######## vectored_int_ctrl ########
**src/rtl/int_ctrl_pkg.sv**
```systemverilog
// Shared register map and FSM encoding for the vectored interrupt controller.
package int_ctrl_pkg;

    localparam logic [3:0] ADDR_IER = 4'h0;
    localparam logic [3:0] ADDR_IMR = 4'h1;
    localparam logic [3:0] ADDR_ITR = 4'h2;
    localparam logic [3:0] ADDR_IPR = 4'h3;
    localparam logic [3:0] ADDR_INR = 4'h4;
    localparam logic [3:0] ADDR_ISR = 4'h5;

    typedef enum logic [2:0] {
        ST_IDLE     = 3'd0,
        ST_ARB      = 3'd1,
        ST_REQ      = 3'd2,
        ST_WAIT_ACK = 3'd3,
        ST_CLEAR    = 3'd4
    } intState_t;

endpackage

```
**src/rtl/int_ack_sync.sv**
```systemverilog
// Synchronizes the asynchronous toggle acknowledge and emits a one-cycle
// event for every level change seen on the synchronized signal.
module int_ack_sync #(
    parameter int unsigned STAGES = 2
) (
    input  logic Clock,
    input  logic Reset,
    input  logic AckIn,
    output logic AckEvent
);

    logic [STAGES-1:0] syncChain;
    logic              syncLast;

    always_ff @(posedge Clock or negedge Reset) begin
        if (!Reset) begin
            syncChain <= '0;
            syncLast  <= 1'b0;
            AckEvent  <= 1'b0;
        end else begin
            syncChain <= {syncChain[STAGES-2:0], AckIn};
            syncLast  <= syncChain[STAGES-1];
            AckEvent  <= syncChain[STAGES-1] ^ syncLast;
        end
    end

endmodule

```
**src/rtl/vectored_int_ctrl.sv**
```systemverilog
// Parametrised interrupt controller: mask/mode/pending registers, fixed-priority
// arbitration (urgent first, then lowest index) and a pulse/toggle-ack handshake.
module vectored_int_ctrl
    import int_ctrl_pkg::*;
#(
    parameter  int unsigned NUM_IRQ         = 8,
    parameter  int unsigned ACK_SYNC_STAGES = 2,
    parameter  int unsigned ACK_TIMEOUT     = 0,
    localparam int unsigned ID_W            = $clog2(NUM_IRQ)
) (
    input  logic                Clock,
    input  logic                Reset,
    input  logic                WrEn,
    input  logic                BlockSelect,
    input  logic [3:0]          RegAddress,
    input  logic [31:0]         WrData,
    output logic [31:0]         RdData,
    input  logic                UrgentReq,
    input  logic [NUM_IRQ-1:0]  IntReq,
    output logic                K_IntReq,
    output logic                K_IntID,
    output logic [ID_W-1:0]     K_IntNum,
    input  logic                I_IntAck
);

    intState_t          state;
    intState_t          stateNext;
    logic               ier;
    logic [NUM_IRQ-1:0] imr;
    logic [NUM_IRQ-1:0] itr;
    logic [NUM_IRQ-1:0] pendEdge;
    logic [NUM_IRQ-1:0] intReqLast;
    logic               urgLast;
    logic               urgPend;
    logic [ID_W-1:0]    inr;
    logic               toSticky;
    logic [15:0]        waitCnt;
    logic               latchedEdge;
    logic               ackEvent;

    logic               regWr;
    logic [NUM_IRQ-1:0] ipr;
    logic [NUM_IRQ-1:0] reqMasked;
    logic               anyReq;
    logic               winValid;
    logic [ID_W-1:0]    winNum;
    logic               winEdge;
    logic               timeoutHit;
    logic [NUM_IRQ-1:0] edgeClr;
    logic               urgClr;
    logic               unusedWrData;

    assign unusedWrData = ^WrData;
    assign regWr        = WrEn & BlockSelect;
    assign ipr          = (itr & pendEdge) | (~itr & intReqLast);
    assign reqMasked    = ipr & imr;
    assign anyReq       = ier & (urgPend | (|reqMasked));
    assign urgClr       = (state == ST_CLEAR) && K_IntID;

    int_ack_sync #(
        .STAGES(ACK_SYNC_STAGES)
    ) u_ackSync (
        .Clock   (Clock),
        .Reset   (Reset),
        .AckIn   (I_IntAck),
        .AckEvent(ackEvent)
    );

    // Lowest-index masked pending line; descending scan lets low indices overwrite.
    always_comb begin
        winValid = 1'b0;
        winNum   = '0;
        winEdge  = 1'b0;
        for (int i = NUM_IRQ - 1; i >= 0; i--) begin
            if (reqMasked[i]) begin
                winValid = 1'b1;
                winNum   = ID_W'(i);
                winEdge  = itr[i];
            end
        end
    end

    always_comb begin
        edgeClr = '0;
        if (regWr && (RegAddress == ADDR_IPR)) begin
            edgeClr = WrData[NUM_IRQ-1:0] & itr;
        end
        if ((state == ST_CLEAR) && !K_IntID && latchedEdge) begin
            for (int i = 0; i < NUM_IRQ; i++) begin
                if (ID_W'(i) == K_IntNum) begin
                    edgeClr[i] = 1'b1;
                end
            end
        end
    end

    always_comb begin
        stateNext  = state;
        timeoutHit = 1'b0;
        case (state)
            ST_IDLE:     if (anyReq) stateNext = ST_ARB;
            ST_ARB:      stateNext = anyReq ? ST_REQ : ST_IDLE;
            ST_REQ:      stateNext = ST_WAIT_ACK;
            ST_WAIT_ACK: begin
                if (ackEvent) begin
                    stateNext = ST_CLEAR;
                end else if ((ACK_TIMEOUT != 0) && (waitCnt == 16'(ACK_TIMEOUT))) begin
                    timeoutHit = 1'b1;
                    stateNext  = ST_IDLE;
                end
            end
            ST_CLEAR:    stateNext = ST_IDLE;
            default:     stateNext = ST_IDLE;
        endcase
    end

    always_ff @(posedge Clock or negedge Reset) begin
        if (!Reset) begin
            state <= ST_IDLE;
        end else begin
            state <= stateNext;
        end
    end

    // Pending capture: a new edge always wins over a same-cycle clear.
    always_ff @(posedge Clock or negedge Reset) begin
        if (!Reset) begin
            intReqLast <= '0;
            pendEdge   <= '0;
            urgLast    <= 1'b0;
            urgPend    <= 1'b0;
        end else begin
            intReqLast <= IntReq;
            pendEdge   <= (pendEdge & ~edgeClr) | (IntReq & ~intReqLast & itr);
            urgLast    <= UrgentReq;
            urgPend    <= (urgPend & ~urgClr) | (UrgentReq & ~urgLast);
        end
    end

    always_ff @(posedge Clock or negedge Reset) begin
        if (!Reset) begin
            ier      <= 1'b0;
            imr      <= '0;
            itr      <= '0;
            toSticky <= 1'b0;
        end else begin
            if (regWr && (RegAddress == ADDR_IER)) ier <= WrData[0];
            if (regWr && (RegAddress == ADDR_IMR)) imr <= WrData[NUM_IRQ-1:0];
            if (regWr && (RegAddress == ADDR_ITR)) itr <= WrData[NUM_IRQ-1:0];
            if (timeoutHit) begin
                toSticky <= 1'b1;
            end else if (regWr && (RegAddress == ADDR_ISR) && WrData[1]) begin
                toSticky <= 1'b0;
            end
        end
    end

    // Winner is frozen at ARB so later register writes cannot disturb it.
    always_ff @(posedge Clock or negedge Reset) begin
        if (!Reset) begin
            K_IntReq    <= 1'b0;
            K_IntID     <= 1'b0;
            K_IntNum    <= '0;
            inr         <= '0;
            latchedEdge <= 1'b0;
            waitCnt     <= '0;
        end else begin
            K_IntReq <= (state == ST_ARB) && anyReq;
            if ((state == ST_ARB) && anyReq) begin
                if (urgPend) begin
                    K_IntID     <= 1'b1;
                    K_IntNum    <= '0;
                    inr         <= '0;
                    latchedEdge <= 1'b1;
                end else if (winValid) begin
                    K_IntID     <= 1'b0;
                    K_IntNum    <= winNum;
                    inr         <= winNum;
                    latchedEdge <= winEdge;
                end
            end
            if (state == ST_REQ) begin
                waitCnt <= '0;
            end else if (state == ST_WAIT_ACK) begin
                waitCnt <= waitCnt + 16'd1;
            end
        end
    end

    always_comb begin
        RdData = '0;
        case (RegAddress)
            ADDR_IER: RdData[0]           = ier;
            ADDR_IMR: RdData[NUM_IRQ-1:0] = imr;
            ADDR_ITR: RdData[NUM_IRQ-1:0] = itr;
            ADDR_IPR: RdData[NUM_IRQ-1:0] = ipr;
            ADDR_INR: RdData[ID_W-1:0]    = inr;
            ADDR_ISR: RdData[1:0]         = {toSticky, state != ST_IDLE};
            default:  RdData              = '0;
        endcase
    end

endmodule

```
**config.mk**
```make
export PLATFORM = sky130hd
export DESIGN_NAME = vectored_int_ctrl
export DESIGN_NICKNAME = d
export VERILOG_FILES = /design/src/rtl/int_ctrl_pkg.sv /design/src/rtl/int_ack_sync.sv /design/src/rtl/vectored_int_ctrl.sv
export SDC_FILE = /design/constraint.sdc
export NUM_CORES = 1
export LEC_CHECK = 0
export CAP_MARGIN = 10
export CORE_AREA = 2 2 82 84
export CTS_BUF_LIST = sky130_fd_sc_hd__clkbuf_4
export CTS_CLUSTER_DIAMETER = 50
export DETAILED_ROUTE_END_ITERATION = 16
export DIE_AREA = 0 0 84 86
export PLACE_DENSITY = 0.76
export SKIP_LAST_GASP = 1
export SLEW_MARGIN = 5
export SYNTH_ARGS = -nofsm -noshare
export SYNTH_HDL_FRONTEND = slang
export SYNTH_SLANG_ARGS = --single-unit
```
**constraint.sdc**
```tcl
create_clock -name Clock -period 1.9 [get_ports Clock]
set_clock_uncertainty 0.1 [all_clocks]
set_input_delay 0.57 -clock Clock [delete_from_list [all_inputs] [get_ports Clock]]
set_output_delay 0.57 -clock Clock [all_outputs]
set_load 0.03 [all_outputs]
```
######## wb_stage ########
===== src/rtl/wb_stage.sv =====
// wb_stage: MEM/WB pipeline register driving the register-file write port,
// with a forwarding bypass and a retired-instruction counter.
module wb_stage #(
    parameter int DATA_W   = 32,
    parameter int ADDR_W   = 5,
    parameter int LINK_REG = 31
) (
    input  logic              clk,
    input  logic              rst_n,
    input  logic              in_valid,
    output logic              in_ready,
    input  logic [ADDR_W-1:0] in_rd,
    input  logic              in_regwrite,
    input  logic              in_jal,
    input  logic [1:0]        in_sel,
    input  logic [DATA_W-1:0] in_alu,
    input  logic [DATA_W-1:0] in_mem,
    input  logic [DATA_W-1:0] in_pc4,
    input  logic              flush,
    input  logic              rf_hold,
    output logic [ADDR_W-1:0] wb_addr,
    output logic [DATA_W-1:0] wb_data,
    output logic              wb_en,
    output logic              wb_jal,
    output logic              fwd_valid,
    output logic [ADDR_W-1:0] fwd_addr,
    output logic [DATA_W-1:0] fwd_data,
    output logic [31:0]       retire_cnt
);
    logic              r_full;
    logic              r_regwrite;
    logic              r_jal;
    logic [ADDR_W-1:0] r_addr;
    logic [DATA_W-1:0] r_data;
    logic [31:0]       r_retire_cnt;
    logic              w_drain;
    logic              w_accept;
    logic              w_nonzero;
    logic [ADDR_W-1:0] w_cap_addr;
    logic [DATA_W-1:0] w_cap_data;

    always_comb begin
        w_drain    = r_full & ~rf_hold;
        in_ready   = ~r_full | ~rf_hold;
        w_accept   = in_valid & in_ready & ~flush;
        w_nonzero  = |r_addr;
        // JAL overrides the destination and value regardless of select
        w_cap_addr = in_jal ? ADDR_W'(LINK_REG) : in_rd;
        w_cap_data = (in_jal || in_sel == 2'd2) ? in_pc4 :
                     (in_sel == 2'd1)           ? in_mem : in_alu;
        wb_en      = w_drain & r_regwrite & w_nonzero & ~flush;
        wb_jal     = r_jal & wb_en;
        wb_addr    = r_addr;
        wb_data    = r_data;
        fwd_valid  = r_full & r_regwrite & w_nonzero;
        fwd_addr   = r_addr;
        fwd_data   = r_data;
        retire_cnt = r_retire_cnt;
    end

    always_ff @(posedge clk or negedge rst_n) begin
        if (!rst_n) begin
            r_full       <= 1'b0;
            r_regwrite   <= 1'b0;
            r_jal        <= 1'b0;
            r_addr       <= '0;
            r_data       <= '0;
            r_retire_cnt <= '0;
        end else begin
            r_full <= flush ? 1'b0 : w_accept ? 1'b1 : w_drain ? 1'b0 : r_full;
            if (w_accept) begin
                r_addr     <= w_cap_addr;
                r_data     <= w_cap_data;
                r_regwrite <= in_jal | in_regwrite;
                r_jal      <= in_jal;
            end
            if (w_drain && !flush)
                r_retire_cnt <= r_retire_cnt + 32'd1;
        end
    end
endmodule

===== config.mk =====
export PLATFORM = sky130hd
export DESIGN_NAME = wb_stage
export DESIGN_NICKNAME = d
export VERILOG_FILES = /design/src/rtl/wb_stage.sv
export SDC_FILE = /design/constraint.sdc
export NUM_CORES = 1
export LEC_CHECK = 0
export CAP_MARGIN = 20
export CORE_UTILIZATION = 36
export DETAILED_ROUTE_END_ITERATION = 7
export PLACE_DENSITY = 0.9
export SYNTH_ARGS = -nofsm -noshare
export SYNTH_HDL_FRONTEND = slang
export SYNTH_SLANG_ARGS = --single-unit
export TNS_END_PERCENT = 100

===== constraint.sdc =====
create_clock -name clk -period 1.6 [get_ports clk]
set_clock_uncertainty 0.05 [all_clocks]
set_input_delay 0.16 -clock clk [delete_from_list [all_inputs] [get_ports clk]]
set_output_delay 0.16 -clock clk [all_outputs]
set_load 0.02 [all_outputs]

######## led_pattern_driver_flat ########
File: src/rtl/led_pattern_driver_if.sv
// Control/status bundle between the LED driver and whoever sets its mode and brightness.
interface led_pattern_driver_if;
    logic [1:0] mode_sel;
    logic       mode_load;
    logic [7:0] brightness;
    logic [3:0] led;
    logic       step_tick;
    logic [1:0] mode;

    // Controller side: issues mode/brightness, observes the pins and status.
    modport master (
        output mode_sel,
        output mode_load,
        output brightness,
        input  led,
        input  step_tick,
        input  mode
    );

    // Driver side.
    modport slave (
        input  mode_sel,
        input  mode_load,
        input  brightness,
        output led,
        output step_tick,
        output mode
    );
endinterface

File: src/rtl/led_pattern_driver.sv
// LED output stage for a 4-LED bank: tick prescaler, step counter, pattern sequencer
// (OFF/BLINK/CHASE/BREATHE) and 8-bit PWM dimming, all on the single osc_clk domain.
module led_pattern_driver #(
    parameter int unsigned TICK_DIV    = 450000,
    parameter int unsigned STEP_TICKS  = 250,
    parameter int unsigned BREATHE_INC = 1
) (
    input logic                 osc_clk,
    input logic                 gsrn,
    led_pattern_driver_if.slave bus
);

    localparam int unsigned PRESC_W = $clog2(TICK_DIV);
    localparam int unsigned STEP_W  = (STEP_TICKS > 1) ? $clog2(STEP_TICKS) : 1;

    localparam logic [PRESC_W-1:0] PRESC_MAX = PRESC_W'(TICK_DIV - 1);
    localparam logic [STEP_W-1:0]  STEP_MAX  = STEP_W'(STEP_TICKS - 1);
    localparam logic [8:0]         INC       = 9'(BREATHE_INC);

    typedef enum logic [1:0] {
        ModeOff     = 2'd0,
        ModeBlink   = 2'd1,
        ModeChase   = 2'd2,
        ModeBreathe = 2'd3
    } mode_e;

    mode_e              mode_q, mode_d;
    logic [PRESC_W-1:0] presc_q, presc_d;
    logic [STEP_W-1:0]  step_cnt_q, step_cnt_d;
    logic [7:0]         pwm_cnt_q;
    logic [3:0]         pattern_q, pattern_d;
    logic [7:0]         level_q, level_d;
    logic               dir_up_q, dir_up_d;
    logic [3:0]         led_q, led_d;
    logic               step_tick_q;

    logic       tick;
    logic       step;
    logic [7:0] duty;
    logic       pwm_on;
    logic [8:0] up_sum;
    logic [8:0] dn_diff;

    assign tick = (presc_q == PRESC_MAX);
    assign step = tick && (step_cnt_q == STEP_MAX);

    // Mode state register.
    always_ff @(posedge osc_clk or negedge gsrn) begin
        if (!gsrn) begin
            mode_q <= ModeBlink;
        end else begin
            mode_q <= mode_d;
        end
    end

    // Mode next state: a load always commits, even if it re-selects the current mode.
    always_comb begin
        mode_d = mode_q;
        if (bus.mode_load) begin
            mode_d = mode_e'(bus.mode_sel);
        end
    end

    // Pattern next value: load restarts at the entry pattern and swallows a coincident step.
    always_comb begin
        pattern_d = pattern_q;
        if (bus.mode_load) begin
            case (mode_e'(bus.mode_sel))
                ModeChase:   pattern_d = 4'b0001;
                ModeBreathe: pattern_d = 4'b1111;
                default:     pattern_d = 4'b0000;
            endcase
        end else begin
            case (mode_q)
                ModeOff:     pattern_d = 4'b0000;
                ModeBlink:   pattern_d = step ? {4{~pattern_q[0]}} : pattern_q;
                ModeChase:   pattern_d = step ? {pattern_q[2:0], pattern_q[3]} : pattern_q;
                ModeBreathe: pattern_d = 4'b1111;
                default:     pattern_d = 4'b0000;
            endcase
        end
    end

    // Prescaler and step counter next values; a load restarts both from zero.
    always_comb begin
        presc_d    = presc_q + PRESC_W'(1);
        step_cnt_d = step_cnt_q;
        if (tick) begin
            presc_d    = '0;
            step_cnt_d = step ? '0 : step_cnt_q + STEP_W'(1);
        end
        if (bus.mode_load) begin
            presc_d    = '0;
            step_cnt_d = '0;
        end
    end

    // Breathe level: 9-bit arithmetic so the saturation checks see any overflow/underflow.
    always_comb begin
        up_sum   = {1'b0, level_q} + INC;
        dn_diff  = {1'b0, level_q} - INC;
        level_d  = level_q;
        dir_up_d = dir_up_q;
        if (bus.mode_load) begin
            level_d  = 8'd0;
            dir_up_d = 1'b1;
        end else if (mode_q == ModeBreathe && tick) begin
            if (dir_up_q) begin
                if (up_sum >= 9'd255) begin
                    level_d  = 8'd255;
                    dir_up_d = 1'b0;
                end else begin
                    level_d = up_sum[7:0];
                end
            end else begin
                if (dn_diff[8] || dn_diff == 9'd0) begin
                    level_d  = 8'd0;
                    dir_up_d = 1'b1;
                end else begin
                    level_d = dn_diff[7:0];
                end
            end
        end
    end

    // PWM gate: full scale is forced on so 255 really means continuously lit.
    always_comb begin
        duty   = (mode_q == ModeBreathe) ? level_q : bus.brightness;
        pwm_on = (duty == 8'hFF) || (pwm_cnt_q < duty);
        led_d  = pattern_q & {4{pwm_on}};
    end

    // Datapath registers.
    always_ff @(posedge osc_clk or negedge gsrn) begin
        if (!gsrn) begin
            presc_q     <= '0;
            step_cnt_q  <= '0;
            pwm_cnt_q   <= 8'd0;
            pattern_q   <= 4'b0000;
            level_q     <= 8'd0;
            dir_up_q    <= 1'b1;
            led_q       <= 4'b0000;
            step_tick_q <= 1'b0;
        end else begin
            presc_q     <= presc_d;
            step_cnt_q  <= step_cnt_d;
            pwm_cnt_q   <= pwm_cnt_q + 8'd1;
            pattern_q   <= pattern_d;
            level_q     <= level_d;
            dir_up_q    <= dir_up_d;
            led_q       <= led_d;
            step_tick_q <= step && !bus.mode_load;
        end
    end

    assign bus.led       = led_q;
    assign bus.step_tick = step_tick_q;
    assign bus.mode      = mode_q;

endmodule

File: src/flat_wrapper.sv
// flat-port wrapper written by rule: the top's interface ports become plain ports
module led_pattern_driver_flat 
#(
    parameter int unsigned TICK_DIV    = 450000,
    parameter int unsigned STEP_TICKS  = 250,
    parameter int unsigned BREATHE_INC = 1
)
  (osc_clk, gsrn, bus_mode_sel, bus_mode_load, bus_brightness, bus_led, bus_step_tick, bus_mode);
  led_pattern_driver_if bus_i ();
  input logic osc_clk;
  input logic gsrn;
  input wire logic [$bits(bus_i.mode_sel)-1:0] bus_mode_sel;
  input wire logic [$bits(bus_i.mode_load)-1:0] bus_mode_load;
  input wire logic [$bits(bus_i.brightness)-1:0] bus_brightness;
  output wire logic [$bits(bus_i.led)-1:0] bus_led;
  output wire logic [$bits(bus_i.step_tick)-1:0] bus_step_tick;
  output wire logic [$bits(bus_i.mode)-1:0] bus_mode;
  assign bus_i.mode_sel = bus_mode_sel;
  assign bus_i.mode_load = bus_mode_load;
  assign bus_i.brightness = bus_brightness;
  assign bus_led = bus_i.led;
  assign bus_step_tick = bus_i.step_tick;
  assign bus_mode = bus_i.mode;
  led_pattern_driver #(.TICK_DIV(TICK_DIV), .STEP_TICKS(STEP_TICKS), .BREATHE_INC(BREATHE_INC)) u_core (.osc_clk(osc_clk), .gsrn(gsrn), .bus(bus_i));
endmodule
File: config.mk
export PLATFORM = sky130hd
export DESIGN_NAME = led_pattern_driver_flat
export DESIGN_NICKNAME = d
export VERILOG_FILES = /design/src/rtl/led_pattern_driver_if.sv /design/src/rtl/led_pattern_driver.sv /design/src/flat_wrapper.sv
export SDC_FILE = /design/constraint.sdc
export NUM_CORES = 1
export LEC_CHECK = 0
export ABC_AREA = 0
export ABC_CLOCK_PERIOD_IN_PS = 2200
export CAP_MARGIN = 20
export CORE_ASPECT_RATIO = 1.5
export CORE_MARGIN = 2
export CORE_UTILIZATION = 39
export CTS_CLUSTER_SIZE = 30
export DETAILED_ROUTE_END_ITERATION = 8
export PLACE_DENSITY_LB_ADDON = 0.12
export SYNTH_ARGS = -nofsm -noshare
export SYNTH_HDL_FRONTEND = slang
export SYNTH_SLANG_ARGS = --single-unit
File: constraint.sdc
create_clock -name osc_clk -period 2.2 [get_ports osc_clk]
set_input_delay 0.44 -clock osc_clk [delete_from_list [all_inputs] [get_ports osc_clk]]
set_output_delay 0.44 -clock osc_clk [all_outputs]
set_load 0.02 [all_outputs]
######## cache_req_gen ########
[config.mk]
export PLATFORM = sky130hd
export DESIGN_NAME = cache_req_gen
export DESIGN_NICKNAME = d
export VERILOG_FILES = /design/src/rtl/cache_req_gen.sv
export SDC_FILE = /design/constraint.sdc
export NUM_CORES = 2
export LEC_CHECK = 0
export CAP_MARGIN = 20
export CORE_MARGIN = 2
export CORE_UTILIZATION = 45
export CTS_CLUSTER_SIZE = 25
export DETAILED_ROUTE_END_ITERATION = 10
export SLEW_MARGIN = 20
export SYNTH_ARGS = -nofsm -noshare
export SYNTH_HDL_FRONTEND = slang
export SYNTH_SLANG_ARGS = --single-unit
[constraint.sdc]
create_clock -name clk -period 20.2 [get_ports clk]
set_input_delay 5.05 -clock clk [delete_from_list [all_inputs] [get_ports clk]]
set_output_delay 5.05 -clock clk [all_outputs]
set_load 0.02 [all_outputs]
[src/rtl/cache_req_gen.sv]
// Directed request initiator for the CPU-side port of the L1 cache: queues commands,
// issues them one at a time, checks read data and keeps hit/miss/error/timeout statistics.
module cache_req_gen #(
  parameter int DEPTH   = 16,
  parameter int TIMEOUT = 256,
  parameter int CNT_W   = 16
) (
  input  logic             clk,
  input  logic             reset,
  input  logic             cmd_valid,
  output logic             cmd_ready,
  input  logic [1:0]       cmd_op,
  input  logic [31:0]      cmd_a,
  input  logic [3:0]       cmd_be,
  input  logic [31:0]      cmd_wd,
  output logic [31:0]      a,
  output logic [3:0]       be,
  output logic             read,
  output logic             write,
  output logic [31:0]      wd,
  input  logic [31:0]      rd,
  input  logic             rd_valid,
  input  logic             req_hit,
  input  logic             req_miss,
  output logic             busy,
  output logic [CNT_W-1:0] done_cnt,
  output logic [CNT_W-1:0] hit_cnt,
  output logic [CNT_W-1:0] miss_cnt,
  output logic [CNT_W-1:0] err_cnt,
  output logic             err_valid,
  output logic [31:0]      err_addr,
  output logic [31:0]      err_data,
  output logic             timeout
);

  localparam int PW = $clog2(DEPTH);
  localparam int WW = $clog2(TIMEOUT) + 1;
  localparam logic [PW:0]   FULL      = (PW+1)'(DEPTH);
  localparam logic [WW-1:0] WAIT_LAST = WW'(TIMEOUT - 1);

  localparam logic [1:0] OP_GAP = 2'b00;
  localparam logic [1:0] OP_WR  = 2'b10;
  localparam logic [1:0] OP_CHK = 2'b11;

  typedef enum logic [2:0] {IDLE, REQ, GAP, WAITN, HALT} state_t;

  state_t state, state_nxt;

  // ---------------------------------------------------------------- command FIFO
  logic [1:0]  f_op [DEPTH];
  logic [31:0] f_a  [DEPTH];
  logic [3:0]  f_be [DEPTH];
  logic [31:0] f_wd [DEPTH];

  logic [PW-1:0] wr_ptr, rd_ptr;
  logic [PW:0]   count;
  logic          push, pop;

  assign push = cmd_valid && cmd_ready;
  assign pop  = (state == IDLE) && (count != '0);

  // NOTE: sequential state uses non-blocking assignments only, so every register
  // samples pre-edge values and the block order never changes behaviour.
  always_ff @(posedge clk) begin
    if (reset) begin
      wr_ptr <= '0;
      rd_ptr <= '0;
      count  <= '0;
    end else begin
      if (push) wr_ptr <= wr_ptr + 1'b1;
      if (pop)  rd_ptr <= rd_ptr + 1'b1;
      case ({push, pop})
        2'b10:   count <= count + 1'b1;
        2'b01:   count <= count - 1'b1;
        default: count <= count;
      endcase
    end
  end

  // NOTE: the storage array has no reset; an entry is only read after the count
  // says it was written, and leaving it unreset lets it map onto plain RAM.
  always_ff @(posedge clk) begin
    if (push) begin
      f_op[wr_ptr] <= cmd_op;
      f_a[wr_ptr]  <= cmd_a;
      f_be[wr_ptr] <= cmd_be;
      f_wd[wr_ptr] <= cmd_wd;
    end
  end

  logic [1:0]  h_op;
  logic [31:0] h_a, h_wd;
  logic [3:0]  h_be;

  assign h_op = f_op[rd_ptr];
  assign h_a  = f_a[rd_ptr];
  assign h_be = f_be[rd_ptr];
  assign h_wd = f_wd[rd_ptr];

  // ---------------------------------------------------------------- request datapath
  logic [1:0]    op_r;
  logic [WW-1:0] wait_cnt;
  logic [8:0]    gap_cnt;
  logic          miss_seen;
  logic          req_done, timed_out, mismatch;
  logic [31:0]   be_mask;

  assign req_done  = (op_r == OP_WR) ? req_hit : rd_valid;
  assign timed_out = (wait_cnt == WAIT_LAST);
  assign be_mask   = {{8{be[3]}}, {8{be[2]}}, {8{be[1]}}, {8{be[0]}}};
  assign mismatch  = |((rd ^ wd) & be_mask);

  function automatic logic [CNT_W-1:0] sat_inc(input logic [CNT_W-1:0] c);
    return (&c) ? c : c + 1'b1;
  endfunction

  // ---------------------------------------------------------------- FSM
  always_ff @(posedge clk) begin
    if (reset) state <= IDLE;
    else       state <= state_nxt;
  end

  // NOTE: every always_comb output gets a default first so no path leaves it
  // unassigned, which would otherwise infer a latch.
  always_comb begin
    state_nxt = state;
    case (state)
      IDLE:    if (count != '0) state_nxt = (h_op == OP_GAP) ? WAITN : REQ;
      REQ:     if (req_done) state_nxt = GAP;
               else if (timed_out) state_nxt = HALT;
      GAP:     state_nxt = IDLE;
      WAITN:   if (gap_cnt == 9'd1) state_nxt = IDLE;
      HALT:    state_nxt = HALT;
      default: state_nxt = IDLE;
    endcase
  end

  // Strobes come straight from the state, so leaving REQ (or reset) drops them at that edge.
  always_comb begin
    read      = (state == REQ) && (op_r != OP_WR);
    write     = (state == REQ) && (op_r == OP_WR);
    busy      = (count != '0) || (state != IDLE);
    cmd_ready = (count != FULL);
  end

  always_ff @(posedge clk) begin
    if (reset) begin
      a         <= '0;
      be        <= '0;
      wd        <= '0;
      op_r      <= '0;
      wait_cnt  <= '0;
      gap_cnt   <= '0;
      miss_seen <= 1'b0;
      done_cnt  <= '0;
      hit_cnt   <= '0;
      miss_cnt  <= '0;
      err_cnt   <= '0;
      err_valid <= 1'b0;
      err_addr  <= '0;
      err_data  <= '0;
      timeout   <= 1'b0;
    end else begin
      err_valid <= 1'b0;
      case (state)
        IDLE: begin
          if (pop) begin
            if (h_op == OP_GAP) begin
              gap_cnt <= {1'b0, h_a[7:0]} + 9'd1;
            end else begin
              a         <= h_a;
              be        <= h_be;
              wd        <= h_wd;
              op_r      <= h_op;
              wait_cnt  <= '0;
              miss_seen <= 1'b0;
            end
          end
        end
        REQ: begin
          wait_cnt <= wait_cnt + 1'b1;
          if (req_miss) miss_seen <= 1'b1;
          if (req_done) begin
            done_cnt <= sat_inc(done_cnt);
            // A miss flagged on the completion cycle itself still counts as a miss.
            if (miss_seen || req_miss) miss_cnt <= sat_inc(miss_cnt);
            else                       hit_cnt  <= sat_inc(hit_cnt);
            if ((op_r == OP_CHK) && mismatch) begin
              err_cnt   <= sat_inc(err_cnt);
              err_valid <= 1'b1;
              err_addr  <= a;
              err_data  <= rd;
            end
          end else if (timed_out) begin
            timeout <= 1'b1;
          end
        end
        WAITN:   gap_cnt <= gap_cnt - 9'd1;
        default: ;
      endcase
    end
  end

endmodule

### A small window of the routed layout, wb_stage

Window x 41 to 66, y 20 to 45 µm. Cells in grey, sequential cells in the stronger grey; small squares are vias.
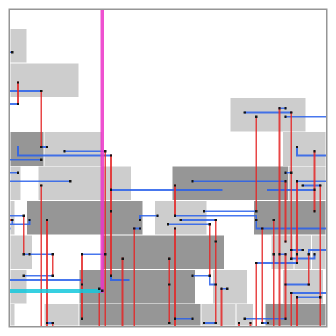
colour	layer
blue	metal 1
magenta	metal 4
red	metal 2
cyan	metal 3
sequential cells in the window	7
most frequent	dfrtp_1 (5), buf_4 (3)
netlist names of flops here include	fwd_addr (5)
cells with their middle in the window	19

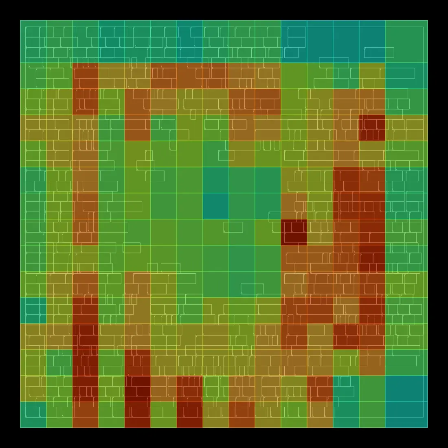
*Congestion heat map, wb_stage*
met2 usage in global routing: 0.398
wire length per cell: 16.6 µm
met3 capacity usage during global routing: 0.0436
Global Route Usage Sum: 0.209

==> run summary, wb_stage <==
Implementation status.

- The initial core utilization is 0.370.
- The final number of setup-violating endpoints is 5.
- The dominant kind of combinational cell is multiplexers.
- The pin closest to its max-slew limit shows a slew of 0.449 ns.
- The static leakage is 3.60 nW.
- The max-slew violation count is 0.
- After layout, the worst setup slack is -0.390 ns.
- In this run the worst path has a maximum fanout of 2.
- Setup repair after global routing could not meet its margin everywhere.
- The flow ran to the end, but the final reports show violations.
- The checks that failed: negative setup slack.
- The number of instances resized during post-cts repair is 67.
- TritonCTS built the clock tree.
- Across all register-to-register paths, the minimum setup slack is -0.02 ns.
- The worst VDD IR drop from the latest analysis is 0.000404 V.
- After filler insertion, the fill cell instance count of the layout stands at 822.
- The fraction of final cell area spent on non-clock buffers in this run is 0.391.
- The kind of cell adding the most delay to the critical path is simple AND/OR/NAND/NOR gates.
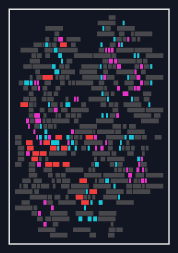
*Logic cells by family, led_pattern_driver_flat*
Drawn at 2 px/µm.
colour	family	cells	most used
cyan	NOR gates	56	nor2_1
magenta	NAND gates	54	nand2_1
red	multiplexers	20	mux2i_1
post-layout instance count excluding filler cells: 501
most frequent standard cell in the layout excluding fill and tap cells: sky130_fd_sc_hd__dfrtp_1

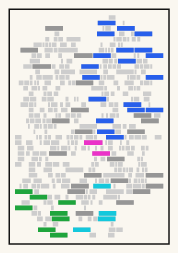
*Where the registers sit, led_pattern_driver_flat*
Drawn at 2 px/µm. Other sequential cells in the stronger grey, the rest of the logic in the fainter grey.
colour	signal	sequential cells
magenta	u_core.bus.mode	2
green	u_core.pwm_cnt_q	8
blue	u_core.presc_q	19
cyan	u_core.bus.led	4
Layout Utilization: 0.486
fraction of standard cell area that is sequential: 0.341

==> run summary, led_pattern_driver_flat <==
Implementation status.

- The post-synthesis register bit count is 55.
- The worst register-to-register path has a setup slack of 0.11 ns.
- The count of pins on the block boundary is 20.
- Across the placement rows, the number of tap cells is 107.
- The area inside the core boundary is 8310 µm².
- The post-route clock period utilization is 0.949.
- The worst hold slack is 0.211 ns.
- The met3 demand-to-capacity share in global routing is 0.0255.
- The flow ran to the end, and the final reports show no timing, DRC or antenna violations.
- According to the floorplan report, the die height is 117 µm.
- Sorting the synthesized cells by area gives the leading types as sky130_fd_sc_hd__dfrtp_1 40%, sky130_fd_sc_hd__ha_1 5.7%, sky130_fd_sc_hd__xor2_1 5.0%, sky130_fd_sc_hd__nor2_1 4.0%, sky130_fd_sc_hd__mux2i_1 3.9%.
- After detailed routing, the number of vias per cell comes to 5.43.
- The slowest library cell on the worst path is sky130_fd_sc_hd__or4_1.
- The count of plain and timing-repair buffers is 55.
- Of the total synthesized cell area, the portion taken by AND-OR and OR-AND cells is 0.147.
- The HPWL after detailed placement is 5800 µm.
- Multi-input logic gates represent a cell area share of 0.459.
- Of all power groups, the one with the highest power is sequential cells.
- Sorting the Yosys area breakdown by cell type puts at the top sky130_fd_sc_hd__dfrtp_1.
- In the final run the clock tree shows a worst skew of 0.00807 ns.
- The worst stage delay on the critical path is 0.53 ns.
- The number of clock buffers inserted by TritonCTS is 5.
- The timing report notes that buffer and inverter cells on the critical path total 0.
- The largest net degree at the start of global routing is 33.
- The global-route wire length before repair is 12800 µm.
- The clock input transition at the sequential cells of the worst setup and hold paths is 0.07 ns.
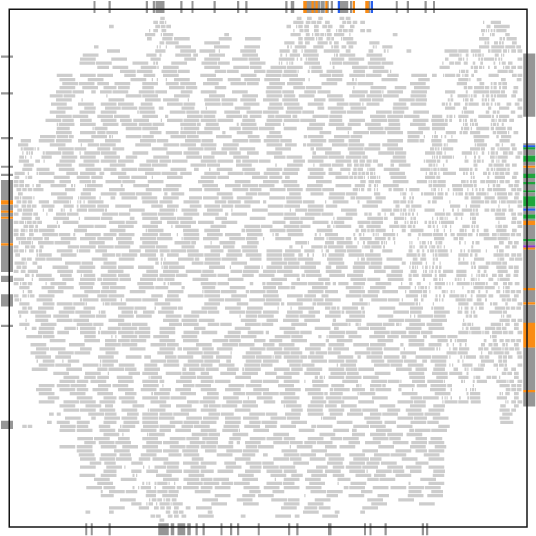
*Pin placement, cache_req_gen*
Drawn at 1.5 px/µm. Pins as bars across the die edge, other pins in grey.
colour	port	pins	direction	edge
orange	wd	32	output	19 right, 8 top, 5 left
blue	be	4	output	2 top, 2 right
green	miss_cnt	16	output	right
purple	busy	1	output	right
x dimension of the die: 344 µm
height of the chip: 344 µm
count of buffers from port buffering: 309

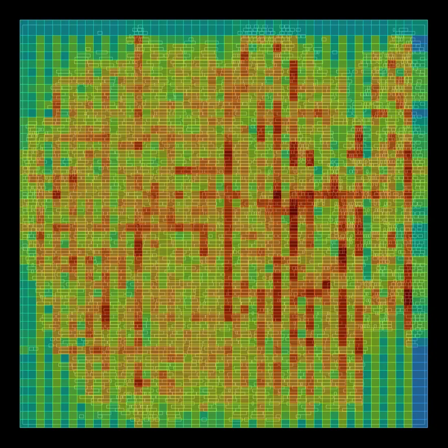
*Congestion heat map, cache_req_gen*
met2 usage in global routing: 0.353
met1 usage: 0.297
Global Route Usage Sum: 0.219
Layout Utilization: 0.541
layer with the highest usage after global routing: met2

==> run summary, cache_req_gen <==
Implementation status.

- The number of buffers and inverters on the critical path is 2.
- The static leakage is 19.2 nW.
- Looking at the VDD voltage map, the peak drop is 0.0000908 V.
- The run finished with clean final reports.
- The final number of setup-violating endpoints is 0.
- After synthesis, the mean cell area works out to 18.8 µm².
- The critical path capture point is err_data[18].
- The final max-slew violation count recorded for this run is 0.
- Per the layout area report, the combinational gate area comes to 13100 µm².
- The sequential cell power is 0.00335 W.
- The layout clock buffer count is 187.
- The fraction of cell area in sequential cells is reported as 0.621.
- The mapped netlist covers 52100 µm².
- The share of total power in sequential cells is 0.438.
- The worst pin sits at a relative slew slack of 0.274.
- Setup repair after global routing left no endpoint under its margin.
- The synthesized design contains 1120 enable-type register cells.
- The HPWL after detailed placement is 72900 µm.
- The number of warnings in the stage logs is 39.
- The total stage count of the critical path is 9.
- The basic-gate share of the synthesized area counting and, or, nand and nor cells is 0.0458.
- Per the synth stats, the proportion of register bits with asynchronous set or reset is 0.
- Per report_power, the Clock row totals 0.00269 W.
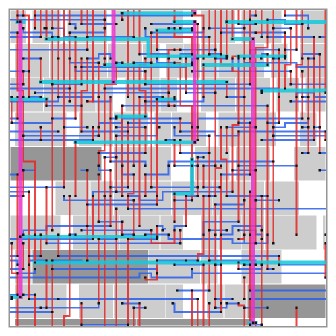
*A small window of the routed layout, vectored_int_ctrl*
Window x 30 to 55, y 13 to 38 µm. Cells in grey, sequential cells in the stronger grey; small squares are vias.
colour	layer
magenta	metal 4
blue	metal 1
red	metal 2
cyan	metal 3
sequential cells in the window	3
most frequent	nand2_1 (12), buf_4 (10), mux2_2 (6)
cells with their middle in the window	64
netlist names of flops here include	pendEdge (2), imr (1)

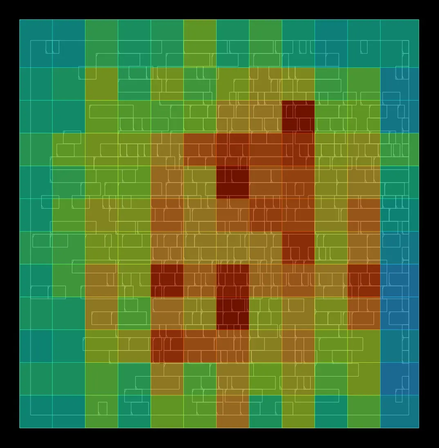
*Congestion heat map, vectored_int_ctrl*
met3 capacity usage during global routing: 0.0289
Layout Utilization: 0.613
layer with the highest usage after global routing: met2
met1 usage: 0.277

==> run summary, vectored_int_ctrl <==
Implementation status.

- Together, buffers and inverters on the worst path number 1.
- The checks that failed: negative setup slack.
- After floorplanning, the core was sized to cover 6280 µm².
- Total power normalized to cell area comes to 920 nW/µm².
- For this run, the number of Yosys warnings is 0.
- Among the non-sequential cells, AND-OR/OR-AND gates take the most area.
- Counting along the longest clock path gives a buffer depth of 2.
- The data required time reported for the critical path is 1.23 ns.
- The number of clock sinks is 48.
- The most common cell in the synthesized netlist is sky130_fd_sc_hd__dfrtp_1.
- The met2 track utilization from global routing is 0.344.
- The share of total power dissipated in the clock network is 0.134.
- In the post-synthesis netlist, the biggest area contributors are sky130_fd_sc_hd__dfrtp_1 46%, sky130_fd_sc_hd__mux2_2 9.0%, sky130_fd_sc_hd__buf_4 6.9%, sky130_fd_sc_hd__nand2_1 5.3%, sky130_fd_sc_hd__o21ai_0 3.8%.
- The sum of met2 wire segment lengths after detailed routing is 3650 µm.
- The biggest slice of the total power is consumed by combinational cells.
- The critical path in the final layout is reported with a setup slack of -0.667 ns.
- The number of distinct library cell variants in the gate-level netlist after synthesis is 47.
- Across every metal layer, demand over resource in global routing totals 0.205.
- The source of the critical timing path is itr[0].
- In the placement report, post-DP HPWL is listed as 5020 µm.
- The top-area cell type share of the netlist area is 0.458.
- The area taken by sequential standard cells is reported as 1210 µm².
- The number of antenna violations at the first check in global routing is 0.
- The area share of fa/ha/maj cells after synthesis is 0.
- The fraction of registers with async set/reset is 1.00.
- The flow ran to the end, but the final reports show violations.
- Compared with the post-synthesis result, the final layout area differs by 46.9%.
- The most common logic cells in the final layout are 48 x sky130_fd_sc_hd__buf_4, 43 x sky130_fd_sc_hd__dfrtp_1, 36 x sky130_fd_sc_hd__nand2_1.
- Summed over all instances, the cell type with the most area after synthesis is sky130_fd_sc_hd__dfrtp_1.
- Per the post-CTS timing run, clock transition at the registers of the reported paths is 0.13 ns.
- Once layout is done, the placed cells without fillers occupy 3850 µm².
- The synthesis run shows the most used standard cells to be 48 x sky130_fd_sc_hd__dfrtp_1, 37 x sky130_fd_sc_hd__nand2_1, 24 x sky130_fd_sc_hd__buf_4, 21 x sky130_fd_sc_hd__mux2_2, 20 x sky130_fd_sc_hd__o21ai_0.
- The clock-net power is 0.000475 W.
- The fraction of area in registers is 0.314.
- The congestion estimate from routability-driven global placement came to 0.866.
- The final number of setup-violating endpoints is 16.
- The critical path is of the reg2out type.
- The count of filler cells inserted in the layout is 511.
- The routed metal-1 wirelength is 3100 µm.
- Once placement finished, the instance area stood at 3350 µm².
- The count of library flops with an enable pin is 0.
- After clock tree synthesis, the repair step resized 77 gates.
- The run reported a max-capacitance violation count of 0.
- The count of nets left with antenna violations once routing finished came out at 0.
- Adding up every negative setup slack in the final design gives -3.91 ns.

######## mux_n1_zero_pipe ########
File: src/rtl/mux_n1_zero_pipe.sv
// Per-lane N:1 word select with forced-zero codes; optional MUX_SEL_ERR_EN adds sticky sel_err.
// Latency: 2 register stages (group pre-select, then group/zero select).
// Backpressure: elastic valid/ready, one slot per stage; in_ready is combinational from out_ready.
module mux_n1_zero_pipe #(
    parameter int DATA_WIDTH = 8,
    parameter int NUM_IN     = 16,
    parameter int NUM_LANE   = 4,
    localparam int SEL_WIDTH = $clog2(NUM_IN) + 1
) (
    input  logic                           clk,
    input  logic                           reset,
    input  logic [NUM_IN*DATA_WIDTH-1:0]   in_vec,
    input  logic [NUM_LANE*SEL_WIDTH-1:0]  in_sel,
    input  logic                           in_valid,
    output logic                           in_ready,
    output logic [NUM_LANE*DATA_WIDTH-1:0] out_vec,
    output logic [NUM_LANE-1:0]            out_zero,
    output logic                           out_valid,
    input  logic                           out_ready
`ifdef MUX_SEL_ERR_EN
    ,
    output logic                           sel_err
`endif
);

    localparam int NUM_GRP = NUM_IN / 4;
    localparam int GIDX_W  = SEL_WIDTH - 2;

    logic                  v1_q;
    logic                  v2_q;
    logic                  adv2;
    logic                  xfer_in;
    logic                  load2;

    logic [DATA_WIDTH-1:0] grp_d  [NUM_LANE][NUM_GRP];
    logic [DATA_WIDTH-1:0] grp_q  [NUM_LANE][NUM_GRP];
    logic [GIDX_W-1:0]     gidx_d [NUM_LANE];
    logic [GIDX_W-1:0]     gidx_q [NUM_LANE];

    logic [NUM_LANE*DATA_WIDTH-1:0] out_vec_d;
    logic [NUM_LANE*DATA_WIDTH-1:0] out_vec_q;
    logic [NUM_LANE-1:0]            out_zero_d;
    logic [NUM_LANE-1:0]            out_zero_q;

    function automatic logic [DATA_WIDTH-1:0] pick_word(
        input logic [NUM_IN*DATA_WIDTH-1:0] vec,
        input int                           grp,
        input logic [1:0]                   lo
    );
        return vec[(4*grp + int'(lo))*DATA_WIDTH +: DATA_WIDTH];
    endfunction

    assign adv2     = ~v2_q | out_ready;
    assign in_ready = ~v1_q | adv2;
    assign xfer_in  = in_valid & in_ready;
    assign load2    = adv2 & v1_q;

    // Stage 1: low select bits pick one word inside every group of four.
    always_comb begin
        for (int l = 0; l < NUM_LANE; l++) begin
            gidx_d[l] = in_sel[l*SEL_WIDTH+2 +: GIDX_W];
            for (int g = 0; g < NUM_GRP; g++) begin
                grp_d[l][g] = pick_word(in_vec, g, in_sel[l*SEL_WIDTH +: 2]);
            end
        end
    end

    always_ff @(posedge clk) begin
        if (reset) begin
            v1_q <= 1'b0;
            for (int l = 0; l < NUM_LANE; l++) begin
                gidx_q[l] <= '0;
                for (int g = 0; g < NUM_GRP; g++) begin
                    grp_q[l][g] <= '0;
                end
            end
        end else begin
            if (in_ready) begin
                v1_q <= in_valid;
            end
            if (xfer_in) begin
                for (int l = 0; l < NUM_LANE; l++) begin
                    gidx_q[l] <= gidx_d[l];
                    for (int g = 0; g < NUM_GRP; g++) begin
                        grp_q[l][g] <= grp_d[l][g];
                    end
                end
            end
        end
    end

    // Stage 2: a group index past the last group is any code >= NUM_IN, i.e. a zero code.
    always_comb begin
        out_vec_d  = '0;
        out_zero_d = '0;
        for (int l = 0; l < NUM_LANE; l++) begin
            out_zero_d[l] = (int'(gidx_q[l]) >= NUM_GRP);
            for (int g = 0; g < NUM_GRP; g++) begin
                if (int'(gidx_q[l]) == g) begin
                    out_vec_d[l*DATA_WIDTH +: DATA_WIDTH] = grp_q[l][g];
                end
            end
        end
    end

    always_ff @(posedge clk) begin
        if (reset) begin
            v2_q       <= 1'b0;
            out_vec_q  <= '0;
            out_zero_q <= '0;
        end else begin
            if (adv2) begin
                v2_q <= v1_q;
            end
            if (load2) begin
                out_vec_q  <= out_vec_d;
                out_zero_q <= out_zero_d;
            end
        end
    end

    assign out_vec   = out_vec_q;
    assign out_zero  = out_zero_q;
    assign out_valid = v2_q;

`ifdef MUX_SEL_ERR_EN
    logic sel_oor;
    logic sel_err_q;

    always_comb begin
        sel_oor = 1'b0;
        for (int l = 0; l < NUM_LANE; l++) begin
            if (int'(in_sel[l*SEL_WIDTH +: SEL_WIDTH]) > NUM_IN) begin
                sel_oor = 1'b1;
            end
        end
    end

    always_ff @(posedge clk) begin
        if (reset) begin
            sel_err_q <= 1'b0;
        end else if (xfer_in && sel_oor) begin
            sel_err_q <= 1'b1;
        end
    end

    assign sel_err = sel_err_q;
`endif

endmodule

File: config.mk
export PLATFORM = sky130hd
export DESIGN_NAME = mux_n1_zero_pipe
export DESIGN_NICKNAME = d
export VERILOG_FILES = /design/src/rtl/mux_n1_zero_pipe.sv
export SDC_FILE = /design/constraint.sdc
export NUM_CORES = 1
export LEC_CHECK = 0
export CORE_MARGIN = 3
export CORE_UTILIZATION = 44
export DETAILED_ROUTE_END_ITERATION = 8
export PLACE_DENSITY = 0.7
export SLEW_MARGIN = 30
export SYNTH_ARGS = -nofsm -noshare
export SYNTH_HDL_FRONTEND = slang
export SYNTH_SLANG_ARGS = --single-unit
File: constraint.sdc
create_clock -name clk -period 7.8 [get_ports clk]
set_input_delay 0.78 -clock clk [delete_from_list [all_inputs] [get_ports clk]]
set_output_delay 0.78 -clock clk [all_outputs]
set_load 0.02 [all_outputs]
######## cpu_boot_ctrl ########
===== src/rtl/cpu_boot_pkg.sv =====
// rtl/cpu_boot_pkg.sv - shared types and constants for the CPU boot controller
package cpu_boot_pkg;

    typedef enum logic [2:0] {
        ST_IDLE    = 3'd0,
        ST_LOAD    = 3'd1,
        ST_RELEASE = 3'd2,
        ST_RUN     = 3'd3,
        ST_HALTED  = 3'd4,
        ST_TIMEOUT = 3'd5
    } boot_state_t;

    localparam int DEF_HALT_CYCLES = 4;

    // Halt idiom is "beq rs,rs,-1": the CPU branches onto itself forever.
    localparam logic [5:0] OP_BEQ = 6'b000100;

    function automatic logic [31:0] halt_word(input logic [4:0] rs);
        return {OP_BEQ, rs, rs, 16'hFFFF};
    endfunction

endpackage


===== src/rtl/cpu_halt_detect.sv =====
// rtl/cpu_halt_detect.sv - flags a CPU whose PC has stopped moving
module cpu_halt_detect
    import cpu_boot_pkg::*;
#(
    parameter int ADDR_W      = 8,
    parameter int HALT_CYCLES = DEF_HALT_CYCLES
) (
    input  logic              clock,
    input  logic              reset,
    input  logic              run,
    input  logic [ADDR_W-1:0] cpu_pc,
    output logic              halt
);

    localparam int SW = $clog2(HALT_CYCLES + 1);

    logic [ADDR_W-1:0] pc_q;
    logic              pc_vld;
    logic [SW-1:0]     stall_cnt;
    logic              same;

    // The first RUN cycle only captures the PC, so a freshly reset PC never
    // counts as a repeat of a stale value.
    assign same = pc_vld && (cpu_pc == pc_q);
    assign halt = run && same && (stall_cnt == SW'(HALT_CYCLES - 1));

    // Track previous PC and the run of consecutive equal samples while running
    always_ff @(posedge clock or negedge reset) begin
        if (!reset) begin
            pc_q      <= '0;
            pc_vld    <= 1'b0;
            stall_cnt <= '0;
        end else if (!run) begin
            pc_q      <= '0;
            pc_vld    <= 1'b0;
            stall_cnt <= '0;
        end else begin
            pc_q      <= cpu_pc;
            pc_vld    <= 1'b1;
            stall_cnt <= same ? stall_cnt + SW'(1) : '0;
        end
    end

endmodule


===== src/rtl/cpu_boot_ctrl.sv =====
// rtl/cpu_boot_ctrl.sv - program loader and run controller; LOAD_CHECKSUM_EN adds load_sum
module cpu_boot_ctrl
    import cpu_boot_pkg::*;
#(
    parameter int ADDR_W      = 8,
    parameter int DATA_W      = 32,
    parameter int HALT_CYCLES = DEF_HALT_CYCLES,
    parameter int CNT_W       = 16
) (
    input  logic              clock,
    input  logic              reset,
    input  logic              go,
    input  logic [CNT_W-1:0]  run_limit,
    input  logic              load_valid,
    output logic              load_ready,
    input  logic [DATA_W-1:0] load_data,
    input  logic              load_last,
    output logic              imem_we,
    output logic [ADDR_W-1:0] imem_addr,
    output logic [DATA_W-1:0] imem_wdata,
    output logic              cpu_reset,
    input  logic [ADDR_W-1:0] cpu_pc,
    output logic              busy,
    output logic              done,
    output logic              timed_out,
    output logic              load_err,
    output logic [ADDR_W:0]   prog_len,
    output logic [CNT_W-1:0]  cycle_count
`ifdef LOAD_CHECKSUM_EN
    ,
    output logic [DATA_W-1:0] load_sum
`endif
);

    boot_state_t       state_q, state_d;
    logic [ADDR_W-1:0] wr_ptr;
    logic [CNT_W-1:0]  limit_q;
    logic              xfer;
    logic              at_end;
    logic              start;
    logic              halt;
    logic              timeout_hit;

    assign xfer        = load_valid && (state_q == ST_LOAD);
    assign at_end      = (wr_ptr == {ADDR_W{1'b1}});
    assign timeout_hit = (limit_q != '0) && (cycle_count == limit_q - CNT_W'(1));
    assign imem_we     = xfer;
    assign imem_addr   = wr_ptr;
    assign imem_wdata  = load_data;

    cpu_halt_detect #(
        .ADDR_W      (ADDR_W),
        .HALT_CYCLES (HALT_CYCLES)
    ) u_halt (
        .clock  (clock),
        .reset  (reset),
        .run    (state_q == ST_RUN),
        .cpu_pc (cpu_pc),
        .halt   (halt)
    );

    // State register
    always_ff @(posedge clock or negedge reset) begin
        if (!reset) state_q <= ST_IDLE;
        else        state_q <= state_d;
    end

    // Next state and state-decoded control outputs
    always_comb begin
        state_d    = state_q;
        load_ready = 1'b0;
        cpu_reset  = 1'b1;
        busy       = 1'b0;
        start      = 1'b0;
        case (state_q)
            ST_IDLE, ST_HALTED, ST_TIMEOUT: begin
                // A halted CPU keeps spinning so its register file stays readable.
                cpu_reset = (state_q != ST_HALTED);
                if (go) begin
                    start   = 1'b1;
                    state_d = ST_LOAD;
                end
            end
            ST_LOAD: begin
                load_ready = 1'b1;
                busy       = 1'b1;
                if (xfer && (load_last || at_end)) state_d = ST_RELEASE;
            end
            ST_RELEASE: begin
                busy    = 1'b1;
                state_d = ST_RUN;
            end
            ST_RUN: begin
                busy      = 1'b1;
                cpu_reset = 1'b0;
                if (halt)             state_d = ST_HALTED;
                else if (timeout_hit) state_d = ST_TIMEOUT;
            end
            default: state_d = ST_IDLE;
        endcase
    end

    // Load pointer, flags and run counters
    always_ff @(posedge clock or negedge reset) begin
        if (!reset) begin
            wr_ptr      <= '0;
            prog_len    <= '0;
            cycle_count <= '0;
            limit_q     <= '0;
            done        <= 1'b0;
            timed_out   <= 1'b0;
            load_err    <= 1'b0;
`ifdef LOAD_CHECKSUM_EN
            load_sum    <= '0;
`endif
        end else begin
            if (start) begin
                wr_ptr      <= '0;
                prog_len    <= '0;
                cycle_count <= '0;
                limit_q     <= run_limit;
                done        <= 1'b0;
                timed_out   <= 1'b0;
                load_err    <= 1'b0;
`ifdef LOAD_CHECKSUM_EN
                load_sum    <= '0;
`endif
            end
            if (xfer) begin
                // The pointer parks on the last word instead of wrapping.
                if (!at_end) wr_ptr <= wr_ptr + ADDR_W'(1);
                prog_len <= prog_len + (ADDR_W + 1)'(1);
                load_err <= at_end && !load_last;
`ifdef LOAD_CHECKSUM_EN
                load_sum <= load_sum + load_data;
`endif
            end
            if (state_q == ST_RUN) begin
                // Count only cycles that stay in RUN, so the exit cycle is the final value.
                if (state_d == ST_RUN && cycle_count != '1) cycle_count <= cycle_count + CNT_W'(1);
                if (halt)             done      <= 1'b1;
                else if (timeout_hit) timed_out <= 1'b1;
            end
        end
    end

endmodule


===== config.mk =====
export PLATFORM = sky130hd
export DESIGN_NAME = cpu_boot_ctrl
export DESIGN_NICKNAME = d
export VERILOG_FILES = /design/src/rtl/cpu_boot_pkg.sv /design/src/rtl/cpu_halt_detect.sv /design/src/rtl/cpu_boot_ctrl.sv
export SDC_FILE = /design/constraint.sdc
export NUM_CORES = 1
export LEC_CHECK = 0
export ABC_AREA = 1
export CORE_UTILIZATION = 60
export DETAILED_ROUTE_END_ITERATION = 12
export DONT_BUFFER_PORTS = 1
export GPL_TIMING_DRIVEN = 0
export PLACE_DENSITY_LB_ADDON = 0.1
export SYNTH_ARGS = -nofsm -noshare
export SYNTH_HDL_FRONTEND = slang
export SYNTH_SLANG_ARGS = --single-unit

===== constraint.sdc =====
create_clock -name clock -period 2.3 [get_ports clock]
set_input_delay 0.23 -clock clock [delete_from_list [all_inputs] [get_ports clock]]
set_output_delay 0.23 -clock clock [all_outputs]
set_load 0.01 [all_outputs]

######## x_sram_spi ########
--- src/rtl/x_sram_pkg.sv ---
// Shared constants and types for the 23K640 serial SRAM SPI master.
package x_sram_pkg;

   localparam logic [7:0] SRAM_OP_READ    = 8'h03;
   localparam logic [7:0] SRAM_OP_WRITE   = 8'h02;
   localparam int         SRAM_FRAME_BITS = 32;

   typedef enum logic [1:0] {
      HOLD,
      IDLE,
      SHIFT
   } t_sram_state;

endpackage

--- src/rtl/x_sck_gen.sv ---
// SPI mode-0 clock generator: divides i_clk into SCK half-periods and counts
// completed SCK periods, wrapping at the end of a frame.
module x_sck_gen
   import x_sram_pkg::*;
#(
   parameter int p_clk_div = 2
) (
   input  logic       i_clk,
   input  logic       i_rst_n,
   input  logic       i_en,
   output logic       o_sck,
   output logic       o_rise,
   output logic       o_fall,
   output logic [5:0] o_period
);

   localparam int DW = (p_clk_div > 1) ? $clog2(p_clk_div) : 1;

   logic [DW-1:0] div_cnt;
   logic          half_done;

   // Strobes flag the i_clk edge on which SCK is about to change.
   assign half_done = i_en && (div_cnt == DW'(p_clk_div - 1));
   assign o_rise    = half_done && !o_sck;
   assign o_fall    = half_done && o_sck;

   always_ff @(posedge i_clk or negedge i_rst_n) begin
      if (!i_rst_n) begin
         div_cnt  <= '0;
         o_sck    <= 1'b0;
         o_period <= '0;
      end else if (!i_en) begin
         div_cnt  <= '0;
         o_sck    <= 1'b0;
         o_period <= '0;
      end else if (half_done) begin
         div_cnt <= '0;
         o_sck   <= ~o_sck;
         if (o_sck) begin
            if (o_period == 6'(SRAM_FRAME_BITS - 1))
               o_period <= '0;
            else
               o_period <= o_period + 6'd1;
         end
      end else begin
         div_cnt <= div_cnt + DW'(1);
      end
   end

endmodule

--- src/rtl/x_sram_spi.sv ---
// Per-context SPI master for one 23K640 SRAM: takes one byte read/write request,
// sends instruction + address + data in mode 0, and returns read data as a pulse.
module x_sram_spi
   import x_sram_pkg::*;
#(
   parameter int p_clk_div = 2,
   parameter int p_cs_hold = 1
) (
   input  logic        i_clk,
   input  logic        i_rst_n,
   input  logic        i_valid,
   output logic        o_accept,
   input  logic        i_rd_n_wr,
   input  logic [15:0] i_addr,
   input  logic [7:0]  i_wdata,
   output logic        o_ready,
   output logic [7:0]  o_rdata,
   output logic        o_cs_n,
   output logic        o_sck,
   output logic        o_si,
   input  logic        i_so
);

   localparam int HW = $clog2(p_cs_hold + 1);

   t_sram_state state, next_state;
   logic [HW-1:0]              hold_cnt;
   logic [SRAM_FRAME_BITS-1:0] frame;
   logic                       is_read;
   logic [7:0]                 rx;
   logic                       sck_rise, sck_fall;
   logic [5:0]                 period;
   logic                       take, last_fall;

   x_sck_gen #(.p_clk_div(p_clk_div)) u_sck_gen (
      .i_clk    (i_clk),
      .i_rst_n  (i_rst_n),
      .i_en     (state == SHIFT),
      .o_sck    (o_sck),
      .o_rise   (sck_rise),
      .o_fall   (sck_fall),
      .o_period (period)
   );

   always_ff @(posedge i_clk or negedge i_rst_n) begin
      if (!i_rst_n)
         state <= HOLD;
      else
         state <= next_state;
   end

   // CS and SI are decoded from state so an asynchronous reset drops them at once.
   always_comb begin
      next_state = state;
      o_accept   = 1'b0;
      o_cs_n     = 1'b1;
      o_si       = 1'b0;
      take       = 1'b0;
      last_fall  = 1'b0;
      case (state)
         HOLD: begin
            if (hold_cnt == HW'(1))
               next_state = IDLE;
         end
         IDLE: begin
            o_accept = 1'b1;
            if (i_valid) begin
               take       = 1'b1;
               next_state = SHIFT;
            end
         end
         SHIFT: begin
            o_cs_n = 1'b0;
            o_si   = frame[SRAM_FRAME_BITS-1];
            if (sck_fall && period == 6'(SRAM_FRAME_BITS - 1)) begin
               last_fall  = 1'b1;
               next_state = HOLD;
            end
         end
         default: next_state = HOLD;
      endcase
   end

   // Data byte arrives during periods 25..32, i.e. period indices 24..31.
   always_ff @(posedge i_clk or negedge i_rst_n) begin
      if (!i_rst_n) begin
         hold_cnt <= HW'(p_cs_hold);
         frame    <= '0;
         is_read  <= 1'b0;
         rx       <= '0;
         o_ready  <= 1'b0;
         o_rdata  <= '0;
      end else begin
         o_ready <= 1'b0;
         if (state == HOLD)
            hold_cnt <= hold_cnt - HW'(1);
         if (take) begin
            frame   <= {(i_rd_n_wr ? SRAM_OP_READ : SRAM_OP_WRITE), i_addr,
                        (i_rd_n_wr ? 8'h00 : i_wdata)};
            is_read <= i_rd_n_wr;
         end else if (sck_fall) begin
            frame <= {frame[SRAM_FRAME_BITS-2:0], 1'b0};
         end
         if (sck_rise && period[5:3] == 3'b011)
            rx <= {rx[6:0], i_so};
         if (last_fall) begin
            hold_cnt <= HW'(p_cs_hold);
            if (is_read) begin
               o_ready <= 1'b1;
               o_rdata <= rx;
            end
         end
      end
   end

endmodule

--- config.mk ---
export PLATFORM = sky130hd
export DESIGN_NAME = x_sram_spi
export DESIGN_NICKNAME = d
export VERILOG_FILES = /design/src/rtl/x_sram_pkg.sv /design/src/rtl/x_sck_gen.sv /design/src/rtl/x_sram_spi.sv
export SDC_FILE = /design/constraint.sdc
export NUM_CORES = 1
export LEC_CHECK = 0
export ABC_AREA = 1
export CAP_MARGIN = 25
export CORE_ASPECT_RATIO = 1.2
export CORE_UTILIZATION = 50
export DETAILED_ROUTE_END_ITERATION = 10
export GPL_ROUTABILITY_DRIVEN = 0
export PLACE_DENSITY_LB_ADDON = 0.05
export SETUP_SLACK_MARGIN = 0.5
export SYNTH_ARGS = -nofsm -noshare
export SYNTH_HDL_FRONTEND = slang
export SYNTH_SLANG_ARGS = --single-unit
--- constraint.sdc ---
create_clock -name i_clk -period 1.85 [get_ports i_clk]
set_input_delay 0.37 -clock i_clk [delete_from_list [all_inputs] [get_ports i_clk]]
set_output_delay 0.37 -clock i_clk [all_outputs]
set_load 0.02 [all_outputs]
### Logic cells by family, mux_n1_zero_pipe

Drawn at 1.5 px/µm.
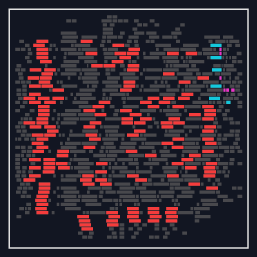
colour	family	cells	most used
red	multiplexers	160	mux4_2
cyan	NOR gates	6	nor4_4
magenta	NAND gates	6	nand3_1
most frequent standard cell in the layout excluding fill and tap cells: sky130_fd_sc_hd__clkdlybuf4s50_1
post-layout instance count excluding filler cells: 1058
logic share of the area: 0.388

==> run summary, mux_n1_zero_pipe <==
Implementation status.

- The run finished with clean final reports.
- The worst vdd rail ir drop is 0.000154 V.
- The clock input transition at the sequential cells of the worst setup and hold paths is 0.06 ns.
- The wire length on met3 is 2610 µm.
- The finished layout reports a core utilization of 0.565.
- The global-route wire length before repair is 42300 µm.
- In this run, power in flip-flops and latches comes to 0.00114 W.
- STA shows the worst reg2reg path with a cell count of 3.
- The share of total power in the clock network is 0.336.
- For met3 alone, demand over resource in global routing was 0.0582.
- The number of warnings in the stage logs is 30.
- The prevailing post-synth register cell is sky130_fd_sc_hd__edfxtp_1.
- The transition at the pin with the smallest max-transition slack is 0.872 ns.
- The number of instances resized during post-cts repair is 0.
- The congestion estimate from routability-driven global placement came to 0.900.
- Setup repair after global routing left no endpoint under its margin.
- Among the non-sequential cells, multiplexers take the most area.
- The number of warnings reported in the yosys synthesis log is 0.
- The tapcell count is 285.
- In the final routed layout, each cell accounts on average for 27.1 µm.
- Per the final report, the share of cell area in non-clock buffers is 0.153.
- Synthesis handed over a netlist of 592 instances.
- The count of filler cells inserted in the layout is 1759.
- The report lists the cells along the critical path as clkdlybuf4s50_1 -> a21o_4 -> buf_6.
- The count of plain and timing-repair buffers is 200.
- The die is 158 µm tall.
- Of the total power, the share spent switching nets is 0.244.
- In the layout the commonest cells are 185 x sky130_fd_sc_hd__clkdlybuf4s50_1, 160 x sky130_fd_sc_hd__mux4_2, 140 x sky130_fd_sc_hd__and2_1, 140 x sky130_fd_sc_hd__edfxtp_1, 38 x sky130_fd_sc_hd__dfxtp_1.
- The area share of fa/ha/maj cells after synthesis is 0.
- The final critical-path setup slack is 4.71 ns.
- The synthesis report lists the most area-consuming cells as sky130_fd_sc_hd__edfxtp_1 41%, sky130_fd_sc_hd__mux4_2 35%, sky130_fd_sc_hd__and2_1 8.6%, sky130_fd_sc_hd__dfxtp_1 7.5%, sky130_fd_sc_hd__a22o_1 2.7%.
- The clock insertion delay at the later pin of the skew report is 0.42 ns.
- Max-slew check failures listed in the final report amount to 0.
- For the final routed database, the setup TNS stands at 0 ns.
- The register name with the most flops is grp_q.
- After detailed routing, the met2 layer carries 14000 µm of wire.
- Entering global routing, the biggest net connects 141 pins.
- The first-iteration detailed-routing DRC count is 648.
- Per the layout area report, the register area comes to 4960 µm².
- Total power normalized to cell area comes to 184 nW/µm².
- sky130_fd_sc_hd__edfxtp_1 takes more of the synthesized area than any other cell.
- The area fraction of the largest cell type after synthesis is 0.412.
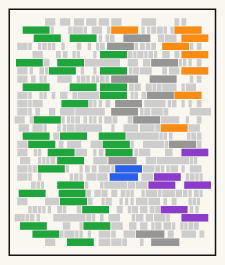
*Where the registers sit, x_sram_spi*
Drawn at 3 px/µm. Other sequential cells in the stronger grey, the rest of the logic in the fainter grey.
colour	signal	sequential cells
green	frame	32
orange	o_rdata	8
blue	state	2
purple	u_sck_gen.o_period	6
not coloured	13
Layout Utilization: 0.747
Storage cell area: 1530 µm²
fraction of standard cell area that is sequential: 0.409
power dissipated in sequential cells: 0.00193 W

==> run summary, x_sram_spi <==
Implementation status.

- The tree is rooted in a sky130_fd_sc_hd__clkbuf_8.
- The layout clock buffer count is 10.
- The number of sequential cells is 61.
- Per Yosys stat, the portion of area used by sequential elements is 0.580.
- The internal portion of the total power is 0.00306 W.
- From bottom edge to top edge, the die measures 81.5 µm.
- The worst stage delay on the critical path is 0.45 ns.
- Detailed placement finished with a half-perimeter wire length of 3480 µm.
- Per report_power, the Combinational row totals 0.00107 W.
- In the final layout, the multi-input gates occupy 1160 µm².
- Among all cell types in the netlist, the one instantiated most often is sky130_fd_sc_hd__nand2_1.
- The number of placed instances, taps included, is 408.
- The mux cell area share after synthesis is 0.
- Counting flops and latches in the post-synthesis netlist gives 61.
- The routed design shows a via density per instance of 5.15.
- Per STA, the worst path is made up of inv_2 -> nand2_2 -> inv_4 -> buf_6.
- The basic-gate share of the synthesized area counting and, or, nand and nor cells is 0.351.
- According to the timing report, the arrival time at the worst endpoint equals 1.14 ns.
- The flow ran to the end, and the final reports show no timing, DRC or antenna violations.
- Of the total synthesized cell area, the portion taken by XOR and XNOR cells is 0.
- Port buffering added 41 buffers.
- After the flow finishes, the layout carries non-filler instances totaling 444.
- The final tally of hold violations is 0.
- The total via count after detailed routing is 2288.
- In this run, the synthesized area fraction spent on adder and majority cells is recorded as 0.00475.
- The total stage count of the critical path is 4.
- The count of inserted antenna diode cells is 0.
- The first global-routing pass estimated 9530 µm of wire.
- frame holds more flip-flops than any other register.
- Yosys printed 0 warnings.
- The yosys-reported design area after synthesis is 2630 µm².
- The final period demand of the worst path is 1.51 ns.
- By instance count after routing, the leading logic cell types are 116 x sky130_fd_sc_hd__nand2_1, 57 x sky130_fd_sc_hd__dfrtp_1, 45 x sky130_fd_sc_hd__nand3_1.
- The number of nets in the layout is 409.
- The area of placed instances is 3140 µm².
- For the completed layout, the total cell area is recorded as 3740 µm².
- STA classifies the critical path startpoint as a flop.
- The register with the most flip-flops in the layout has 32 of them.
- The maximum fanout along the worst path is 4.
- Multi-input logic gates represent a cell area share of 0.309.
- The initialized floorplan defines 28 standard-cell rows.
- For met1 alone, demand over resource in global routing was 0.298.
- The area of the die is 5560 µm².
- By count the netlist is led by 133 x sky130_fd_sc_hd__nand2_1, 60 x sky130_fd_sc_hd__dfrtp_1, 52 x sky130_fd_sc_hd__nand3_1, 14 x sky130_fd_sc_hd__nor2_1, 13 x sky130_fd_sc_hd__inv_1.
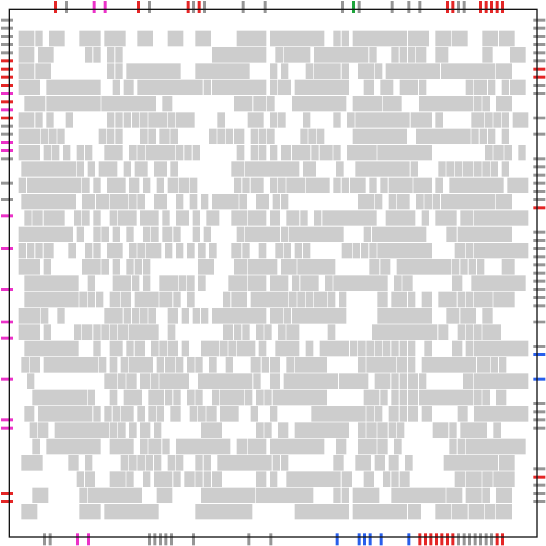
*Pin placement, cpu_boot_ctrl*
Drawn at 6 px/µm. Pins as bars across the die edge, other pins in grey.
colour	port	pins	direction	edge
green	done	1	output	top
magenta	run_limit	16	input	12 left, 2 bottom, 2 top
red	load_data	32	input	11 top, 9 bottom, 8 left, 4 right
blue	imem_addr	8	output	6 bottom, 2 right
all pins by edge	42 right, 34 bottom, 30 left, 27 top
height of the chip: 87.7 µm
x dimension of the die: 87.7 µm

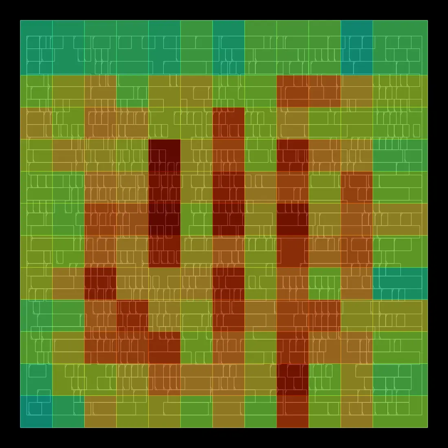
*Congestion heat map, cpu_boot_ctrl*
met2 usage in global routing: 0.494
wire length per cell: 14.0 µm

==> run summary, cpu_boot_ctrl <==
Implementation status.

- The flow ran to the end, and the final reports show no timing, DRC or antenna violations.
- Of all nets on the critical path, the largest fanout is 10.
- The cell total after placement is 720.
- Per the repair_timing log after CTS, setup buffers inserted total 0.
- The number of global-route vias before repair was 3728.
- The terminus of the critical flop-to-flop path is cycle_count[10].
- In the finished design the tool counted flip-flops and latches totalling 67.
- The overall overflow remaining after global route is 0.
- The DRC violations left is 0.
- The count of plain and timing-repair buffers is 70.
- The number of instances resized during post-cts repair is 5.
- The worst register-to-register path depth is 13.
- The synthesized netlist occupies a cell area of 4410 µm².
- The average cell area after synthesis is 7.06 µm².
- The worst setup path is launched from a flop.
- The dominant kind of combinational cell is simple AND/OR/NAND/NOR gates.
- The logic gate share of total power is 0.477.
- The wire length on met3 is 651 µm.
- Across the whole layout, storage elements account for 1680 µm².
- The setup path with the least slack is of type reg2reg.
- The fraction of final layout cells sized beyond drive strength 1 is 0.137.
- The total via count after detailed routing is 4036.
- According to the floorplan report, the placeable core area is 6940 µm².
- Registers represent a cell area share of 0.328.
- The worst vdd rail ir drop is 0.000695 V.
- The remaining max-slew budget at the tightest pin is 0.529.
- The H-tree generated during clock tree synthesis spans 3 levels.
- The endpoint of the worst hold path is limit_q[5].
- In this run, post-CTS hold repair placed 16 buffers.
- The share of total power dissipated in the clock network is 0.175.
- sky130_fd_sc_hd__dfrtp_1 takes more of the synthesized area than any other cell.
- The worst hold slack is 0.00176 ns.
- The number of warnings in the stage logs is 28.
- STA puts the critical path data arrival time at 2.45 ns.
- The final tally of hold violations is 0.

######## counter_stim_driver ########
### Where the registers sit, counter_stim_driver

Drawn at 3 px/µm. Other sequential cells in the stronger grey, the rest of the logic in the fainter grey.
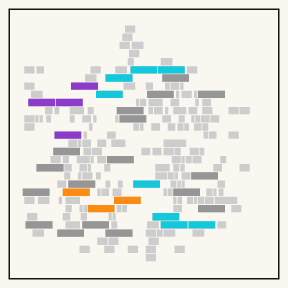

[src/rtl/counter_drv_pkg.sv]
// Shared types and defaults for the counter stimulus driver.
// Optional abort support is enabled by defining COUNTER_DRV_ABORT_EN.
package counter_drv_pkg;

  typedef enum logic [2:0] {
    IDLE,
    SETUP,
    PULSE,
    GAP,
    DONE
  } state_e;

  localparam logic MODE_UP   = 1'b1;
  localparam logic MODE_DOWN = 1'b0;

  localparam int CNT_W_DEF = 8;
  localparam int GAP_W_DEF = 4;

endpackage

[src/rtl/counter_drv_gap_timer.sv]
// Loadable down-counter timing the idle cycles between count pulses.
// zero_o is high once the loaded value has been counted out.
module counter_drv_gap_timer #(
  parameter int GAP_W = 4
) (
  input  logic             clk,
  input  logic             rst_n,
  input  logic             load_i,
  input  logic             en_i,
  input  logic [GAP_W-1:0] val_i,
  output logic             zero_o
);

  logic [GAP_W-1:0] cnt_q;
  logic [GAP_W-1:0] cnt_d;

  always_comb begin
    cnt_d = cnt_q;
    if (load_i)
      cnt_d = val_i;
    else if (en_i && cnt_q != '0)
      cnt_d = cnt_q - 1'b1;
  end

  always_ff @(posedge clk or negedge rst_n) begin
    if (!rst_n)
      cnt_q <= '0;
    else
      cnt_q <= cnt_d;
  end

  assign zero_o = (cnt_q == '0);

endmodule

[src/rtl/counter_stim_driver.sv]
// Turns queued burst commands into registered mode/count stimulus.
// Define COUNTER_DRV_ABORT_EN to add the abort input and aborted output.
module counter_stim_driver
  import counter_drv_pkg::*;
#(
  parameter int CNT_W = CNT_W_DEF,
  parameter int GAP_W = GAP_W_DEF
) (
  input  logic             clk,
  input  logic             rst_n,
  input  logic             cmd_valid,
  output logic             cmd_ready,
  input  logic             cmd_mode,
  input  logic [CNT_W-1:0] cmd_len,
  input  logic [GAP_W-1:0] cmd_gap,
`ifdef COUNTER_DRV_ABORT_EN
  input  logic             abort,
  output logic             aborted,
`endif
  output logic             mode,
  output logic             count,
  output logic             busy,
  output logic             done,
  output logic [CNT_W-1:0] issued
);

  state_e state_q;
  state_e state_d;

  logic             mode_l_q;
  logic [CNT_W-1:0] len_q;
  logic [GAP_W-1:0] gap_q;
  logic             mode_q;
  logic             count_q;
  logic             busy_q;
  logic             done_q;
  logic [CNT_W-1:0] issued_q;

  logic accept;
  logic last;
  logic tmr_load;
  logic tmr_en;
  logic tmr_zero;
  logic abort_take;

  assign accept = cmd_valid && (state_q == IDLE);
  assign last   = ({1'b0, issued_q} + 1'b1) == {1'b0, len_q};

`ifdef COUNTER_DRV_ABORT_EN
  assign abort_take = abort &&
    (state_q == SETUP || state_q == PULSE || state_q == GAP);
`else
  assign abort_take = 1'b0;
`endif

  always_comb begin
    state_d  = state_q;
    tmr_load = 1'b0;
    tmr_en   = 1'b0;
    unique case (state_q)
      IDLE: begin
        if (cmd_valid)
          state_d = (cmd_len != '0) ? SETUP : DONE;
      end
      SETUP: state_d = PULSE;
      PULSE: begin
        if (last)
          state_d = DONE;
        else if (gap_q == '0)
          state_d = PULSE;
        else begin
          state_d  = GAP;
          tmr_load = 1'b1;
        end
      end
      GAP: begin
        if (tmr_zero)
          state_d = PULSE;
        else
          tmr_en = 1'b1;
      end
      DONE:    state_d = IDLE;
      default: state_d = IDLE;
    endcase
    if (abort_take) begin
      state_d  = DONE;
      tmr_load = 1'b0;
      tmr_en   = 1'b0;
    end
  end

  // Timer holds gap-1 so GAP lasts exactly gap cycles.
  counter_drv_gap_timer #(
    .GAP_W (GAP_W)
  ) u_gap_timer (
    .clk    (clk),
    .rst_n  (rst_n),
    .load_i (tmr_load),
    .en_i   (tmr_en),
    .val_i  (gap_q - 1'b1),
    .zero_o (tmr_zero)
  );

  always_ff @(posedge clk or negedge rst_n) begin
    if (!rst_n) begin
      state_q  <= IDLE;
      mode_l_q <= MODE_DOWN;
      len_q    <= '0;
      gap_q    <= '0;
    end else begin
      state_q <= state_d;
      if (accept) begin
        mode_l_q <= cmd_mode;
        len_q    <= cmd_len;
        gap_q    <= cmd_gap;
      end
    end
  end

  // Outputs are decoded from the current state and land one cycle later.
  always_ff @(posedge clk or negedge rst_n) begin
    if (!rst_n) begin
      mode_q   <= MODE_DOWN;
      count_q  <= 1'b0;
      busy_q   <= 1'b0;
      done_q   <= 1'b0;
      issued_q <= '0;
    end else begin
      count_q <= (state_q == PULSE);
      busy_q  <= (state_q != IDLE);
      done_q  <= (state_q == DONE);
      if (state_q == SETUP)
        mode_q <= mode_l_q;
      if (accept)
        issued_q <= '0;
      else if (state_q == PULSE)
        issued_q <= issued_q + 1'b1;
    end
  end

`ifdef COUNTER_DRV_ABORT_EN
  logic abt_q;
  logic aborted_q;

  always_ff @(posedge clk or negedge rst_n) begin
    if (!rst_n) begin
      abt_q     <= 1'b0;
      aborted_q <= 1'b0;
    end else begin
      if (accept) begin
        abt_q     <= 1'b0;
        aborted_q <= 1'b0;
      end else begin
        if (abort_take)
          abt_q <= 1'b1;
        if (state_q == DONE && abt_q)
          aborted_q <= 1'b1;
      end
    end
  end

  assign aborted = aborted_q;
`endif

  assign cmd_ready = (state_q == IDLE);
  assign mode      = mode_q;
  assign count     = count_q;
  assign busy      = busy_q;
  assign done      = done_q;
  assign issued    = issued_q;

endmodule

[config.mk]
export PLATFORM = sky130hd
export DESIGN_NAME = counter_stim_driver
export DESIGN_NICKNAME = d
export VERILOG_FILES = /design/src/rtl/counter_drv_pkg.sv /design/src/rtl/counter_drv_gap_timer.sv /design/src/rtl/counter_stim_driver.sv
export SDC_FILE = /design/constraint.sdc
export NUM_CORES = 1
export LEC_CHECK = 0
export CORE_MARGIN = 3
export CORE_UTILIZATION = 25
export CTS_CLUSTER_SIZE = 30
export DETAILED_ROUTE_END_ITERATION = 7
export PLACE_DENSITY = 0.49
export SYNTH_ARGS = -nofsm -noshare
export SYNTH_HDL_FRONTEND = slang
export SYNTH_SLANG_ARGS = --single-unit
[constraint.sdc]
create_clock -name clk -period 3.9 [get_ports clk]
set_input_delay 0.78 -clock clk [delete_from_list [all_inputs] [get_ports clk]]
set_output_delay 0.78 -clock clk [all_outputs]
set_load 0.02 [all_outputs]
######## pipe_stage_reg ########
File: src/rtl/pipe_stage_reg.sv
// Valid/ready pipeline stage register with a one-entry skid buffer, flush-to-bubble and sync reset.
// Optional performance counters are enabled by defining PIPE_STAGE_PERF_EN.
module pipe_stage_reg #(
  parameter int CTRL_W = 16,
  parameter int DATA_W = 160
`ifdef PIPE_STAGE_PERF_EN
  ,
  parameter int CNT_W  = 32
`endif
) (
  input  logic              clk,
  input  logic              rst,
  input  logic              flush,
  input  logic              in_valid,
  output logic              in_ready,
  input  logic [CTRL_W-1:0] in_ctrl,
  input  logic [DATA_W-1:0] in_data,
  output logic              out_valid,
  input  logic              out_ready,
  output logic [CTRL_W-1:0] out_ctrl,
  output logic [DATA_W-1:0] out_data
`ifdef PIPE_STAGE_PERF_EN
  ,
  output logic [CNT_W-1:0]  perf_stall_cnt,
  output logic [CNT_W-1:0]  perf_bubble_cnt
`endif
);

  logic              out_valid_r;
  logic [CTRL_W-1:0] out_ctrl_r;
  logic [DATA_W-1:0] out_data_r;
  logic              s_valid_r;
  logic [CTRL_W-1:0] s_ctrl_r;
  logic [DATA_W-1:0] s_data_r;

  logic              out_valid_nxt_s;
  logic [CTRL_W-1:0] out_ctrl_nxt_s;
  logic [DATA_W-1:0] out_data_nxt_s;
  logic              s_valid_nxt_s;
  logic [CTRL_W-1:0] s_ctrl_nxt_s;
  logic [DATA_W-1:0] s_data_nxt_s;
  logic              in_ready_s;
  logic              accept_s;

  // Readiness depends only on local state so out_ready never reaches in_ready combinationally.
  assign in_ready_s = ~s_valid_r & ~rst;
  assign accept_s   = in_valid & in_ready_s;

  // Next-state selection for the main and skid registers.
  always_comb begin
    out_valid_nxt_s = out_valid_r;
    out_ctrl_nxt_s  = out_ctrl_r;
    out_data_nxt_s  = out_data_r;
    s_valid_nxt_s   = s_valid_r;
    s_ctrl_nxt_s    = s_ctrl_r;
    s_data_nxt_s    = s_data_r;
    if (flush) begin
      out_valid_nxt_s = 1'b0;
      out_ctrl_nxt_s  = {CTRL_W{1'b0}};
      s_valid_nxt_s   = 1'b0;
    end else if (s_valid_r) begin
      if (out_ready) begin
        out_valid_nxt_s = 1'b1;
        out_ctrl_nxt_s  = s_ctrl_r;
        out_data_nxt_s  = s_data_r;
        s_valid_nxt_s   = 1'b0;
      end else begin
        s_valid_nxt_s   = 1'b1;
      end
    end else if (accept_s && (!out_valid_r || out_ready)) begin
      out_valid_nxt_s = 1'b1;
      out_ctrl_nxt_s  = in_ctrl;
      out_data_nxt_s  = in_data;
    end else if (accept_s) begin
      // Downstream stalled with M occupied: park the new item in the skid slot.
      s_valid_nxt_s   = 1'b1;
      s_ctrl_nxt_s    = in_ctrl;
      s_data_nxt_s    = in_data;
    end else if (out_ready) begin
      out_valid_nxt_s = 1'b0;
      out_ctrl_nxt_s  = {CTRL_W{1'b0}};
    end else begin
      out_valid_nxt_s = out_valid_r;
    end
  end

  // Stage state registers with synchronous reset.
  always_ff @(posedge clk) begin
    if (rst) begin
      out_valid_r <= 1'b0;
      out_ctrl_r  <= {CTRL_W{1'b0}};
      out_data_r  <= {DATA_W{1'b0}};
      s_valid_r   <= 1'b0;
      s_ctrl_r    <= {CTRL_W{1'b0}};
      s_data_r    <= {DATA_W{1'b0}};
    end else begin
      out_valid_r <= out_valid_nxt_s;
      out_ctrl_r  <= out_ctrl_nxt_s;
      out_data_r  <= out_data_nxt_s;
      s_valid_r   <= s_valid_nxt_s;
      s_ctrl_r    <= s_ctrl_nxt_s;
      s_data_r    <= s_data_nxt_s;
    end
  end

  assign in_ready  = in_ready_s;
  assign out_valid = out_valid_r;
  assign out_ctrl  = out_ctrl_r;
  assign out_data  = out_data_r;

`ifdef PIPE_STAGE_PERF_EN
  logic [CNT_W-1:0] stall_cnt_r;
  logic [CNT_W-1:0] bubble_cnt_r;

  function automatic logic [CNT_W-1:0] sat_inc(input logic [CNT_W-1:0] v);
    if (&v) begin
      return v;
    end else begin
      return v + {{(CNT_W-1){1'b0}}, 1'b1};
    end
  endfunction

  // Saturating perf counters; only reset clears them, flush bubbles are counted.
  always_ff @(posedge clk) begin
    if (rst) begin
      stall_cnt_r  <= {CNT_W{1'b0}};
      bubble_cnt_r <= {CNT_W{1'b0}};
    end else begin
      if (out_valid_r && !out_ready) begin
        stall_cnt_r <= sat_inc(stall_cnt_r);
      end else begin
        stall_cnt_r <= stall_cnt_r;
      end
      if (!out_valid_r) begin
        bubble_cnt_r <= sat_inc(bubble_cnt_r);
      end else begin
        bubble_cnt_r <= bubble_cnt_r;
      end
    end
  end

  assign perf_stall_cnt  = stall_cnt_r;
  assign perf_bubble_cnt = bubble_cnt_r;
`endif

endmodule

File: config.mk
export PLATFORM = sky130hd
export DESIGN_NAME = pipe_stage_reg
export DESIGN_NICKNAME = d
export VERILOG_FILES = /design/src/rtl/pipe_stage_reg.sv
export SDC_FILE = /design/constraint.sdc
export NUM_CORES = 1
export LEC_CHECK = 0
export CORE_UTILIZATION = 50
export DETAILED_ROUTE_END_ITERATION = 7
export PLACE_DENSITY = 0.79
export SETUP_SLACK_MARGIN = 0.02
export SYNTH_ARGS = -nofsm -noshare
export SYNTH_HDL_FRONTEND = slang
export SYNTH_SLANG_ARGS = --single-unit
File: constraint.sdc
create_clock -name clk -period 2.45 [get_ports clk]
set_clock_uncertainty 0.1 [all_clocks]
set_input_delay 0.49 -clock clk [delete_from_list [all_inputs] [get_ports clk]]
set_output_delay 0.49 -clock clk [all_outputs]
set_load 0.05 [all_outputs]
######## lsu_mem_unit ########
$ cat config.mk
export PLATFORM = sky130hd
export DESIGN_NAME = lsu_mem_unit
export DESIGN_NICKNAME = d
export VERILOG_FILES = /design/src/rtl/lsu_mem_unit.sv
export SDC_FILE = /design/constraint.sdc
export NUM_CORES = 1
export LEC_CHECK = 0
export ABC_AREA = 1
export CORE_MARGIN = 2
export CORE_UTILIZATION = 53
export DETAILED_ROUTE_END_ITERATION = 6
export PLACE_DENSITY = 0.87
export SLEW_MARGIN = 20
export SYNTH_ARGS = -nofsm -noshare
export SYNTH_HDL_FRONTEND = slang
export SYNTH_SLANG_ARGS = --single-unit
$ cat constraint.sdc
create_clock -name clk -period 3.85 [get_ports clk]
set_input_delay 0.385 -clock clk [delete_from_list [all_inputs] [get_ports clk]]
set_output_delay 0.385 -clock clk [all_outputs]
set_load 0.03 [all_outputs]
$ cat src/rtl/lsu_mem_unit.sv
`default_nettype none
// ============================================================================
// lsu_mem_unit : single-outstanding load/store unit with alignment checks,
//                byte-lane steering and a load-response timeout.
// Revision     : 1.0
// ============================================================================
module lsu_mem_unit #(
    parameter int TIMEOUT_CYCLES = 255
) (
    input  logic        clk,
    input  logic        rst_n,
    input  logic        in_valid,
    output logic        in_ready,
    input  logic        in_is_load,
    input  logic        in_zero_ext,
    input  logic [1:0]  in_size,
    input  logic [31:0] in_base,
    input  logic [11:0] in_imm,
    input  logic [31:0] in_store_data,
    input  logic [4:0]  in_rd,
    output logic        mem_req_valid,
    input  logic        mem_req_ready,
    output logic [31:0] mem_addr,
    output logic        mem_we,
    output logic [3:0]  mem_wstrb,
    output logic [31:0] mem_wdata,
    input  logic        mem_rsp_valid,
    input  logic [31:0] mem_rdata,
    output logic        out_valid,
    input  logic        out_ready,
    output logic [4:0]  out_rd,
    output logic [31:0] out_data,
    output logic        out_is_load,
    output logic        out_err
);

    localparam int CNT_W = (TIMEOUT_CYCLES < 2) ? 1 : $clog2(TIMEOUT_CYCLES + 1);
    localparam logic [CNT_W-1:0] CNT_LIMIT = CNT_W'(TIMEOUT_CYCLES);

    typedef enum logic [1:0] {
        IDLE = 2'd0,
        REQ  = 2'd1,
        WAIT = 2'd2,
        DONE = 2'd3
    } state_t;

    state_t           state, state_next;
    logic             is_load, zero_ext;
    logic [1:0]       size;
    logic [31:0]      ea, store_data;
    logic [CNT_W-1:0] cnt;

    logic [31:0] ea_in;
    logic        illegal_in;
    logic        accept;
    logic [31:0] shifted;
    logic [31:0] load_val;

    assign ea_in  = in_base + {{20{in_imm[11]}}, in_imm};
    assign accept = in_valid && in_ready;

    always_comb begin
        case (in_size)
            2'b00:   illegal_in = 1'b0;
            2'b01:   illegal_in = ea_in[0];
            2'b10:   illegal_in = (ea_in[1:0] != 2'b00);
            default: illegal_in = 1'b1;
        endcase
    end

    always_ff @(posedge clk or negedge rst_n) begin
        if (!rst_n) state <= IDLE;
        else        state <= state_next;
    end

    always_comb begin
        state_next = state;
        case (state)
            IDLE: if (accept)        state_next = illegal_in ? DONE : REQ;
            REQ:  if (mem_req_ready) state_next = is_load ? WAIT : DONE;
            WAIT: if (mem_rsp_valid || cnt == CNT_LIMIT) state_next = DONE;
            DONE: if (out_ready)     state_next = IDLE;
            default:                 state_next = IDLE;
        endcase
    end

    // Right-justify the addressed lane, then extend to the access width.
    assign shifted = mem_rdata >> {ea[1:0], 3'b000};
    always_comb begin
        case (size)
            2'b00:   load_val = zero_ext ? {24'd0, shifted[7:0]}  : {{24{shifted[7]}},  shifted[7:0]};
            2'b01:   load_val = zero_ext ? {16'd0, shifted[15:0]} : {{16{shifted[15]}}, shifted[15:0]};
            default: load_val = mem_rdata;
        endcase
    end

    always_ff @(posedge clk or negedge rst_n) begin
        if (!rst_n) begin
            is_load     <= 1'b0;
            zero_ext    <= 1'b0;
            size        <= 2'b00;
            ea          <= 32'd0;
            store_data  <= 32'd0;
            cnt         <= '0;
            out_rd      <= 5'd0;
            out_is_load <= 1'b0;
            out_data    <= 32'd0;
            out_err     <= 1'b0;
        end else begin
            case (state)
                IDLE: if (accept) begin
                    is_load     <= in_is_load;
                    zero_ext    <= in_zero_ext;
                    size        <= in_size;
                    ea          <= ea_in;
                    store_data  <= in_store_data;
                    out_rd      <= in_is_load ? in_rd : 5'd0;
                    out_is_load <= in_is_load;
                    out_data    <= 32'd0;
                    out_err     <= illegal_in;
                end
                REQ: if (mem_req_ready) cnt <= '0;
                WAIT: begin
                    // A response arriving on the timeout cycle takes priority.
                    if (mem_rsp_valid) begin
                        out_data <= load_val;
                        out_err  <= 1'b0;
                    end else if (cnt == CNT_LIMIT) begin
                        out_data <= 32'd0;
                        out_err  <= 1'b1;
                    end else begin
                        cnt <= cnt + 1'b1;
                    end
                end
                default: ;
            endcase
        end
    end

    assign in_ready      = (state == IDLE);
    assign out_valid     = (state == DONE);
    assign mem_req_valid = (state == REQ);

    always_comb begin
        mem_addr  = 32'd0;
        mem_we    = 1'b0;
        mem_wstrb = 4'b0000;
        mem_wdata = 32'd0;
        if (state == REQ) begin
            mem_addr = {ea[31:2], 2'b00};
            mem_we   = !is_load;
            if (!is_load) begin
                case (size)
                    2'b00: begin
                        mem_wstrb = 4'b0001 << ea[1:0];
                        mem_wdata = {4{store_data[7:0]}};
                    end
                    2'b01: begin
                        mem_wstrb = 4'b0011 << ea[1:0];
                        mem_wdata = {2{store_data[15:0]}};
                    end
                    default: begin
                        mem_wstrb = 4'b1111;
                        mem_wdata = store_data;
                    end
                endcase
            end
        end
    end

endmodule
`default_nettype wire

######## vs_sci_reader ########
==> config.mk <==
export PLATFORM = sky130hd
export DESIGN_NAME = vs_sci_reader
export DESIGN_NICKNAME = d
export VERILOG_FILES = /design/src/rtl/vs_pkg.sv /design/src/rtl/spi_clk_gen.sv /design/src/rtl/vs_sci_reader.sv
export SDC_FILE = /design/constraint.sdc
export NUM_CORES = 1
export LEC_CHECK = 0
export ABC_AREA = 1
export CAP_MARGIN = 20
export CORE_MARGIN = 2
export CORE_UTILIZATION = 40
export CTS_CLUSTER_SIZE = 40
export DETAILED_ROUTE_END_ITERATION = 7
export HOLD_SLACK_MARGIN = 0.06
export PLACE_DENSITY_LB_ADDON = 0.2
export SLEW_MARGIN = 30
export SYNTH_ARGS = -nofsm -noshare
export SYNTH_HDL_FRONTEND = slang
export SYNTH_SLANG_ARGS = --single-unit
export TNS_END_PERCENT = 100
==> constraint.sdc <==
create_clock -name CLK -period 1.75 [get_ports CLK]
set_input_delay 0.525 -clock CLK [delete_from_list [all_inputs] [get_ports CLK]]
set_output_delay 0.525 -clock CLK [all_outputs]
set_load 0.01 [all_outputs]
==> src/rtl/vs_pkg.sv <==
// Shared VS1003 definitions: SCI opcodes, register map and the SCI reader state encoding.
package vs_pkg;

    localparam logic [7:0] SCI_READ  = 8'h03;
    localparam logic [7:0] SCI_WRITE = 8'h02;

    localparam logic [7:0] SCI_MODE        = 8'h00;
    localparam logic [7:0] SCI_STATUS      = 8'h01;
    localparam logic [7:0] SCI_CLOCKF      = 8'h03;
    localparam logic [7:0] SCI_DECODE_TIME = 8'h04;
    localparam logic [7:0] SCI_HDAT0       = 8'h08;
    localparam logic [7:0] SCI_HDAT1       = 8'h09;
    localparam logic [7:0] SCI_VOL         = 8'h0B;

    typedef enum logic [2:0] {
        ST_IDLE,
        ST_WAIT_DREQ,
        ST_SHIFT,
        ST_HOLD,
        ST_GAP
    } sci_state_t;

    function automatic int max3(input int a, input int b, input int c);
        int m;
        m = (a > b) ? a : b;
        return (m > c) ? m : c;
    endfunction

endpackage

==> src/rtl/spi_clk_gen.sv <==
// SPI clock divider: SCLK idles low while disabled; rise/fall strobe on the CLK edge where SCLK toggles.
module spi_clk_gen #(
    parameter int HALF_DIV = 50
) (
    input  logic CLK,
    input  logic init,
    input  logic en,
    output logic SCLK,
    output logic rise,
    output logic fall
);

    localparam int DIV_W = (HALF_DIV > 1) ? $clog2(HALF_DIV) : 1;

    logic [DIV_W-1:0] div_cnt_reg;
    logic             sclk_reg;
    logic             edge_due;

    assign edge_due = en && (div_cnt_reg == DIV_W'(HALF_DIV - 1));
    assign rise     = edge_due && !sclk_reg;
    assign fall     = edge_due && sclk_reg;
    assign SCLK     = sclk_reg;

    always_ff @(posedge CLK or negedge init) begin
        if (!init) begin
            div_cnt_reg <= '0;
            sclk_reg    <= 1'b0;
        end else if (!en) begin
            div_cnt_reg <= '0;
            sclk_reg    <= 1'b0;
        end else if (edge_due) begin
            div_cnt_reg <= '0;
            sclk_reg    <= !sclk_reg;
        end else begin
            div_cnt_reg <= div_cnt_reg + 1'b1;
        end
    end

endmodule

==> src/rtl/vs_sci_reader.sv <==
// VS1003 SCI register reader: sends READ opcode + address on SI, then clocks 16 data bits in from SO.
module vs_sci_reader
    import vs_pkg::*;
#(
    parameter int HALF_DIV     = 50,
    parameter int GAP_CYC      = 8,
    parameter int DREQ_TIMEOUT = 100000
) (
    input  logic        CLK,
    input  logic        init,
    input  logic        req,
    input  logic [7:0]  addr,
    input  logic        DREQ,
    input  logic        SO,
    output logic        XCS,
    output logic        SCLK,
    output logic        SI,
    output logic [15:0] rdata,
    output logic        rvalid,
    output logic        err,
    output logic        busy
);

    localparam int CNT_W = $clog2(max3(DREQ_TIMEOUT, GAP_CYC, HALF_DIV) + 1);

    sci_state_t       state_reg, state_next;
    logic [CNT_W-1:0] cnt_reg, cnt_next;
    logic [4:0]       bitcnt_reg, bitcnt_next;
    logic [31:0]      shift_reg, shift_next;
    logic [15:0]      cap_reg, cap_next;
    logic [15:0]      rdata_reg, rdata_next;
    logic             xcs_reg, xcs_next;
    logic             si_reg, si_next;
    logic             rvalid_reg, rvalid_next;
    logic             err_reg, err_next;
    logic             sclk_rise, sclk_fall;

    spi_clk_gen #(
        .HALF_DIV(HALF_DIV)
    ) u_clk_gen (
        .CLK (CLK),
        .init(init),
        .en  (state_reg == ST_SHIFT),
        .SCLK(SCLK),
        .rise(sclk_rise),
        .fall(sclk_fall)
    );

    always_comb begin
        state_next  = state_reg;
        cnt_next    = cnt_reg;
        bitcnt_next = bitcnt_reg;
        shift_next  = shift_reg;
        cap_next    = cap_reg;
        rdata_next  = rdata_reg;
        xcs_next    = xcs_reg;
        si_next     = si_reg;
        rvalid_next = 1'b0;
        err_next    = 1'b0;
        case (state_reg)
            ST_IDLE: begin
                if (req) begin
                    shift_next = {SCI_READ, addr, 16'h0000};
                    cnt_next   = '0;
                    state_next = ST_WAIT_DREQ;
                end
            end
            ST_WAIT_DREQ: begin
                if (DREQ) begin
                    xcs_next    = 1'b0;
                    si_next     = shift_reg[31];
                    bitcnt_next = '0;
                    state_next  = ST_SHIFT;
                end else if (cnt_reg == CNT_W'(DREQ_TIMEOUT - 1)) begin
                    err_next   = 1'b1;
                    cnt_next   = '0;
                    state_next = ST_GAP;
                end else begin
                    cnt_next = cnt_reg + 1'b1;
                end
            end
            ST_SHIFT: begin
                // Bits 16..31 are the data phase; the lower half of shift_reg feeds zeros onto SI there.
                if (sclk_rise && bitcnt_reg[4]) begin
                    cap_next = {cap_reg[14:0], SO};
                end
                if (sclk_fall) begin
                    if (bitcnt_reg == 5'd31) begin
                        si_next    = 1'b0;
                        cnt_next   = '0;
                        state_next = ST_HOLD;
                    end else begin
                        bitcnt_next = bitcnt_reg + 5'd1;
                        shift_next  = {shift_reg[30:0], 1'b0};
                        si_next     = shift_reg[30];
                    end
                end
            end
            ST_HOLD: begin
                if (cnt_reg == CNT_W'(HALF_DIV - 1)) begin
                    xcs_next    = 1'b1;
                    rdata_next  = cap_reg;
                    rvalid_next = 1'b1;
                    cnt_next    = '0;
                    state_next  = ST_GAP;
                end else begin
                    cnt_next = cnt_reg + 1'b1;
                end
            end
            ST_GAP: begin
                if (cnt_reg == CNT_W'(GAP_CYC - 1)) begin
                    cnt_next   = '0;
                    state_next = ST_IDLE;
                end else begin
                    cnt_next = cnt_reg + 1'b1;
                end
            end
            default: state_next = ST_IDLE;
        endcase
    end

    always_ff @(posedge CLK or negedge init) begin
        if (!init) begin
            state_reg  <= ST_IDLE;
            cnt_reg    <= '0;
            bitcnt_reg <= '0;
            shift_reg  <= '0;
            cap_reg    <= '0;
            rdata_reg  <= '0;
            xcs_reg    <= 1'b1;
            si_reg     <= 1'b0;
            rvalid_reg <= 1'b0;
            err_reg    <= 1'b0;
        end else begin
            state_reg  <= state_next;
            cnt_reg    <= cnt_next;
            bitcnt_reg <= bitcnt_next;
            shift_reg  <= shift_next;
            cap_reg    <= cap_next;
            rdata_reg  <= rdata_next;
            xcs_reg    <= xcs_next;
            si_reg     <= si_next;
            rvalid_reg <= rvalid_next;
            err_reg    <= err_next;
        end
    end

    assign XCS    = xcs_reg;
    assign SI     = si_reg;
    assign rdata  = rdata_reg;
    assign rvalid = rvalid_reg;
    assign err    = err_reg;
    assign busy   = (state_reg != ST_IDLE);

endmodule


==> notes/layouts.md <==
Pictures saved along the way, in no particular order.

Where the registers sit.
(a)
Drawn at 2 px/µm. Other sequential cells in the stronger grey, the rest of the logic in the fainter grey.
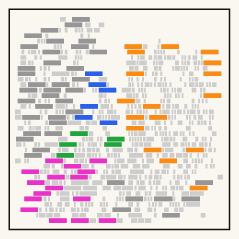
(b)
Drawn at 2 px/µm. Other sequential cells in the stronger grey, the rest of the logic in the fainter grey.
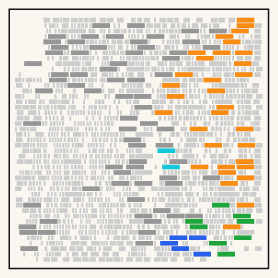
(c)
Drawn at 1.5 px/µm. Other sequential cells in the stronger grey, the rest of the logic in the fainter grey.
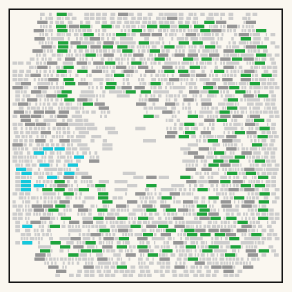
(a): vs_sci_reader
(c): pipe_stage_reg
(b): lsu_mem_unit
The one with the smallest die is (a).
The one with the largest die is (c).

### Congestion heat map, pipe_stage_reg

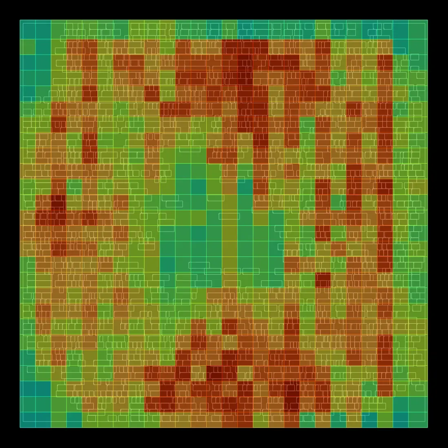
Layout Utilization: 0.667
met2 usage in global routing: 0.461

==> run summary, pipe_stage_reg <==
Implementation status.

- The run finished with clean final reports.
- The number of distinct library cell variants in the gate-level netlist after synthesis is 29.
- For the worst setup path, the data arrival time is 1.75 ns.
- Among logic cells in the layout, the one with the most instances is sky130_fd_sc_hd__clkdlybuf4s50_1.
- The most common cell in the synthesized netlist is sky130_fd_sc_hd__dfxtp_1.
- Pins over their slew limit in the final report were tallied at 0.
- Switching power as a fraction of the total was reported as 0.258.
- Per the layout area report, the combinational fraction of cell area is 0.343.
- The reg-to-reg setup timing slack is 0.51 ns.
- The signed area change from the synthesized netlist to the final layout is 31.4%.
- The source of the critical timing path is out_data[5].
- The cell-internal power is 0.0106 W.
- All stages included, the depth of the critical timing path comes to 1.
- The largest net degree at the start of global routing is 191.
- The final timing report gives a worst setup slack of 0.114 ns.
- The power report attributes to the clock group a share of 0.431.
- The number of hold-repair buffers added at the cts stage is 0.
- The area inside the core boundary is 31600 µm².
- The routed design shows a via density per instance of 6.09.
- The worst endpoint required time is 1.86 ns.
- The number of instances in the synthesized netlist is 1820.
- Per the timing report, the biggest fanout along the worst path comes to 2.
- The final tally of hold violations is 0.
- The final timing report derives a shortest allowable period of 2.34 ns.
- The synthesized netlist was found by Yosys to have 1820 cells.
- The met3 demand-to-capacity share in global routing is 0.0514.
- The placement stage leaves a total instance area of 19700 µm².
- The routed metal-1 wirelength is 19900 µm.
- Setup repair after global routing left no endpoint under its margin.
- The clock-cell share of area is 0.0638.
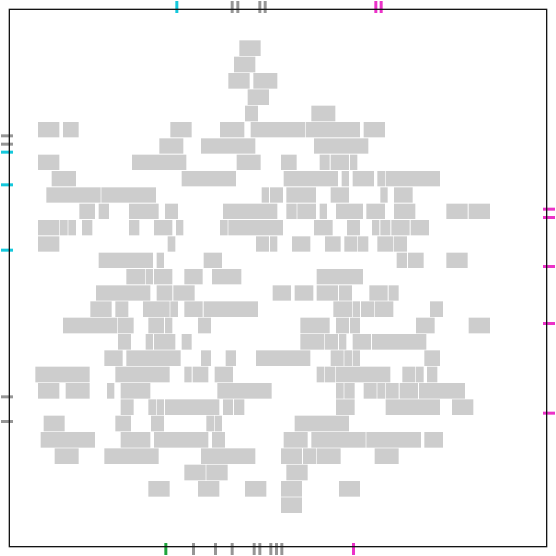
*Pin placement, counter_stim_driver*
Drawn at 6 px/µm. Pins as bars across the die edge, other pins in grey.
colour	port	pins	direction	edge
magenta	issued	8	output	5 right, 2 top, 1 bottom
green	done	1	output	bottom
cyan	cmd_gap	4	input	3 left, 1 top
height of the chip: 89.3 µm
count of buffers from port buffering: 28

About 'Where the registers sit' of counter_stim_driver:
colour	signal	sequential cells
cyan	len_q	8
orange	state_q	3
purple	gap_q	4
fraction of standard cell area that is sequential: 0.365
Layout Utilization: 0.336
power dissipated in sequential cells: 0.000624 W
Storage cell area: 801 µm²

==> run summary, counter_stim_driver <==
Implementation status.

- The slowest library cell on the worst path is sky130_fd_sc_hd__dfrtp_1.
- The power report attributes to the combinational group a share of 0.483.
- The die is 89.3 µm wide.
- The count of plain and timing-repair buffers is 31.
- Row generation in the floorplan step produced 29 rows.
- Cell internal power was estimated by the tool at 0.00103 W.
- The critical path capture point is u_gap_timer.cnt_q[2].
- The number of maximum-capacitance violations is 0.
- Per the final report, the share of cell area in non-clock buffers is 0.138.
- The share of synthesized cell area in and-or and or-and compound cells is 0.143.
- The clock insertion delay at the later pin of the skew report is 0.29 ns.
- The worst stage delay on the critical path is 0.43 ns.
- The number of sequential cells reported for the layout is 32.
- The worst register-to-register path depth is 10.
- In the Yosys stats the netlist draws on 48 distinct library cells.
- The detailed router placed 1353 vias in this run.
- Of the total power, registers draw 0.363.
- The number of nets with antenna violations after routing is 0.
- For reference, the top cells by area after synthesis are sky130_fd_sc_hd__dfrtp_1 46%, sky130_fd_sc_hd__mux2_2 7.8%, sky130_fd_sc_hd__xnor2_1 4.0%, sky130_fd_sc_hd__nand2_1 3.5%, sky130_fd_sc_hd__xor2_1 2.5%.
- The floorplan step defined a die boundary enclosing 7980 µm².
- The global-route wire length before repair is 6670 µm.
- The worst hold slack is 0.505 ns.
- The transition time recorded at the tightest slew-check pin is 1.05 ns.
- The half-perimeter wire length of the detailed placement result is 2900 µm.
- The global router reports that the layer with the highest usage is met2.
- The post-route total power is 0.00172 W.
- The final number of setup-violating endpoints is 0.
- The type of the worst setup path is reg2reg.
- The run finished with clean final reports.
- The via density per instance is 4.90.
- STA lists the startpoint of the worst register-to-register path as issued[0].
- Yosys reports that the most numerous cell types are 32 x sky130_fd_sc_hd__dfrtp_1, 16 x sky130_fd_sc_hd__nand2_1, 12 x sky130_fd_sc_hd__mux2_2, 8 x sky130_fd_sc_hd__nor2_1, 8 x sky130_fd_sc_hd__xnor2_1.
- The most common cell in the synthesized netlist is sky130_fd_sc_hd__dfrtp_1.
- The area share of xor/xnor cells in the synthesized design is 0.0656.
- The number of global-route vias before repair was 1349.
- In this run the layout overhead on the synthesized area is reported as 26.4%.
- The terminus of the critical flop-to-flop path is u_gap_timer.cnt_q[2].
- The post-synthesis register bit count is 32.
- The data arrival time of the worst path is 2.83 ns.
- After layout, the inverter instance count without clock inverters stands at 8.
- The library cell with the largest summed area after synthesis is sky130_fd_sc_hd__dfrtp_1.
- Per the TritonCTS log, the buffer count is 5.
- The wire length per cell is 14.5 µm.
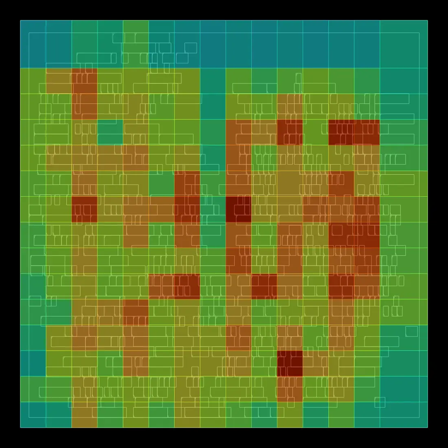
*Congestion heat map, vs_sci_reader*
met2 usage in global routing: 0.322
Global Route Usage Sum: 0.194
met1 usage: 0.254
met3 capacity usage during global routing: 0.0290
Layout Utilization: 0.536

==> run summary, vs_sci_reader <==
Implementation status.

- The synthesis run shows the most used standard cells to be 163 x sky130_fd_sc_hd__nand2_1, 83 x sky130_fd_sc_hd__dfrtp_1, 71 x sky130_fd_sc_hd__inv_1, 56 x sky130_fd_sc_hd__nor2_1, 52 x sky130_fd_sc_hd__nand3_1.
- The layout summary lists the proportion of cells stronger than drive strength 1 as 0.201.
- The number of cell rows is 38.
- Per the synthesis report, the simple-gate share of the synthesized area is 0.297.
- The dominant kind of combinational cell is simple AND/OR/NAND/NOR gates.
- In the post-synthesis netlist, the cell with the most instances is sky130_fd_sc_hd__nand2_1.
- The checks that failed: negative setup slack.
- The post-placement cell area is 5280 µm².
- The die span in x is 109 µm.
- The detailed-routing iteration count for the pre-antenna-repair pass is 5.
- The signed area change from the synthesized netlist to the final layout is 30.7%.
- At the worst endpoint, the required time is 2.02 ns.
- The clock passes through at most 2 buffers.
- After synthesis, the share of cell area in mux cells is 0.00253.
- The total stage count of the critical path is 12.
- For reference, the final report shows the max-slew violation count at 0.
- The clock root buffer master is sky130_fd_sc_hd__clkbuf_8.
- The flow ran to the end, but the final reports show violations.
- The data arrival time of the worst path is 2.07 ns.
- The clock tree synthesis step divided the H-tree into 3 levels.
- The worst hold slack is 0.0628 ns.
- Entering global routing, the biggest net connects 34 pins.
- The final critical-path setup slack is -0.0470 ns.
- The area share of fa/ha/maj cells after synthesis is 0.0169.
- In this run the mean area of a mapped cell was 7.73 µm².
- In this run, power in the clock network comes to 0.00128 W.
- The cell sequence reported for the critical path is ha_2 -> nand2_2 -> nor2_2 -> ha_2 -> nand3b_4 -> nand2_4 -> inv_2 -> nand2_4 -> nor2_4 -> buf_6 -> nand3_2 -> o21ai_1.
- The final number of setup-violating endpoints is 10.
- The kind of cell adding the most delay to the critical path is simple AND/OR/NAND/NOR gates.
- The final non-filler cell total is 816.
- Yosys attributes the largest share of cell area to sky130_fd_sc_hd__dfrtp_1 47%, sky130_fd_sc_hd__nand2_1 14%, sky130_fd_sc_hd__inv_1 6.0%, sky130_fd_sc_hd__nand3_1 5.9%, sky130_fd_sc_hd__nor2_1 4.7%.
- For the pin with the worst max-slew slack, the measured transition is 0.326 ns.
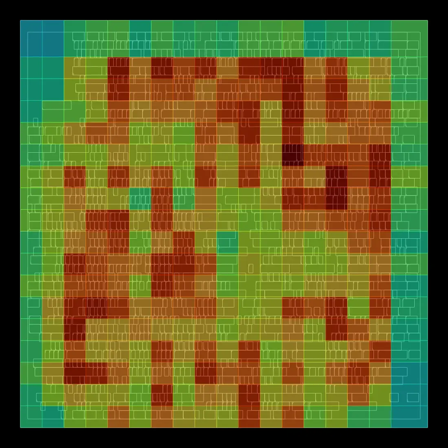
*Congestion heat map, lsu_mem_unit*
met3 capacity usage during global routing: 0.0661
Global Route Usage Sum: 0.324

==> run summary, lsu_mem_unit <==
Implementation status.

- Per the GRT congestion report, total overflow comes to 0.
- The total via count after detailed routing is 9205.
- The clock input transition at the sequential cells of the worst setup and hold paths is 0.06 ns.
- The net switching component of the power is 0.00369 W.
- The worst reg2reg path startpoint is state[0].
- The worst path meets setup with 0.530 ns of slack.
- The reported combinational group power is 0.00417 W.
- Sorting the synthesized cells by how often they occur yields 510 x sky130_fd_sc_hd__nand2_1, 191 x sky130_fd_sc_hd__inv_1, 116 x sky130_fd_sc_hd__dfrtp_1, 93 x sky130_fd_sc_hd__nor2_1, 72 x sky130_fd_sc_hd__a21oi_1.
- The number of instances in the synthesized netlist is 1282.
- Internal power comes to 0.00418 W.
- For this design the static power due to leakage is 6.07 nW.
- Listed in order, past its start point the critical path passes inv_1 -> ha_1 -> nand2_1 -> inv_1 -> clkdlybuf4s50_1.
- The design draws 0.00786 W.
- The flow ran to the end, and the final reports show no timing, DRC or antenna violations.
- The post-place setup slack is 0.837 ns.
- The max-slew violation count is 0.
- After routing the design area is 11200 µm².
- For this run, the post-layout net count is 1661.
- Among cell families on the critical path, the largest total delay comes from buffers and inverters.
- The type of the worst setup path is reg2out.
- The depth of the worst register-to-register path is 8.
- The reg-to-reg setup timing slack is 1.66 ns.
- The worst stage delay on the critical path is 0.79 ns.
- The multi-input gate share of the layout cell area is 0.393.
- According to the tapcell log, the count of inserted taps is 188.
- The filler cells instantiated in the layout total 1227.
- The fraction of area in registers is 0.258.
- Along the worst path, the maximum fanout reaches 17.
- Setup repair after global routing left no endpoint under its margin.
- The area share of fa/ha/maj cells after synthesis is 0.0570.
- The count of pins on the block boundary is 234.
- The share of synthesized cell area in and-or and or-and compound cells is 0.122.
- The non-clock buffering overhead in the final layout is 0.207.
- The HPWL after detailed placement is 19800 µm.
- The final standard cell utilization of the core is 0.740.


==> layout pictures side by side <==
Where the registers sit.
shot_01.png
Drawn at 1 px/µm. Other sequential cells in the stronger grey, the rest of the logic in the fainter grey.
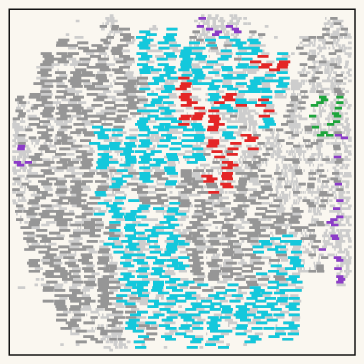
shot_02.png
Drawn at 3 px/µm. Other sequential cells in the stronger grey, the rest of the logic in the fainter grey.
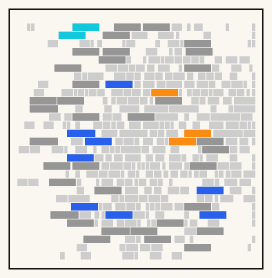
shot_03.png
Drawn at 2 px/µm. Other sequential cells in the stronger grey, the rest of the logic in the fainter grey.
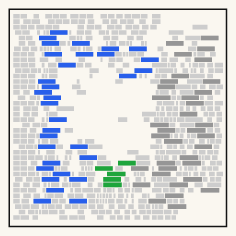
shot_04.png
Drawn at 3 px/µm. Other sequential cells in the stronger grey, the rest of the logic in the fainter grey.
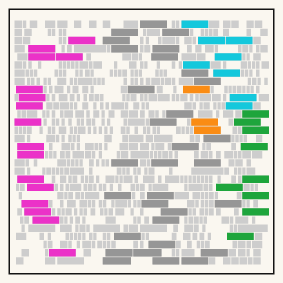
shot_05.png
Drawn at 1.5 px/µm. Other sequential cells in the stronger grey, the rest of the logic in the fainter grey.
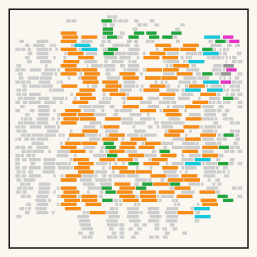
Of these, fewest sequential cells: shot_02.png
Of these, most cells: shot_01.png
mux_n1_zero_pipe is shot_05.png.
cache_req_gen is shot_01.png.
wb_stage is shot_03.png.
cpu_boot_ctrl is shot_04.png.
vectored_int_ctrl is shot_02.png.


==> layout pictures side by side <==
Congestion heat map.
panel A
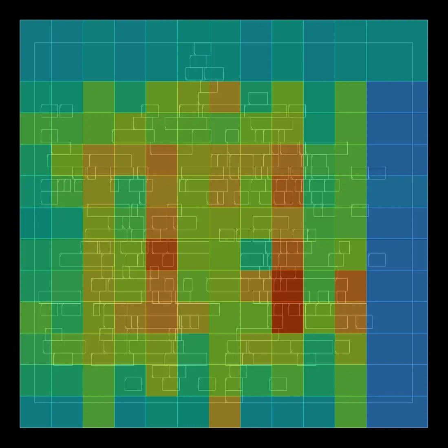
panel B
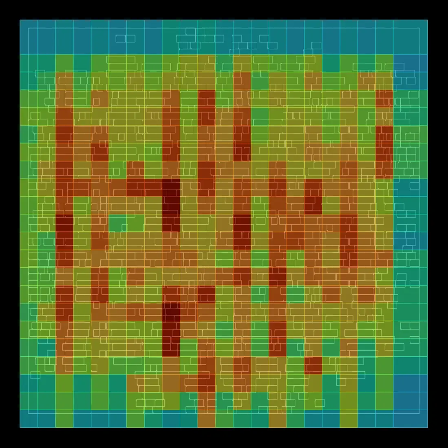
panel C
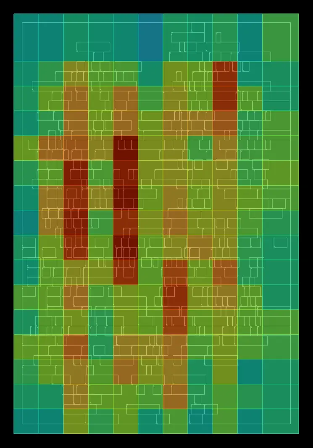
panel D
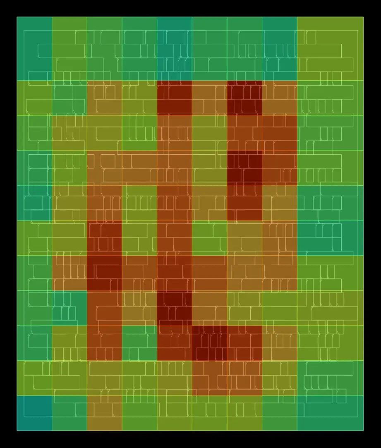
The one with the highest utilization is panel D.
The one with the lowest track usage is panel A.
Panel A comes from counter_stim_driver.
Panel D comes from x_sram_spi.
Panel B comes from mux_n1_zero_pipe.
Panel C comes from led_pattern_driver_flat.

Power figures rest on the tool's default switching activity, not on a simulated workload.
